# block 1

block_1/flops_by_reg.png
Bar = 20 um.
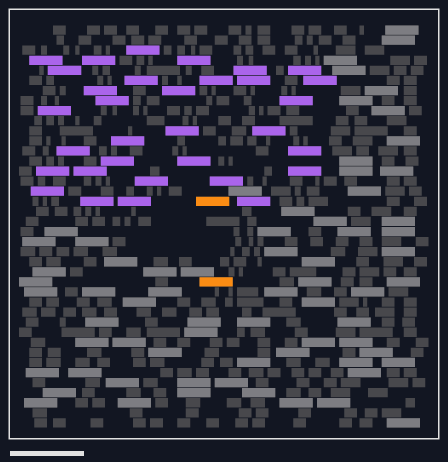

`src/rtl/wishbone_cmd_master.sv`:
```
// wishbone_cmd_master: single-transfer classic Wishbone master.
// Takes read/write commands on a valid/ready port, runs one CYC/STB cycle
// per command and returns read data and status on a valid/ready port.
// Optional ACK timeout: define WB_CMD_MASTER_TIMEOUT_EN to enable it.
module wishbone_cmd_master #(
    parameter int unsigned DATA_WIDTH     = 32,
    parameter int unsigned ADDR_WIDTH     = 32,
    parameter int unsigned TIMEOUT_CYCLES = 16
) (
    input  logic                  clk_i,
    input  logic                  rst_n_i,
    // command port
    input  logic                  cmd_valid_i,
    output logic                  cmd_ready_o,
    input  logic                  cmd_we_i,
    input  logic [ADDR_WIDTH-1:0] cmd_adr_i,
    input  logic [DATA_WIDTH-1:0] cmd_dat_i,
    // response port
    output logic                  rsp_valid_o,
    input  logic                  rsp_ready_i,
    output logic [DATA_WIDTH-1:0] rsp_dat_o,
    output logic                  rsp_err_o,
    // Wishbone master port
    output logic [ADDR_WIDTH-1:0] adr_o,
    output logic                  cyc_o,
    output logic                  stb_o,
    output logic                  we_o,
    output logic [DATA_WIDTH-1:0] dat_o,
    input  logic [DATA_WIDTH-1:0] dat_i,
    input  logic                  ack_i
);

    typedef enum logic [1:0] {
        IDLE,
        BUS,
        RESP
    } state_t;

    state_t state;

    // A zero timeout would abort every transfer before the slave can answer.
    if (TIMEOUT_CYCLES < 1) begin : g_bad_timeout
        $error("wishbone_cmd_master: TIMEOUT_CYCLES must be at least 1");
    end

`ifdef WB_CMD_MASTER_TIMEOUT_EN
    localparam int unsigned CNT_W = $clog2(TIMEOUT_CYCLES + 1);
    localparam logic [CNT_W-1:0] CNT_LAST = CNT_W'(TIMEOUT_CYCLES - 1);

    // BUS cycles elapsed without ACK; cleared when the transfer starts
    logic [CNT_W-1:0] wait_cnt;
`else
    // no timeout path exists, so a transfer can never fail
    assign rsp_err_o = 1'b0;
`endif

    // Transfer FSM: command accept, Wishbone cycle, response hand-off
    always_ff @(posedge clk_i or negedge rst_n_i) begin
        if (!rst_n_i) begin
            state       <= IDLE;
            cmd_ready_o <= 1'b0;
            rsp_valid_o <= 1'b0;
            rsp_dat_o   <= '0;
            adr_o       <= '0;
            cyc_o       <= 1'b0;
            stb_o       <= 1'b0;
            we_o        <= 1'b0;
            dat_o       <= '0;
`ifdef WB_CMD_MASTER_TIMEOUT_EN
            rsp_err_o   <= 1'b0;
            wait_cnt    <= '0;
`endif
        end else begin
            case (state)
                IDLE: begin
                    cmd_ready_o <= 1'b1;
                    if (cmd_valid_i && cmd_ready_o) begin
                        adr_o       <= cmd_adr_i;
                        we_o        <= cmd_we_i;
                        dat_o       <= cmd_dat_i;
                        cyc_o       <= 1'b1;
                        stb_o       <= 1'b1;
                        cmd_ready_o <= 1'b0;
`ifdef WB_CMD_MASTER_TIMEOUT_EN
                        wait_cnt    <= '0;
`endif
                        state       <= BUS;
                    end
                end

                BUS: begin
                    // ACK is checked first so it beats a same-edge timeout
                    if (ack_i) begin
                        rsp_dat_o   <= we_o ? '0 : dat_i;
                        cyc_o       <= 1'b0;
                        stb_o       <= 1'b0;
                        rsp_valid_o <= 1'b1;
`ifdef WB_CMD_MASTER_TIMEOUT_EN
                        rsp_err_o   <= 1'b0;
`endif
                        state       <= RESP;
                    end
`ifdef WB_CMD_MASTER_TIMEOUT_EN
                    else if (wait_cnt == CNT_LAST) begin
                        rsp_dat_o   <= '0;
                        rsp_err_o   <= 1'b1;
                        cyc_o       <= 1'b0;
                        stb_o       <= 1'b0;
                        rsp_valid_o <= 1'b1;
                        state       <= RESP;
                    end else begin
                        wait_cnt    <= wait_cnt + CNT_W'(1);
                    end
`endif
                end

                RESP: begin
                    if (rsp_ready_i) begin
                        rsp_valid_o <= 1'b0;
                        cmd_ready_o <= 1'b1;
                        state       <= IDLE;
                    end
                end

                default: begin
                    state <= IDLE;
                end
            endcase
        end
    end

endmodule

```
`config.mk`:
```
export PLATFORM = sky130hd
export DESIGN_NAME = wishbone_cmd_master
export DESIGN_NICKNAME = d
export VERILOG_FILES = /design/src/rtl/wishbone_cmd_master.sv
export SDC_FILE = /design/constraint.sdc
export NUM_CORES = 1
export LEC_CHECK = 0
export CAP_MARGIN = 20
export CELL_PAD_IN_SITES_DETAIL_PLACEMENT = 1
export CELL_PAD_IN_SITES_GLOBAL_PLACEMENT = 1
export CORE_MARGIN = 2
export CORE_UTILIZATION = 33
export CTS_CLUSTER_DIAMETER = 80
export DETAILED_ROUTE_END_ITERATION = 7
export PLACE_DENSITY_LB_ADDON = 0.05
export SETUP_SLACK_MARGIN = 0.05
export SYNTH_ARGS = -nofsm -noshare
export SYNTH_HDL_FRONTEND = slang
export SYNTH_SLANG_ARGS = --single-unit
```
`constraint.sdc`:
```
create_clock -name clk_i -period 2.85 [get_ports clk_i]
set_input_delay 0.57 -clock clk_i [delete_from_list [all_inputs] [get_ports clk_i]]
set_output_delay 0.57 -clock clk_i [all_outputs]
set_load 0.01 [all_outputs]
```
# block 2

`src/rtl/mem_responder_pkg.sv`:
```
// Shared constants for the CPU word-memory responder: FSM encodings and default latency.
package mem_responder_pkg;

  typedef enum logic [1:0] {
    MEM_IDLE = 2'b00,
    MEM_WAIT = 2'b01,
    MEM_RESP = 2'b10
  } mem_state_t;

  localparam int MEM_DATA_W              = 16;
  localparam int MEM_WAIT_CYCLES_DEFAULT = 1;

endpackage

```
`src/rtl/mem_word_array.sv`:
```
// DEPTH x 16 word array: synchronous write, combinational read, write port shared
// between the preload path and the transaction path.
module mem_word_array
  import mem_responder_pkg::*;
#(
  parameter int ADDR_WIDTH = 8,
  parameter int DEPTH      = 256
) (
  input  logic                  clock,
  input  logic                  sel_txn,
  input  logic                  init_we,
  input  logic [ADDR_WIDTH-1:0] init_addr,
  input  logic [MEM_DATA_W-1:0] init_data,
  input  logic                  txn_we,
  input  logic [ADDR_WIDTH-1:0] txn_addr,
  input  logic [MEM_DATA_W-1:0] txn_data,
  input  logic [ADDR_WIDTH-1:0] rd_addr,
  output logic [MEM_DATA_W-1:0] rd_data
);

  logic [MEM_DATA_W-1:0] mem [DEPTH];
  logic                  wr_en;
  logic [ADDR_WIDTH-1:0] wr_addr;
  logic [MEM_DATA_W-1:0] wr_data;

  assign wr_en   = sel_txn ? txn_we   : init_we;
  assign wr_addr = sel_txn ? txn_addr : init_addr;
  assign wr_data = sel_txn ? txn_data : init_data;

  // Addresses beyond DEPTH are silently dropped on both ports.
  always_ff @(posedge clock) begin
    if (wr_en && (32'(wr_addr) < DEPTH))
      mem[wr_addr] <= wr_data;
  end

  assign rd_data = (32'(rd_addr) < DEPTH) ? mem[rd_addr] : '0;

endmodule

```
`src/rtl/mem_responder.sv`:
```
// Word-memory responder: valid/ready request-response with programmable wait states
// and a side-band preload port.
module mem_responder
  import mem_responder_pkg::*;
#(
  parameter int ADDR_WIDTH  = 8,
  parameter int DEPTH       = 256,
  parameter int WAIT_CYCLES = MEM_WAIT_CYCLES_DEFAULT
) (
  input  logic                  clock,
  input  logic                  reset,
  input  logic                  req_valid,
  output logic                  req_ready,
  input  logic                  req_write,
  input  logic [ADDR_WIDTH-1:0] req_addr,
  input  logic [MEM_DATA_W-1:0] req_wdata,
  output logic                  rsp_valid,
  input  logic                  rsp_ready,
  output logic [MEM_DATA_W-1:0] rsp_rdata,
  output logic                  rsp_error,
  input  logic                  init_we,
  input  logic [ADDR_WIDTH-1:0] init_addr,
  input  logic [MEM_DATA_W-1:0] init_data
);

  localparam int CNT_W = (WAIT_CYCLES < 1) ? 1 : $clog2(WAIT_CYCLES + 1);

  mem_state_t            state;
  logic [CNT_W-1:0]      cnt;
  logic                  lat_write;
  logic [ADDR_WIDTH-1:0] lat_addr;
  logic [MEM_DATA_W-1:0] lat_wdata;
  logic [MEM_DATA_W-1:0] rd_data;
  logic                  entry;
  logic                  addr_ok;

  assign req_ready = reset && (state == MEM_IDLE) && !init_we;

  // RESP is entered with rsp_valid low; the first RESP cycle performs the access.
  assign entry   = (state == MEM_RESP) && !rsp_valid;
  assign addr_ok = 32'(lat_addr) < DEPTH;

  mem_word_array #(
    .ADDR_WIDTH (ADDR_WIDTH),
    .DEPTH      (DEPTH)
  ) u_array (
    .clock     (clock),
    .sel_txn   (state == MEM_RESP),
    .init_we   (reset && (state == MEM_IDLE) && init_we),
    .init_addr (init_addr),
    .init_data (init_data),
    .txn_we    (reset && entry && lat_write),
    .txn_addr  (lat_addr),
    .txn_data  (lat_wdata),
    .rd_addr   (lat_addr),
    .rd_data   (rd_data)
  );

  always_ff @(posedge clock) begin
    if (!reset) begin
      state     <= MEM_IDLE;
      cnt       <= '0;
      rsp_valid <= 1'b0;
      rsp_rdata <= '0;
      rsp_error <= 1'b0;
    end else begin
      case (state)
        MEM_IDLE: begin
          if (req_valid && req_ready) begin
            lat_write <= req_write;
            lat_addr  <= req_addr;
            lat_wdata <= req_wdata;
            cnt       <= CNT_W'(WAIT_CYCLES);
            state     <= (WAIT_CYCLES > 0) ? MEM_WAIT : MEM_RESP;
          end
        end
        MEM_WAIT: begin
          cnt <= cnt - 1'b1;
          if (cnt <= CNT_W'(1))
            state <= MEM_RESP;
        end
        MEM_RESP: begin
          if (!rsp_valid) begin
            rsp_valid <= 1'b1;
            rsp_error <= !addr_ok;
            rsp_rdata <= (!addr_ok || lat_write) ? '0 : rd_data;
          end else if (rsp_ready) begin
            rsp_valid <= 1'b0;
            state     <= MEM_IDLE;
          end
        end
        default: state <= MEM_IDLE;
      endcase
    end
  end

endmodule

```
`config.mk`:
```
export PLATFORM = sky130hd
export DESIGN_NAME = mem_responder
export DESIGN_NICKNAME = d
export VERILOG_FILES = /design/src/rtl/mem_responder_pkg.sv /design/src/rtl/mem_word_array.sv /design/src/rtl/mem_responder.sv
export SDC_FILE = /design/constraint.sdc
export NUM_CORES = 2
export LEC_CHECK = 0
export CORE_AREA = 5 5 738 740
export CTS_BUF_LIST = sky130_fd_sc_hd__clkbuf_4 sky130_fd_sc_hd__clkbuf_8
export DETAILED_ROUTE_END_ITERATION = 16
export DIE_AREA = 0 0 743 745
export PLACE_DENSITY = 0.41
export SETUP_SLACK_MARGIN = 0.5
export SYNTH_ARGS = -nofsm -noshare
export SYNTH_HDL_FRONTEND = slang
export SYNTH_HIERARCHICAL = 1
export SYNTH_SLANG_ARGS = --single-unit
```
`constraint.sdc`:
```
create_clock -name clock -period 12.1 [get_ports clock]
set_input_delay 1.21 -clock clock [delete_from_list [all_inputs] [get_ports clock]]
set_output_delay 1.21 -clock clock [all_outputs]
set_load 0.05 [all_outputs]
```

## Gallery

Clock nets.
Plate I
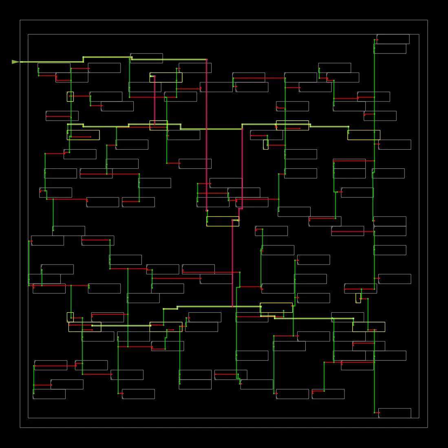
Plate II
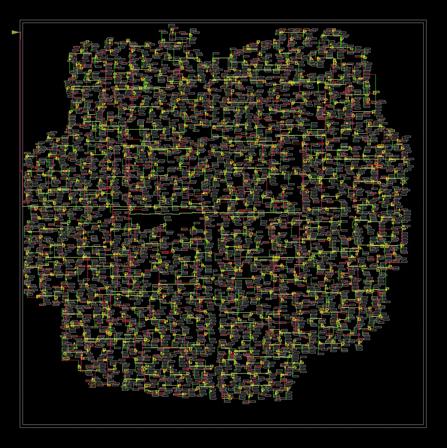
Plate II is block 2.
Plate I is block 1.

block_1/sizes.png
Bar = 20 um.
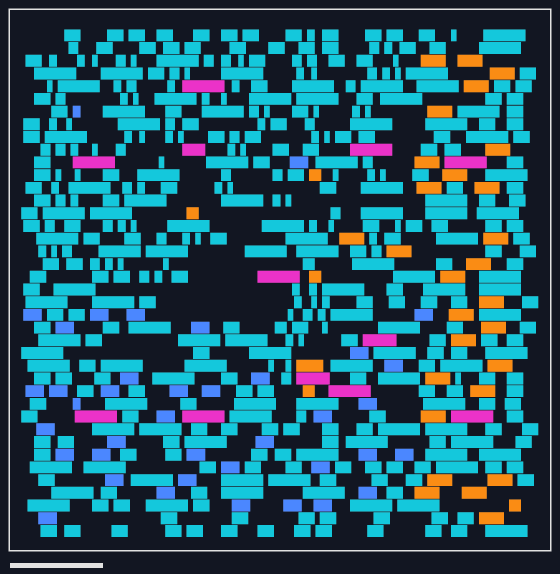
orange -> _3 and _4 cells  # cells 34, share 6.7%
magenta -> _6 and larger  # cells 12, share 2.4%
cyan -> _0 and _1 cells  # cells 419, share 83%
blue -> _2 cells  # cells 39, share 7.7%

## Picture notes: block_1/flops_by_reg.png
purple -> rsp_dat_o  # flops 32
orange -> state  # flops 2
not colored = 68
Power Sequential: 0.00249 W
fin util: 0.542
Seq/total area: 0.391

==> flow_metrics.env, block 1 <==
# yosys + openroad results
export IMPL_cp_start_kind="input port"
export IMPL_ys_cells=301
export IMPL_finalNetCount=603
export IMPL_most_common_cell="dfrtp_1"
export IMPL_path_class="in2reg"
export IMPL_hpwl_um=7860
export IMPL_r2r_start="state[1]"
export IMPL_grt_max_degree=66
export IMPL_nNonClkInverters=3
export IMPL_power_frac_comb=0.477
export IMPL_lay_top_count="clkdlybuf4s50_1"
export IMPL_fmax_ghz=0.516
export IMPL_status="finished, final reports clean"
export IMPL_use_met3=0.0832
export IMPL_max_cap_viol_count=0
export IMPL_worstPathMaxFanout=27
export IMPL_layout_worst_path_cycle_share=0.681
## block 1: through the flow
step                hold slack (ns)  cell area (um^2)  cells  utilization
floorplan                     0.274              4110    301            -
global placement              0.461              6280    658        0.520
detailed placement            0.473              6280    658        0.520
CTS                           0.191              6530    672        0.542
global route                  0.202              6530    672        0.542
finish                        0.176              6530    672        0.542
## block 1: cells by family after synthesis
logic type             after synthesis  synth area share
DFF                                102             0.621
and+or+nand+nor                     72            0.0914
buffers and inverters               22            0.0350
AOI/OAI and AO/OA                   39            0.0478
muxes                               65             0.204
other                                1          0.000913
block_2/io_fan.png
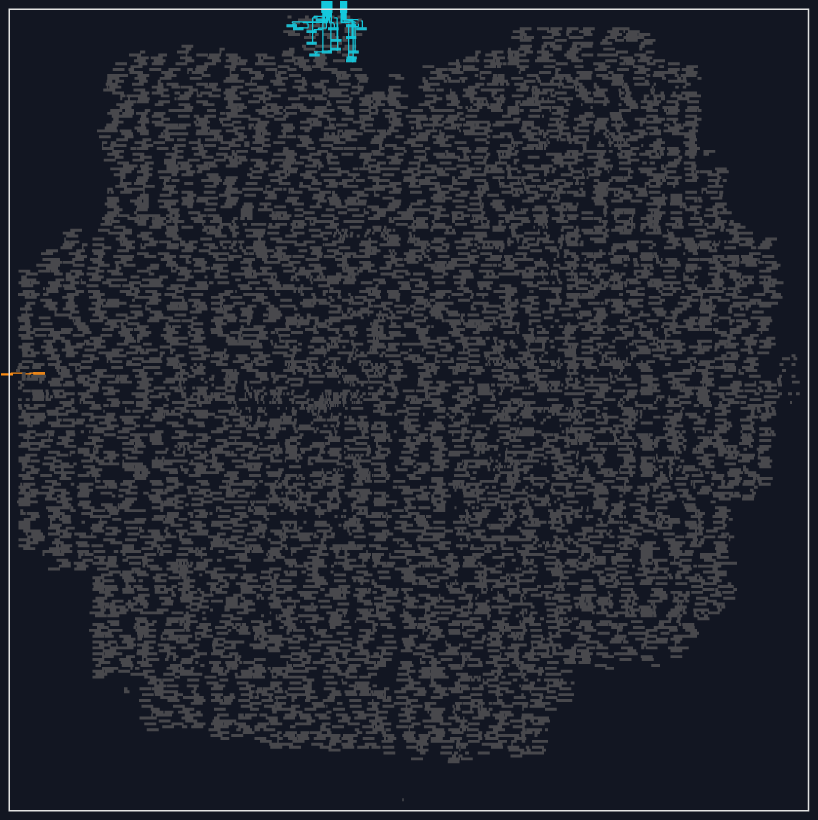
orange -> req_write  # direction input, edge left, end cells 1, wire 21.6 um
cyan -> init_data  # direction input, edge top, end cells 16, wire 610 um
IO Pins: 73
Buffers on Ports: 71

block_2/flops_by_reg.png
Bar = 200 um.
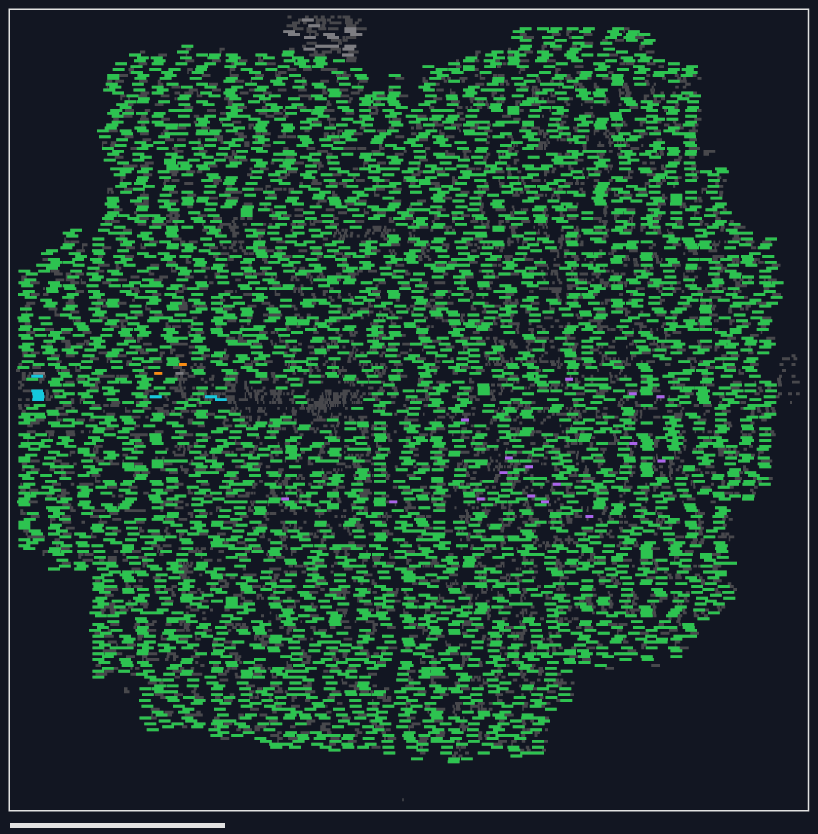
cyan -> lat_addr  # flops 8
purple -> rsp_rdata  # flops 16
green -> u_array/mem  # flops 4096, where spread over the die
orange -> state  # flops 2
Power Sequential: 0.0159 W
fin util: 0.344
Seq/total area: 0.670
area taken by flip-flops and latches: 124000 um^2

==> flow_metrics.env, block 2 <==
# yosys + openroad results
export IMPL_max_cap_viol_count=1
export IMPL_grt_pass1_vias=83945
export IMPL_grt_pass1_wl_um=713000
export IMPL_pg_comb_w=0.00111
export IMPL_cts_max_path_buffers=4
export IMPL_r2r_start="lat_addr[0]"
export IMPL_status="finished with violations"
export IMPL_place_inst=14720
export IMPL_drc=0
export IMPL_cp_cell_sequence="buf_12 -> buf_12 -> buf_4 -> buf_4 -> mux4_2 -> o22ai_1 -> nor3_1 -> nor3_1 -> nor4_1 -> nand4b_1 -> o21ai_0"
export IMPL_edf_count=4121
export IMPL_synth_simple_gate_area_share=0.0174
export IMPL_area_leaders="edfxtp_1 (77%), mux4_2 (11%), mux2i_1 (3.8%)"
export IMPL_violations="capacitance limit, slew limit"
export IMPL_setup_ws_ns=6.00
export IMPL_grt_overflow=0
export IMPL_drv_slew=2
==> block 2: cell type report <==
type / count / area [um^2] / share of cell area
flip-flops and latches: 4140 / 124000 / 0.670
diodes: 15 / 37.5 / 0.000203
well taps: 7208 / 9020 / 0.0487
inverters: 13 / 61.3 / 0.000331
repair buffers: 453 / 3810 / 0.0205
clock buffers: 978 / 11900 / 0.0642
clock inverters: 319 / 1950 / 0.0105
multi-input cells: 2906 / 34300 / 0.185

# block 3

block_3/clocks.png
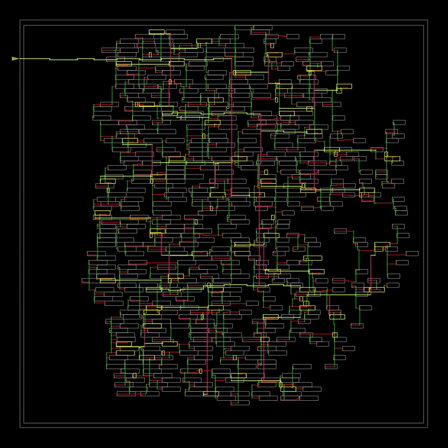

==> src/rtl/motor_pkg.sv <==
// Shared types and widths for the motor segment sequencer and its FIFO.
// Positions are signed two's complement; dividers and dwell counts are unsigned.
package motor_pkg;

    localparam int PW = 19;
    localparam int DW = 13;
    localparam int TW = 16;

    typedef enum logic [2:0] {
        S_IDLE   = 3'd0,
        S_LOAD   = 3'd1,
        S_SETTLE = 3'd2,
        S_MOVE   = 3'd3,
        S_DWELL  = 3'd4,
        S_ABORT  = 3'd5
    } seq_state_t;

    typedef struct packed {
        logic signed [PW-1:0] pos;
        logic        [DW-1:0] div;
        logic        [TW-1:0] dwell;
    } seg_t;

    // A move is finished only once the controller reports the target and has stopped.
    function automatic logic seg_arrived(
        input logic signed [PW-1:0] target,
        input logic signed [PW-1:0] current,
        input logic                 active
    );
        return (target == current) && !active;
    endfunction

endpackage

==> src/rtl/motor_seg_sequencer_seg_fifo.sv <==
// Synchronous show-ahead FIFO of move segments: the head entry is readable
// in the same cycle it is popped. Flush empties it in one cycle.
module seg_fifo
    import motor_pkg::*;
#(
    parameter  int DEPTH = 8,
    localparam int AW    = $clog2(DEPTH),
    localparam int LW    = AW + 1
) (
    input  logic          CLK,
    input  logic          reset,
    input  logic          push,
    input  seg_t          wr_data,
    input  logic          pop,
    input  logic          flush,
    output seg_t          rd_data,
    output logic [LW-1:0] level,
    output logic          full,
    output logic          empty
);

    logic [AW-1:0] r_wr_ptr;
    logic [AW-1:0] r_rd_ptr;
    logic [LW-1:0] r_level;
    seg_t          r_mem [DEPTH];

    logic w_push;
    logic w_pop;

    assign full    = (r_level == LW'(DEPTH));
    assign empty   = (r_level == '0);
    assign level   = r_level;
    assign rd_data = r_mem[r_rd_ptr];

    assign w_push = push && !full;
    assign w_pop  = pop && !empty;

    // NOTE: sequential state is updated only with non-blocking assignments so every
    // register samples the pre-edge values, independent of block ordering.
    always_ff @(posedge CLK) begin
        if (reset || flush) begin
            r_wr_ptr <= '0;
            r_rd_ptr <= '0;
            r_level  <= '0;
        end else begin
            if (w_push) r_wr_ptr <= r_wr_ptr + 1'b1;
            if (w_pop)  r_rd_ptr <= r_rd_ptr + 1'b1;
            case ({w_push, w_pop})
                2'b10:   r_level <= r_level + 1'b1;
                2'b01:   r_level <= r_level - 1'b1;
                default: r_level <= r_level;
            endcase
        end
    end

    // NOTE: the storage array carries no reset; the level counter alone decides which
    // entries are valid, so stale contents are never observed.
    always_ff @(posedge CLK) begin
        if (w_push) r_mem[r_wr_ptr] <= wr_data;
    end

endmodule

==> src/rtl/motor_seg_sequencer.sv <==
// Queues move segments and issues them one at a time to a step/dir controller,
// waiting for arrival plus a dwell before advancing; supports abort and position zeroing.
module motor_seg_sequencer
    import motor_pkg::*;
#(
    parameter  int DEPTH  = 8,
    parameter  int SETTLE = 2,
    localparam int LW     = $clog2(DEPTH) + 1,
    localparam int SW     = $clog2(SETTLE) + 1,
    localparam int CW     = (TW > SW) ? TW : SW
) (
    input  logic                 CLK,
    input  logic                 reset,
    input  logic                 cmd_valid,
    output logic                 cmd_ready,
    input  logic signed [PW-1:0] cmd_pos,
    input  logic        [DW-1:0] cmd_div,
    input  logic        [TW-1:0] cmd_dwell,
    input  logic                 abort,
    input  logic                 zero_req,
    output logic signed [PW-1:0] mc_new_pos,
    output logic        [DW-1:0] mc_divider,
    output logic                 mc_reset,
    input  logic signed [PW-1:0] mc_cur_pos,
    input  logic                 mc_active,
    output logic                 busy,
    output logic                 seg_done,
    output logic        [LW-1:0] level,
    output logic                 aborted
);

    seq_state_t           r_state;
    seg_t                 r_seg;
    logic signed [PW-1:0] r_new_pos;
    logic        [DW-1:0] r_divider;
    logic        [TW-1:0] r_dwell;
    logic        [CW-1:0] r_cnt;
    logic                 r_mc_reset;

    seg_t    w_cmd;
    seg_t    w_head;
    logic    w_full;
    logic    w_empty;
    logic    w_pop;
    logic    w_abort_take;
    logic    w_cnt_zero;

    assign w_cmd = '{pos: cmd_pos, div: cmd_div, dwell: cmd_dwell};

    // Abort is a no-op when idle with nothing queued, and is ignored while already aborting.
    assign w_abort_take = abort && (r_state != S_ABORT) && !((r_state == S_IDLE) && w_empty);
    assign w_pop        = (r_state == S_IDLE) && !w_empty && !w_abort_take;
    assign w_cnt_zero   = (r_cnt == '0);

    seg_fifo #(
        .DEPTH (DEPTH)
    ) u_fifo (
        .CLK     (CLK),
        .reset   (reset),
        .push    (cmd_valid && cmd_ready),
        .wr_data (w_cmd),
        .pop     (w_pop),
        .flush   (w_abort_take),
        .rd_data (w_head),
        .level   (level),
        .full    (w_full),
        .empty   (w_empty)
    );

    assign cmd_ready  = !w_full && !abort;
    assign busy       = (r_state != S_IDLE) || !w_empty;
    assign seg_done   = (r_state == S_DWELL) && w_cnt_zero && !w_abort_take;
    assign aborted    = (r_state == S_ABORT) && w_cnt_zero && !mc_active;
    assign mc_new_pos = r_new_pos;
    assign mc_divider = r_divider;
    assign mc_reset   = r_mc_reset;

    always_ff @(posedge CLK) begin
        if (reset) begin
            r_state    <= S_IDLE;
            r_seg      <= '0;
            r_new_pos  <= '0;
            r_divider  <= '0;
            r_dwell    <= '0;
            r_cnt      <= '0;
            r_mc_reset <= 1'b0;
        end else begin
            r_mc_reset <= 1'b0;
            if (w_abort_take) begin
                // Hold wherever the axis is right now; an in-flight step is walked back.
                r_new_pos <= mc_cur_pos;
                r_cnt     <= CW'(SETTLE - 1);
                r_state   <= S_ABORT;
            end else begin
                case (r_state)
                    S_IDLE: begin
                        if (zero_req && w_empty) begin
                            r_mc_reset <= 1'b1;
                            r_new_pos  <= '0;
                        end else if (!w_empty) begin
                            r_seg   <= w_head;
                            r_state <= S_LOAD;
                        end
                    end
                    S_LOAD: begin
                        r_new_pos <= r_seg.pos;
                        r_divider <= r_seg.div;
                        r_dwell   <= r_seg.dwell;
                        r_cnt     <= CW'(SETTLE - 1);
                        r_state   <= S_SETTLE;
                    end
                    S_SETTLE: begin
                        // Gives the controller time to raise active before arrival is judged.
                        if (w_cnt_zero) r_state <= S_MOVE;
                        else            r_cnt   <= r_cnt - 1'b1;
                    end
                    S_MOVE: begin
                        if (seg_arrived(r_new_pos, mc_cur_pos, mc_active)) begin
                            r_cnt   <= CW'(r_dwell);
                            r_state <= S_DWELL;
                        end
                    end
                    S_DWELL: begin
                        if (w_cnt_zero) r_state <= S_IDLE;
                        else            r_cnt   <= r_cnt - 1'b1;
                    end
                    S_ABORT: begin
                        if (!w_cnt_zero)     r_cnt   <= r_cnt - 1'b1;
                        else if (!mc_active) r_state <= S_IDLE;
                    end
                    default: r_state <= S_IDLE;
                endcase
            end
        end
    end

endmodule

==> config.mk <==
export PLATFORM = sky130hd
export DESIGN_NAME = motor_seg_sequencer
export DESIGN_NICKNAME = d
export VERILOG_FILES = /design/src/rtl/motor_pkg.sv /design/src/rtl/motor_seg_sequencer_seg_fifo.sv /design/src/rtl/motor_seg_sequencer.sv
export SDC_FILE = /design/constraint.sdc
export NUM_CORES = 1
export LEC_CHECK = 0
export CAP_MARGIN = 10
export CORE_MARGIN = 2
export CORE_UTILIZATION = 35
export DETAILED_ROUTE_END_ITERATION = 10
export HOLD_SLACK_MARGIN = 0.02
export SYNTH_ARGS = -nofsm -noshare
export SYNTH_HDL_FRONTEND = slang
export SYNTH_HIERARCHICAL = 1
export SYNTH_SLANG_ARGS = --single-unit
==> constraint.sdc <==
create_clock -name CLK -period 10.4 [get_ports CLK]
set_input_delay 1.56 -clock CLK [delete_from_list [all_inputs] [get_ports CLK]]
set_output_delay 1.56 -clock CLK [all_outputs]
set_load 0.01 [all_outputs]
# block 4

<file path="src/rtl/pc_pkg.sv">
// Shared op encodings for the program-counter sequencer.
package pc_pkg;

    localparam int unsigned PC_OP_W = 3;

    localparam logic [PC_OP_W-1:0] PC_OP_INC    = 3'b000;
    localparam logic [PC_OP_W-1:0] PC_OP_BRANCH = 3'b001;
    localparam logic [PC_OP_W-1:0] PC_OP_JUMP   = 3'b010;
    localparam logic [PC_OP_W-1:0] PC_OP_CALL   = 3'b011;
    localparam logic [PC_OP_W-1:0] PC_OP_RET    = 3'b100;

endpackage

</file>
<file path="src/rtl/ras_stack.sv">
// Return-address LIFO: registered depth/full/empty, combinational top-of-stack read.
module ras_stack #(
    parameter int unsigned ADDR_W      = 8,
    parameter int unsigned STACK_DEPTH = 4
) (
    input  logic                               CLK,
    input  logic                               areset,
    input  logic                               push,
    input  logic                               pop,
    input  logic [ADDR_W-1:0]                  din,
    output logic [ADDR_W-1:0]                  dout,
    output logic [$clog2(STACK_DEPTH+1)-1:0]   depth,
    output logic                               full,
    output logic                               empty
);

    localparam int unsigned CNT_W = $clog2(STACK_DEPTH + 1);

    logic [ADDR_W-1:0] r_mem [STACK_DEPTH];
    logic [CNT_W-1:0]  r_depth;
    logic              r_full;
    logic              r_empty;
    logic [CNT_W-1:0]  w_depth_nxt;
    logic              w_push;
    logic              w_pop;

    // Self-protect against push-when-full and pop-when-empty.
    assign w_push = push && !r_full;
    assign w_pop  = pop && !r_empty;

    always_comb begin
        w_depth_nxt = r_depth;
        if (w_push) begin
            w_depth_nxt = r_depth + CNT_W'(1);
        end else if (w_pop) begin
            w_depth_nxt = r_depth - CNT_W'(1);
        end
    end

    always_ff @(negedge CLK) begin
        if (areset) begin
            r_depth <= '0;
            r_full  <= 1'b0;
            r_empty <= 1'b1;
        end else begin
            r_depth <= w_depth_nxt;
            r_full  <= (w_depth_nxt == CNT_W'(STACK_DEPTH));
            r_empty <= (w_depth_nxt == '0);
        end
    end

    // Contents are don't-care after reset, so the array carries no reset.
    always_ff @(negedge CLK) begin
        if (!areset && w_push) begin
            for (int i = 0; i < int'(STACK_DEPTH); i++) begin
                if (CNT_W'(i) == r_depth) begin
                    r_mem[i] <= din;
                end
            end
        end
    end

    always_comb begin
        dout = '0;
        for (int i = 0; i < int'(STACK_DEPTH); i++) begin
            if (CNT_W'(i + 1) == r_depth) begin
                dout = r_mem[i];
            end
        end
    end

    assign depth = r_depth;
    assign full  = r_full;
    assign empty = r_empty;

endmodule

</file>
<file path="src/rtl/pc_seq_unit.sv">
// Fetch-stage program counter: increment, relative branch, jump, call/return with sticky stack errors.
module pc_seq_unit
    import pc_pkg::*;
#(
    parameter int unsigned       ADDR_W      = 8,
    parameter int unsigned       STACK_DEPTH = 4,
    parameter logic [ADDR_W-1:0] RESET_ADDR  = '0
) (
    input  logic                               CLK,
    input  logic                               areset,
    input  logic                               stall,
    input  logic [PC_OP_W-1:0]                 op,
    input  logic                               cond,
    input  logic [ADDR_W-1:0]                  offset,
    input  logic [ADDR_W-1:0]                  target,
    output logic [ADDR_W-1:0]                  addr_out,
    output logic [$clog2(STACK_DEPTH+1)-1:0]   depth,
    output logic                               full,
    output logic                               empty,
    output logic                               ovf_err,
    output logic                               unf_err
);

    logic [ADDR_W-1:0] r_pc;
    logic              r_ovf;
    logic              r_unf;

    logic [ADDR_W-1:0] w_pc_inc;
    logic [ADDR_W-1:0] w_pc_nxt;
    logic [ADDR_W-1:0] w_top;
    logic              w_push;
    logic              w_pop;
    logic              w_ovf_set;
    logic              w_unf_set;
    logic              w_full;
    logic              w_empty;

    assign w_pc_inc = r_pc + ADDR_W'(1);

    // Next-PC mux; a signed offset added in ADDR_W bits wraps like sign extension.
    always_comb begin
        w_pc_nxt  = r_pc;
        w_push    = 1'b0;
        w_pop     = 1'b0;
        w_ovf_set = 1'b0;
        w_unf_set = 1'b0;
        if (!stall) begin
            w_pc_nxt = w_pc_inc;
            case (op)
                PC_OP_BRANCH: begin
                    if (cond) begin
                        w_pc_nxt = r_pc + offset;
                    end
                end
                PC_OP_JUMP: begin
                    w_pc_nxt = target;
                end
                PC_OP_CALL: begin
                    if (!w_full) begin
                        w_push   = 1'b1;
                        w_pc_nxt = target;
                    end else begin
                        w_ovf_set = 1'b1;
                    end
                end
                PC_OP_RET: begin
                    if (!w_empty) begin
                        w_pop    = 1'b1;
                        w_pc_nxt = w_top;
                    end else begin
                        w_unf_set = 1'b1;
                    end
                end
                default: begin
                end
            endcase
        end
    end

    always_ff @(negedge CLK) begin
        if (areset) begin
            r_pc  <= RESET_ADDR;
            r_ovf <= 1'b0;
            r_unf <= 1'b0;
        end else begin
            r_pc  <= w_pc_nxt;
            r_ovf <= r_ovf | w_ovf_set;
            r_unf <= r_unf | w_unf_set;
        end
    end

    ras_stack #(
        .ADDR_W      (ADDR_W),
        .STACK_DEPTH (STACK_DEPTH)
    ) u_ras_stack (
        .CLK    (CLK),
        .areset (areset),
        .push   (w_push),
        .pop    (w_pop),
        .din    (w_pc_inc),
        .dout   (w_top),
        .depth  (depth),
        .full   (w_full),
        .empty  (w_empty)
    );

    assign addr_out = r_pc;
    assign full     = w_full;
    assign empty    = w_empty;
    assign ovf_err  = r_ovf;
    assign unf_err  = r_unf;

endmodule

</file>
<file path="config.mk">
export PLATFORM = sky130hd
export DESIGN_NAME = pc_seq_unit
export DESIGN_NICKNAME = d
export VERILOG_FILES = /design/src/rtl/pc_pkg.sv /design/src/rtl/ras_stack.sv /design/src/rtl/pc_seq_unit.sv
export SDC_FILE = /design/constraint.sdc
export NUM_CORES = 1
export LEC_CHECK = 0
export ABC_AREA = 1
export CELL_PAD_IN_SITES_DETAIL_PLACEMENT = 0
export CELL_PAD_IN_SITES_GLOBAL_PLACEMENT = 1
export CORE_AREA = 3 3 82 84
export CTS_BUF_LIST = sky130_fd_sc_hd__clkbuf_2
export CTS_CLUSTER_SIZE = 30
export DETAILED_ROUTE_END_ITERATION = 12
export DIE_AREA = 0 0 85 87
export DONT_BUFFER_PORTS = 1
export GPL_TIMING_DRIVEN = 0
export PLACE_DENSITY = 0.77
export SLEW_MARGIN = 25
export SYNTH_ARGS = -nofsm -noshare
export SYNTH_HDL_FRONTEND = slang
export SYNTH_SLANG_ARGS = --single-unit
export TNS_END_PERCENT = 5
</file>
<file path="constraint.sdc">
create_clock -name CLK -period 2.81 [get_ports CLK]
set_clock_uncertainty 0.2 [all_clocks]
set_input_delay 0.7025 -clock CLK [delete_from_list [all_inputs] [get_ports CLK]]
set_output_delay 0.7025 -clock CLK [all_outputs]
set_load 0.01 [all_outputs]
</file>
# block 5

==> config.mk <==
export PLATFORM = sky130hd
export DESIGN_NAME = smart_counter_ctrl_flat
export DESIGN_NICKNAME = d
export VERILOG_FILES = /design/src/rtl/smart_counter_pkg.sv /design/src/rtl/smart_counter_ctrl_if.sv /design/src/rtl/smart_counter_ctrl.sv /design/src/flat_wrapper.sv
export SDC_FILE = /design/constraint.sdc
export NUM_CORES = 1
export LEC_CHECK = 0
export ABC_AREA = 1
export CORE_UTILIZATION = 43
export CTS_BUF_LIST = sky130_fd_sc_hd__clkbuf_2 sky130_fd_sc_hd__clkbuf_4 sky130_fd_sc_hd__clkbuf_8
export DETAILED_ROUTE_END_ITERATION = 10
export PLACE_DENSITY_LB_ADDON = 0.3
export SLEW_MARGIN = 30
export SYNTH_ARGS = -nofsm -noshare
export SYNTH_HDL_FRONTEND = slang
export SYNTH_SLANG_ARGS = --single-unit
==> constraint.sdc <==
create_clock -name clk -period 1.2 [get_ports clk]
set_input_delay 0.12 -clock clk [delete_from_list [all_inputs] [get_ports clk]]
set_output_delay 0.12 -clock clk [all_outputs]
set_load 0.005 [all_outputs]
==> src/rtl/smart_counter_pkg.sv <==
// Shared definitions for the smart counter command sequencer.
package smart_counter_pkg;

   localparam int unsigned CNT_WIDTH = 8;
   localparam int unsigned RUN_LEN_W = 8;

   typedef enum logic [1:0] {
      OP_NOP  = 2'b00,
      OP_LOAD = 2'b01,
      OP_RUN  = 2'b10
   } op_e;

   typedef enum logic [1:0] {
      S_IDLE = 2'b00,
      S_LOAD = 2'b01,
      S_RUN  = 2'b10,
      S_DONE = 2'b11
   } state_e;

endpackage

==> src/rtl/smart_counter_ctrl_if.sv <==
// Valid/ready command channel into the smart counter sequencer.
interface smart_counter_ctrl_if
   import smart_counter_pkg::*;
#(
   parameter int unsigned WIDTH = CNT_WIDTH
);
   logic             cmd_valid;
   logic             cmd_ready;
   logic [1:0]       cmd_op;
   logic [WIDTH-1:0] cmd_data;

   modport master (output cmd_valid, output cmd_op, output cmd_data, input cmd_ready);
   modport slave  (input cmd_valid, input cmd_op, input cmd_data, output cmd_ready);
endinterface

==> src/rtl/smart_counter_ctrl.sv <==
// Turns LOAD/RUN commands into load pulses and bounded enable windows for the
// downstream 8-bit smart counter; flags imminent wrap and signals completion.
module smart_counter_ctrl
   import smart_counter_pkg::*;
#(
   parameter int unsigned WIDTH = CNT_WIDTH,
   parameter int unsigned LEN_W = RUN_LEN_W
) (
   input  logic                 clk,
   input  logic                 reset,
   smart_counter_ctrl_if.slave  cmd,
   input  logic                 halt,
   input  logic [WIDTH-1:0]     count_in,
   output logic                 load_o,
   output logic                 enable_o,
   output logic [WIDTH-1:0]     data_o,
   output logic                 busy,
   output logic                 done,
   output logic                 wrap_evt
);

   state_e           state_q, state_d;
   logic [LEN_W-1:0] rem_q, rem_d;
   logic             load_d, enable_d, done_d;
   logic [WIDTH-1:0] data_d;
   logic             accept_c;
   logic [LEN_W-1:0] run_len_c;

   assign cmd.cmd_ready = (state_q == S_IDLE) && reset;
   assign accept_c      = cmd.cmd_valid && cmd.cmd_ready;
   assign run_len_c     = cmd.cmd_data[LEN_W-1:0];
   assign busy          = (state_q != S_IDLE);
   assign wrap_evt      = enable_o && (count_in == {WIDTH{1'b1}});

   // State register
   always_ff @(posedge clk) begin
      if (!reset) state_q <= S_IDLE;
      else        state_q <= state_d;
   end

   // Next-state logic
   always_comb begin
      state_d = state_q;
      case (state_q)
         S_IDLE: begin
            if (accept_c) begin
               case (cmd.cmd_op)
                  OP_LOAD: state_d = S_LOAD;
                  OP_RUN:  state_d = (run_len_c == '0) ? S_DONE : S_RUN;
                  default: state_d = S_IDLE;
               endcase
            end
         end
         S_LOAD:  state_d = S_DONE;
         S_RUN:   if (halt || rem_q == LEN_W'(1)) state_d = S_DONE;
         S_DONE:  state_d = S_IDLE;
         default: state_d = S_IDLE;
      endcase
   end

   // Output logic: outputs are registered copies of what the next state implies
   always_comb begin
      load_d   = (state_d == S_LOAD);
      enable_d = (state_d == S_RUN);
      done_d   = (state_d == S_DONE);
      data_d   = data_o;
      rem_d    = rem_q;
      if (state_q == S_IDLE && accept_c && cmd.cmd_op == OP_LOAD) begin
         data_d = cmd.cmd_data;
      end
      if (state_q == S_IDLE && accept_c && cmd.cmd_op == OP_RUN) begin
         rem_d = run_len_c;
      end else if (state_q == S_RUN) begin
         rem_d = rem_q - LEN_W'(1);
      end
   end

   always_ff @(posedge clk) begin
      if (!reset) begin
         load_o   <= 1'b0;
         enable_o <= 1'b0;
         done     <= 1'b0;
         data_o   <= '0;
         rem_q    <= '0;
      end else begin
         load_o   <= load_d;
         enable_o <= enable_d;
         done     <= done_d;
         data_o   <= data_d;
         rem_q    <= rem_d;
      end
   end

endmodule

==> src/flat_wrapper.sv <==
// flat-port wrapper written by rule: the top's interface ports become plain ports
module smart_counter_ctrl_flat import smart_counter_pkg::*;
#(
   parameter int unsigned WIDTH = CNT_WIDTH,
   parameter int unsigned LEN_W = RUN_LEN_W
)
  (clk, reset, halt, count_in, load_o, enable_o, data_o, busy, done, wrap_evt, cmd_cmd_valid, cmd_cmd_op, cmd_cmd_data, cmd_cmd_ready);
  smart_counter_ctrl_if #(.WIDTH(WIDTH)) cmd_i ();
  input  logic clk;
  input  logic reset;
  input  logic halt;
  input  logic [WIDTH-1:0] count_in;
  output logic load_o;
  output logic enable_o;
  output logic [WIDTH-1:0] data_o;
  output logic busy;
  output logic done;
  output logic wrap_evt;
  input wire logic [$bits(cmd_i.cmd_valid)-1:0] cmd_cmd_valid;
  input wire logic [$bits(cmd_i.cmd_op)-1:0] cmd_cmd_op;
  input wire logic [$bits(cmd_i.cmd_data)-1:0] cmd_cmd_data;
  output wire logic [$bits(cmd_i.cmd_ready)-1:0] cmd_cmd_ready;
  assign cmd_i.cmd_valid = cmd_cmd_valid;
  assign cmd_i.cmd_op = cmd_cmd_op;
  assign cmd_i.cmd_data = cmd_cmd_data;
  assign cmd_cmd_ready = cmd_i.cmd_ready;
  smart_counter_ctrl #(.WIDTH(WIDTH), .LEN_W(LEN_W)) u_core (.clk(clk), .reset(reset), .cmd(cmd_i), .halt(halt), .count_in(count_in), .load_o(load_o), .enable_o(enable_o), .data_o(data_o), .busy(busy), .done(done), .wrap_evt(wrap_evt));
endmodule
# block 6

## src/rtl/commit_if.sv

```systemverilog
// Retirement-side bus of the commit stage: ROB head view, architectural
// register file write, free-list return, flush and retired-instruction count.
interface commit_if #(
   parameter int PHYS_W = 6,
   parameter int ARCH_W = 5,
   parameter int DATA_W = 32,
   parameter int CNT_W  = 32
);
   logic              head_valid;
   logic              head_done;
   logic              head_exc;
   logic              head_has_dest;
   logic [ARCH_W-1:0] head_arch_rd;
   logic [PHYS_W-1:0] head_phys_rd;
   logic [PHYS_W-1:0] head_old_phys_rd;
   logic [DATA_W-1:0] head_value;
   logic [31:0]       head_pc;
   logic              head_pop;

   logic              rf_we;
   logic [ARCH_W-1:0] rf_waddr;
   logic [DATA_W-1:0] rf_wdata;

   // free_valid/free_reg form a valid/ready channel: once free_valid rises,
   // free_valid and free_reg stay stable until a rising clock edge with
   // free_ready high transfers free_reg to the free list.
   logic              free_valid;
   logic [PHYS_W-1:0] free_reg;
   logic              free_ready;

   logic              flush;
   logic [31:0]       flush_pc;
   logic [CNT_W-1:0]  retire_count;

   modport master (
      output head_valid, head_done, head_exc, head_has_dest, head_arch_rd,
             head_phys_rd, head_old_phys_rd, head_value, head_pc, free_ready,
      input  head_pop, rf_we, rf_waddr, rf_wdata, free_valid, free_reg,
             flush, flush_pc, retire_count
   );

   modport slave (
      input  head_valid, head_done, head_exc, head_has_dest, head_arch_rd,
             head_phys_rd, head_old_phys_rd, head_value, head_pc, free_ready,
      output head_pop, rf_we, rf_waddr, rf_wdata, free_valid, free_reg,
             flush, flush_pc, retire_count
   );
endinterface

```

## src/rtl/commit_unit.sv

```systemverilog
// In-order retirement: pops a completed ROB head, writes the architectural
// register file, returns the superseded physical register, flushes on exceptions.
module commit_unit #(
   parameter int PHYS_W = 6,
   parameter int ARCH_W = 5,
   parameter int DATA_W = 32,
   parameter int CNT_W  = 32
) (
   input  logic    clk,
   input  logic    reset,
   commit_if.slave cu,
   output logic    state_dbg
);
   typedef enum logic {RUN = 1'b0, FLUSH = 1'b1} state_t;

   state_t state, state_n;

   logic              free_stall;
   logic              commit;
   logic              exc_take;
   logic              writes_rf;
   logic              frees_reg;

   logic              rf_we_q;
   logic [ARCH_W-1:0] rf_waddr_q;
   logic [DATA_W-1:0] rf_wdata_q;
   logic              free_valid_q;
   logic [PHYS_W-1:0] free_reg_q;
   logic              flush_q;
   logic [31:0]       flush_pc_q;
   logic [CNT_W-1:0]  count_q;

   // The new physical destination is already architecturally mapped by rename.
   logic unused_phys;
   assign unused_phys = ^cu.head_phys_rd;

   always_ff @(posedge clk or posedge reset) begin
      if (reset) state <= RUN;
      else       state <= state_n;
   end

   always_comb begin
      state_n    = state;
      commit     = 1'b0;
      exc_take   = 1'b0;
      free_stall = free_valid_q & ~cu.free_ready;
      writes_rf  = cu.head_has_dest & (cu.head_arch_rd != '0);
      frees_reg  = cu.head_has_dest & (cu.head_old_phys_rd != '0);
      case (state)
         RUN: begin
            commit   = ~reset & cu.head_valid & cu.head_done & ~cu.head_exc & ~free_stall;
            exc_take = cu.head_valid & cu.head_done & cu.head_exc;
            if (exc_take) state_n = FLUSH;
         end
         FLUSH: begin
            // Leave only once the ROB has been emptied by the flush.
            if (!cu.head_valid) state_n = RUN;
         end
         default: state_n = RUN;
      endcase
   end

   always_ff @(posedge clk or posedge reset) begin
      if (reset) begin
         rf_we_q      <= 1'b0;
         rf_waddr_q   <= '0;
         rf_wdata_q   <= '0;
         free_valid_q <= 1'b0;
         free_reg_q   <= '0;
         flush_q      <= 1'b0;
         flush_pc_q   <= '0;
         count_q      <= '0;
      end else begin
         rf_we_q <= commit & writes_rf;
         if (commit) begin
            rf_waddr_q <= cu.head_arch_rd;
            rf_wdata_q <= cu.head_value;
            count_q    <= count_q + CNT_W'(1);
         end
         // A commit only happens when the free channel is empty or draining,
         // so loading a new entry never overwrites an unaccepted one.
         if (commit & frees_reg) begin
            free_valid_q <= 1'b1;
            free_reg_q   <= cu.head_old_phys_rd;
         end else if (free_valid_q & cu.free_ready) begin
            free_valid_q <= 1'b0;
            free_reg_q   <= '0;
         end
         flush_q <= exc_take;
         if (exc_take) flush_pc_q <= cu.head_pc;
      end
   end

   assign cu.head_pop     = commit;
   assign cu.rf_we        = rf_we_q;
   assign cu.rf_waddr     = rf_waddr_q;
   assign cu.rf_wdata     = rf_wdata_q;
   assign cu.free_valid   = free_valid_q;
   assign cu.free_reg     = free_reg_q;
   assign cu.flush        = flush_q;
   assign cu.flush_pc     = flush_pc_q;
   assign cu.retire_count = count_q;
   assign state_dbg       = state;
endmodule

```

## src/flat_wrapper.sv

```systemverilog
// flat-port wrapper written by rule: the top's interface ports become plain ports
module commit_unit_flat 
#(
   parameter int PHYS_W = 6,
   parameter int ARCH_W = 5,
   parameter int DATA_W = 32,
   parameter int CNT_W  = 32
)
  (clk, reset, state_dbg, cu_head_valid, cu_head_done, cu_head_exc, cu_head_has_dest, cu_head_arch_rd, cu_head_phys_rd, cu_head_old_phys_rd, cu_head_value, cu_head_pc, cu_free_ready, cu_head_pop, cu_rf_we, cu_rf_waddr, cu_rf_wdata, cu_free_valid, cu_free_reg, cu_flush, cu_flush_pc, cu_retire_count);
  commit_if #(.PHYS_W(PHYS_W), .ARCH_W(ARCH_W), .DATA_W(DATA_W), .CNT_W(CNT_W)) cu_i ();
  input  logic clk;
  input  logic reset;
  output logic state_dbg;
  input wire logic [$bits(cu_i.head_valid)-1:0] cu_head_valid;
  input wire logic [$bits(cu_i.head_done)-1:0] cu_head_done;
  input wire logic [$bits(cu_i.head_exc)-1:0] cu_head_exc;
  input wire logic [$bits(cu_i.head_has_dest)-1:0] cu_head_has_dest;
  input wire logic [$bits(cu_i.head_arch_rd)-1:0] cu_head_arch_rd;
  input wire logic [$bits(cu_i.head_phys_rd)-1:0] cu_head_phys_rd;
  input wire logic [$bits(cu_i.head_old_phys_rd)-1:0] cu_head_old_phys_rd;
  input wire logic [$bits(cu_i.head_value)-1:0] cu_head_value;
  input wire logic [$bits(cu_i.head_pc)-1:0] cu_head_pc;
  input wire logic [$bits(cu_i.free_ready)-1:0] cu_free_ready;
  output wire logic [$bits(cu_i.head_pop)-1:0] cu_head_pop;
  output wire logic [$bits(cu_i.rf_we)-1:0] cu_rf_we;
  output wire logic [$bits(cu_i.rf_waddr)-1:0] cu_rf_waddr;
  output wire logic [$bits(cu_i.rf_wdata)-1:0] cu_rf_wdata;
  output wire logic [$bits(cu_i.free_valid)-1:0] cu_free_valid;
  output wire logic [$bits(cu_i.free_reg)-1:0] cu_free_reg;
  output wire logic [$bits(cu_i.flush)-1:0] cu_flush;
  output wire logic [$bits(cu_i.flush_pc)-1:0] cu_flush_pc;
  output wire logic [$bits(cu_i.retire_count)-1:0] cu_retire_count;
  assign cu_i.head_valid = cu_head_valid;
  assign cu_i.head_done = cu_head_done;
  assign cu_i.head_exc = cu_head_exc;
  assign cu_i.head_has_dest = cu_head_has_dest;
  assign cu_i.head_arch_rd = cu_head_arch_rd;
  assign cu_i.head_phys_rd = cu_head_phys_rd;
  assign cu_i.head_old_phys_rd = cu_head_old_phys_rd;
  assign cu_i.head_value = cu_head_value;
  assign cu_i.head_pc = cu_head_pc;
  assign cu_i.free_ready = cu_free_ready;
  assign cu_head_pop = cu_i.head_pop;
  assign cu_rf_we = cu_i.rf_we;
  assign cu_rf_waddr = cu_i.rf_waddr;
  assign cu_rf_wdata = cu_i.rf_wdata;
  assign cu_free_valid = cu_i.free_valid;
  assign cu_free_reg = cu_i.free_reg;
  assign cu_flush = cu_i.flush;
  assign cu_flush_pc = cu_i.flush_pc;
  assign cu_retire_count = cu_i.retire_count;
  commit_unit #(.PHYS_W(PHYS_W), .ARCH_W(ARCH_W), .DATA_W(DATA_W), .CNT_W(CNT_W)) u_core (.clk(clk), .reset(reset), .cu(cu_i), .state_dbg(state_dbg));
endmodule
```

## config.mk

```make
export PLATFORM = sky130hd
export DESIGN_NAME = commit_unit_flat
export DESIGN_NICKNAME = d
export VERILOG_FILES = /design/src/rtl/commit_if.sv /design/src/rtl/commit_unit.sv /design/src/flat_wrapper.sv
export SDC_FILE = /design/constraint.sdc
export NUM_CORES = 1
export LEC_CHECK = 0
export ABC_AREA = 1
export ABC_CLOCK_PERIOD_IN_PS = 5500
export CORE_ASPECT_RATIO = 1.1
export CORE_MARGIN = 2
export CORE_UTILIZATION = 39
export DETAILED_ROUTE_END_ITERATION = 16
export PLACE_DENSITY = 0.77
export SKIP_LAST_GASP = 1
export SLEW_MARGIN = 20
export SYNTH_ARGS = -nofsm -noshare
export SYNTH_HDL_FRONTEND = slang
export SYNTH_SLANG_ARGS = --single-unit
```

## constraint.sdc

```tcl
create_clock -name clk -period 5.5 [get_ports clk]
set_input_delay 1.1 -clock clk [delete_from_list [all_inputs] [get_ports clk]]
set_output_delay 1.1 -clock clk [all_outputs]
set_load 0.02 [all_outputs]
```

block_4/flops_by_reg.png
Bar = 20 um.
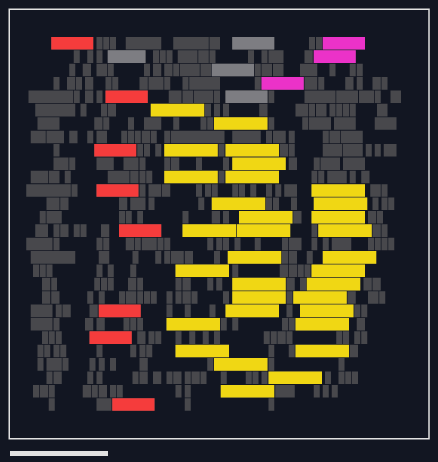
red -> addr_out  # flops 8
yellow -> u_ras_stack.r_mem  # flops 32
magenta -> u_ras_stack.depth  # flops 3
not colored = 4
area taken by flip-flops and latches: 1320 um^2
fin util: 0.573
Power Sequential: 0.000779 W
Seq/total area: 0.383

==> flow_metrics.env, block 4 <==
# yosys + openroad results
export IMPL_ff_count=47
export IMPL_pre_cts_ws_ns=-0.994
export IMPL_worstPathMaxFanout=8
export IMPL_hold_buffers=0
export IMPL_final_hold_viol_count=0
export IMPL_area_growth_pct=20.5
export IMPL_power_top_group="registers"
export IMPL_bufAreaShareNonClock=0.0233
export IMPL_hold_path_endpoint="unf_err"
export IMPL_finalSetupViolCount=56
export IMPL_nWellTaps=75
export IMPL_setup_ws_ns=-0.371
export IMPL_violations="setup timing"
export IMPL_p_leak_nw=1.75
export IMPL_synth_chip_area_um2=2850
export IMPL_finalPower_w=0.00161
export IMPL_comb_area_frac=0.430
export IMPL_slew_headroom=0.693
export IMPL_initCoreUtil=0.476
export IMPL_status="finished with violations"
export IMPL_wl_um=6880
export IMPL_cts_tree="done"
block 4: cell families after synthesis:
family	share of synthesized area
AND-OR/OR-AND	0.0641
XOR/XNOR	0.0184
adder cells (fa/ha/maj)	0.0685
buffers and inverters	0.0913
flip-flops	0.443
AND/OR/NAND/NOR	0.315
block 4: per-layer routing:
| metal | part of all wire | vias to the layer above | global-route usage |
|---|---|---|---|
| li1 | - | 1303 | - |
| met1 | 0.44 | 1111 | 0.236 |
| met3 | 0.041 | 8 | 0.0568 |
| met2 | 0.51 | 58 | 0.341 |
| met5 | 0 | - | 0 |
| met4 | 0.012 | 0 | 0.0835 |
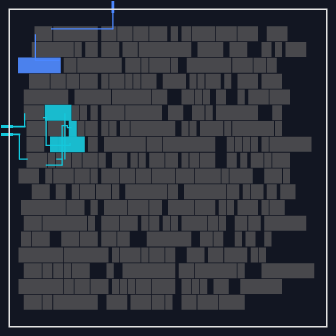
block_5/io_fan.png
blue -> load_o  # direction output, edge top, end cells 1, wire 22.0 um
cyan -> cmd_cmd_op  # direction input, edge left, end cells 4, wire 41.0 um

==> flow_metrics.env, block 5 <==
# yosys + openroad results
export IMPL_dieWidth_um=54.4
export IMPL_nWellTaps=30
export IMPL_core_area_um2=2540
export IMPL_cts_sinks=21
export IMPL_seq_power_share=0.273
export IMPL_r2r_slack_ns=-0.26
export IMPL_fill_cells=161
export IMPL_worstReg2RegEnd="u_core.rem_q[0]"
export IMPL_pwr_density_cell_nw_per_um2=1750
export IMPL_cp_slowest_cell="dfxtp_2"
export IMPL_setup_ws_ns=-0.260
export IMPL_netlist_instances=166
export IMPL_grt_usage=0.260
export IMPL_status="finished with violations"
export IMPL_power_frac_comb=0.617
export IMPL_yosysTopAreaCell="dfxtp_1"
export IMPL_grt_busiest_layer="met2"
export IMPL_cp_cell_sequence="inv_2 -> ha_4 -> buf_6 -> nand4_4 -> buf_6 -> o22ai_1 -> o21ai_1 -> inv_1"
export IMPL_powerClk_w=0.000390
export IMPL_lay_top_count="buf_4"
export IMPL_seqCellArea_um2=434
export IMPL_drtAntennaViolNets=0
export IMPL_finalNetCount=267
export IMPL_violations="setup timing"
export IMPL_fp_nets=196
export IMPL_nNonClkInverters=32
export IMPL_finalSetupViolCount=24
export IMPL_clock_latency_ns=0.33
-- block 5: per-layer routing --
layer,part of all wire,wire length (um)
met1,0.41,1740
met2,0.51,2170
met3,0.059,252
met4,0.022,95
met5,0,0
-- block 5: per-stage QoR --
stage / hold slack (ns) / TNS (ns) / instance area [um^2] / total power, W
floorplan: 0.262 / -0.00560 / 1190 / 0.00192
global route: 0.443 / -5.48 / 2030 / 0.00373
global placement: 0.497 / -6.26 / 1740 / 0.00251
detailed placement: 0.499 / -7.13 / 1740 / 0.00256
CTS: 0.419 / -2.02 / 1890 / 0.00312
finish: 0.435 / -4.37 / 2030 / 0.00355
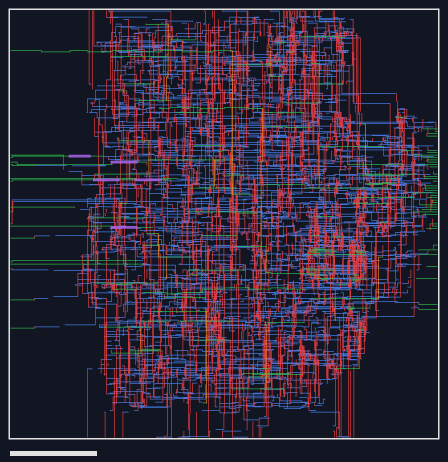
block_3/wires.png
Bar = 50 um.
orange -> metal 4  # wire length 562 um
green -> metal 3  # wire length 2780 um
blue -> metal 1  # wire length 20.3 mm
purple -> metal 5  # wire length 66.2 um
red -> metal 2  # wire length 21.0 mm
Routed WL: 44700 um
Vias: 11.2k
total track usage: 0.147
WL/cell: 20.6 um

## Picture notes: block_3/clocks.png
Flops: 513
Clock Sinks: 513
post-route clock skew: 0.0170 ns
clk latency of the worst-skew pair: 0.59 ns
P_clk: 0.00179 W

==> flow_metrics.env, block 3 <==
# yosys + openroad results
export IMPL_status="finished, final reports clean"
export IMPL_finalPower_w=0.00488
export IMPL_sh_seq_area=0.592
export IMPL_lay_top_count="edfxtp_1"
export IMPL_synth_seq_share=0.693
export IMPL_cp_cell_sequence="clkdlybuf4s50_1 -> nor2_1 -> nand2_2 -> buf_4 -> inv_2 -> buf_4 -> o41a_1 -> ha_1 -> xor2_1 -> ha_1 -> a21oi_1 -> xor2_1 -> or3_1 -> a21oi_1"
export IMPL_ys_ff=513
export IMPL_p_int_w=0.00361
export IMPL_initCoreUtil=0.354
export IMPL_seqCellArea_um2=14100
export IMPL_most_common_layout_cells="edfxtp_1 (384), nand2_1 (180), dfxtp_1 (126)"
export IMPL_path_class="in2reg"
export IMPL_comb_area_frac=0.245
export IMPL_yosys_top_cells_count="edfxtp_1 (384), nand2_1 (181), dfxtp_1 (129)"
export IMPL_power_frac_comb=0.153
export IMPL_warnings=28
export IMPL_gp_congestion=0.808
export IMPL_post_cts_repair_setup_buffers=0
export IMPL_grt_pass1_vias=11096
export IMPL_synthXorXnorAreaFrac=0.0125
export IMPL_grt_pass1_wl_um=67700
export IMPL_synth_top_area_share=0.566
export IMPL_edf_count=384
export IMPL_path_clk_slew_ns=0.06
export IMPL_pre_cts_ws_ns=5.20
[block 3: sequential cells by signal, summed over array words and instances (netlist names), named ones only]
signal,flops
mc_divider,13
mc_new_pos,19
u_fifo/r_mem,384
u_fifo/r_rd_ptr,3
u_fifo/level,4
mc_reset,1
r_state,3
u_fifo/r_wr_ptr,3
r_seg,48
r_dwell,16
r_cnt,16
[block 3: per-layer routing]
layer  share of wire  GRT usage  wire length, um  vias to the layer above
li1                -          -                -                     5089
met1            0.45      0.202            20300                     5734
met2            0.47      0.239            21000                      285
met3           0.062     0.0362             2780                       55
met4           0.013     0.0316              562                       10
met5          0.0015          0               66                        -
block_6/wires.png
Bar = 20 um.
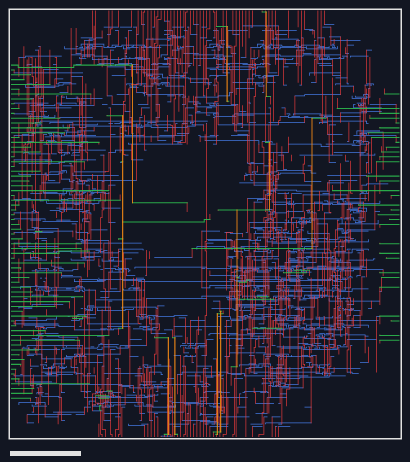
red -> metal 2  # wire length 6210 um
orange -> metal 4  # wire length 366 um
blue -> metal 1  # wire length 5100 um
green -> metal 3  # wire length 967 um
total track usage: 0.198
Routed WL: 12600 um
WL/cell: 13.7 um
Vias: 4375

==> flow_metrics.env, block 6 <==
# yosys + openroad results
export IMPL_lay_top_count="nand2_1"
export IMPL_drv_slew=0
export IMPL_buffers=197
export IMPL_seqCellArea_um2=2780
export IMPL_status="finished, final reports clean"
export IMPL_numCtsBuffers=9
export IMPL_sh_seq_area=0.386
export IMPL_netlist_instances=572
export IMPL_use_met1=0.237
export IMPL_p_int_w=0.00162
export IMPL_cpPeakStageDelay_ns=0.63
export IMPL_dominant_cell_class="registers"
export IMPL_power_top_group="registers"
export IMPL_path_common_cell="clkdlybuf4s50_1"
export IMPL_yosys_top_cells_count="nand2_1 (300), dfrtp_1 (111), nor2_1 (37)"
export IMPL_max_cap_viol_count=0
export IMPL_fill_cells=1065
export IMPL_crit_required_ns=4.40
export IMPL_clkbuf_count=9
export IMPL_clockPowerShare=0.280
export IMPL_n_antenna_cell=0
export IMPL_finalSetupViolCount=0
export IMPL_initCoreUtil=0.400
export IMPL_cp_cell_sequence="clkdlybuf4s50_1 -> nand2_1 -> inv_1 -> nand2_2 -> nor2_8 -> clkdlybuf4s50_1"
export IMPL_crit_buf_inv=3
export IMPL_hold_depth=2
export IMPL_clock_skew_ns=0.00635
export IMPL_edf_count=0
export IMPL_post_drt_via_cell_ratio=4.73
block 6: worst min-delay path: stages (launching register included):
cell and delay [ns]:
dfrtp_1 0.34, nand2_1 0.05, nand2_1 0.05
block 6: kinds of logic after synthesis:
kind of cell | synth area share
AND-OR/OR-AND | 0.00960
buffers and inverters | 0.0397
flip-flops | 0.576
XOR/XNOR | 0.0345
adder cells (fa/ha/maj) | 0.00260
AND/OR/NAND/NOR | 0.337
block 6: routing by layer:
layer | part of all wire | wire length [um]
met3 | 0.076 | 966
met4 | 0.029 | 365
met1 | 0.40 | 5100
met2 | 0.49 | 6210
met5 | 0 | 0

==> layout pictures side by side <==
Clock nets.
panel A
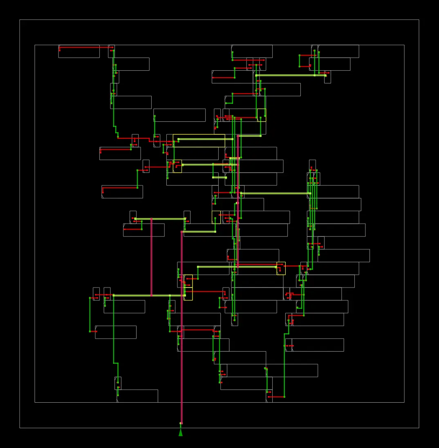
panel B
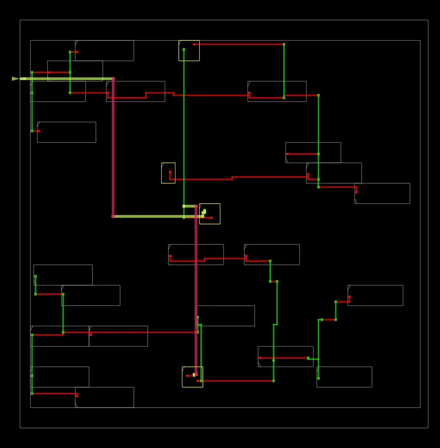
panel C
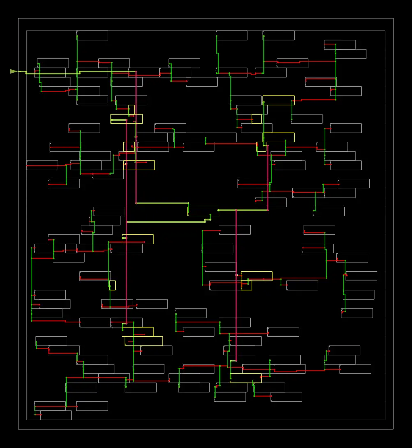
- block 4 = panel A
- block 5 = panel B
- block 6 = panel C
The one with the most clock buffers is panel C.
The one with the fewest sequential cells is panel B.



==> layout pictures side by side <==
Register map, names as in the netlist.
(a)
Bar = 50 um.
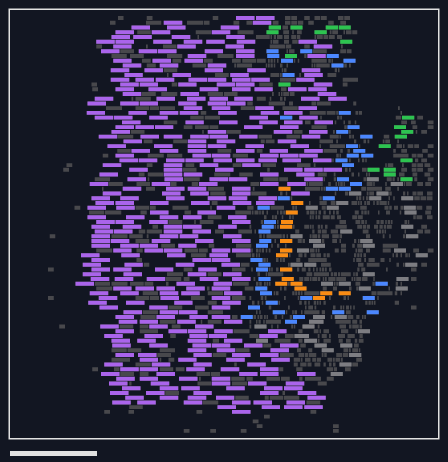
(b)
Bar = 20 um.
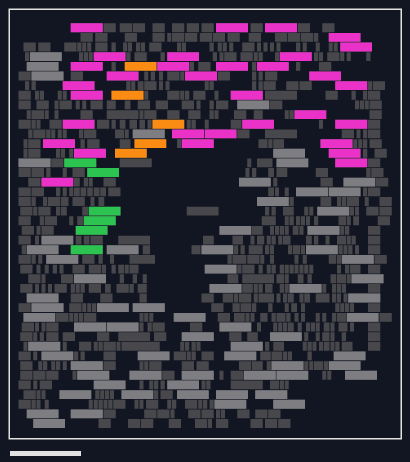
(c)
Bar = 20 um.
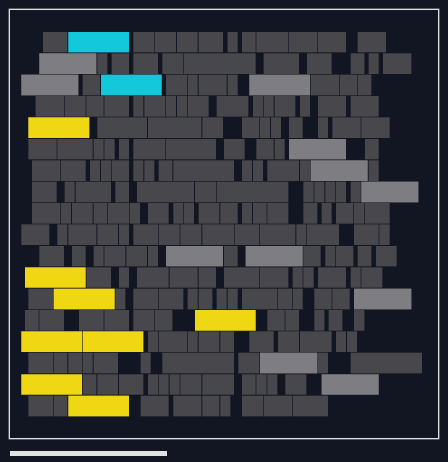
Block 3 is (a).
Block 5 is (c).
Block 6 is (b).
Of these, largest die: (a)


==> notes/layouts.md <==
Pictures saved along the way, in no particular order.

Cells by drive strength.
shot_01.png
Bar = 50 um.
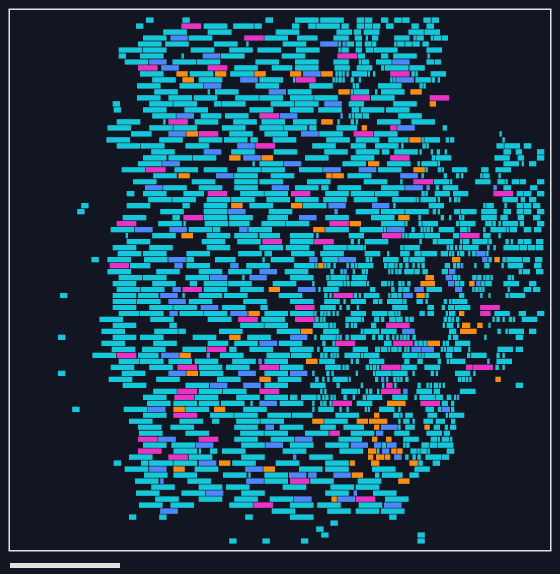
shot_02.png
Bar = 20 um.
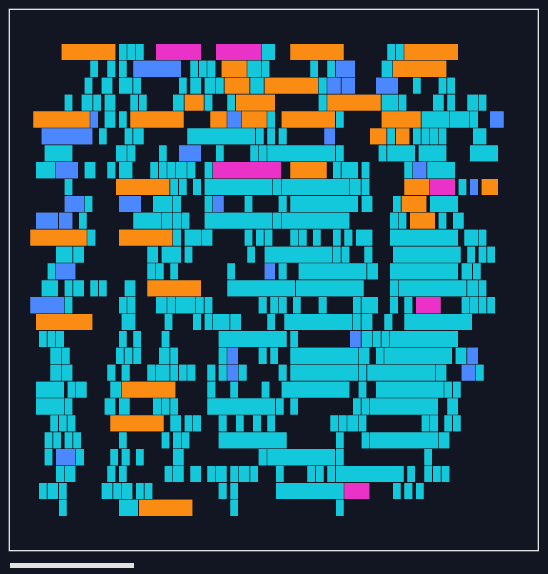
shot_03.png
Bar = 20 um.
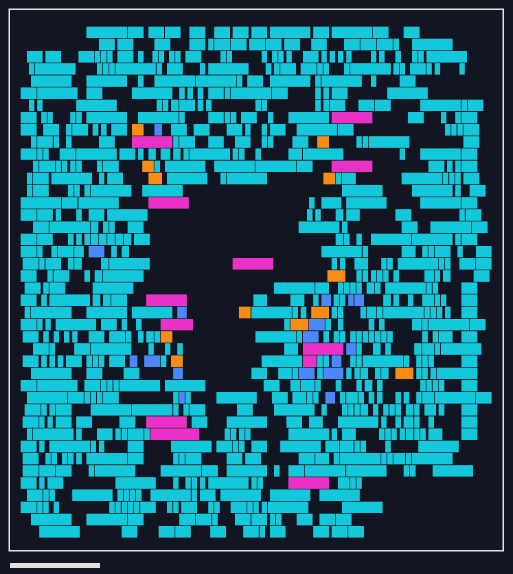
shot_04.png
Bar = 20 um.
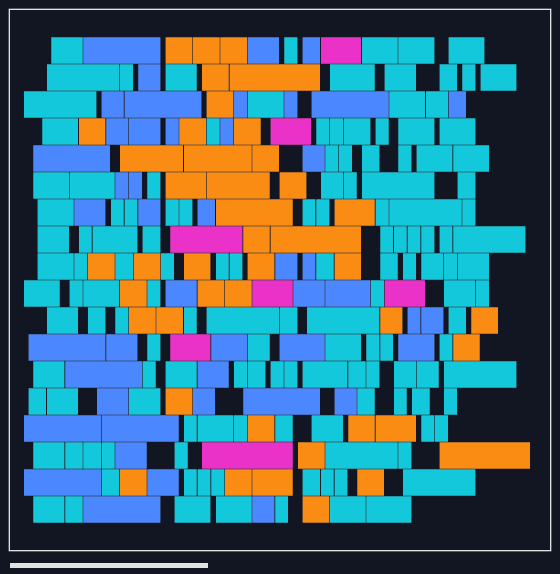
shot_03.png is block 6.
shot_02.png is block 4.
shot_04.png is block 5.
shot_01.png is block 3.
- most cells: shot_01.png
- smallest die: shot_04.png

Key to shot_02.png:
orange -> _3 and _4 cells  # cells 31, share 7.2%
magenta -> _6 and larger  # cells 6, share 1.4%
cyan -> _0 and _1 cells  # cells 363, share 85%
blue -> _2 cells  # cells 28, share 6.5%

Power and IR drop assume default switching activity.
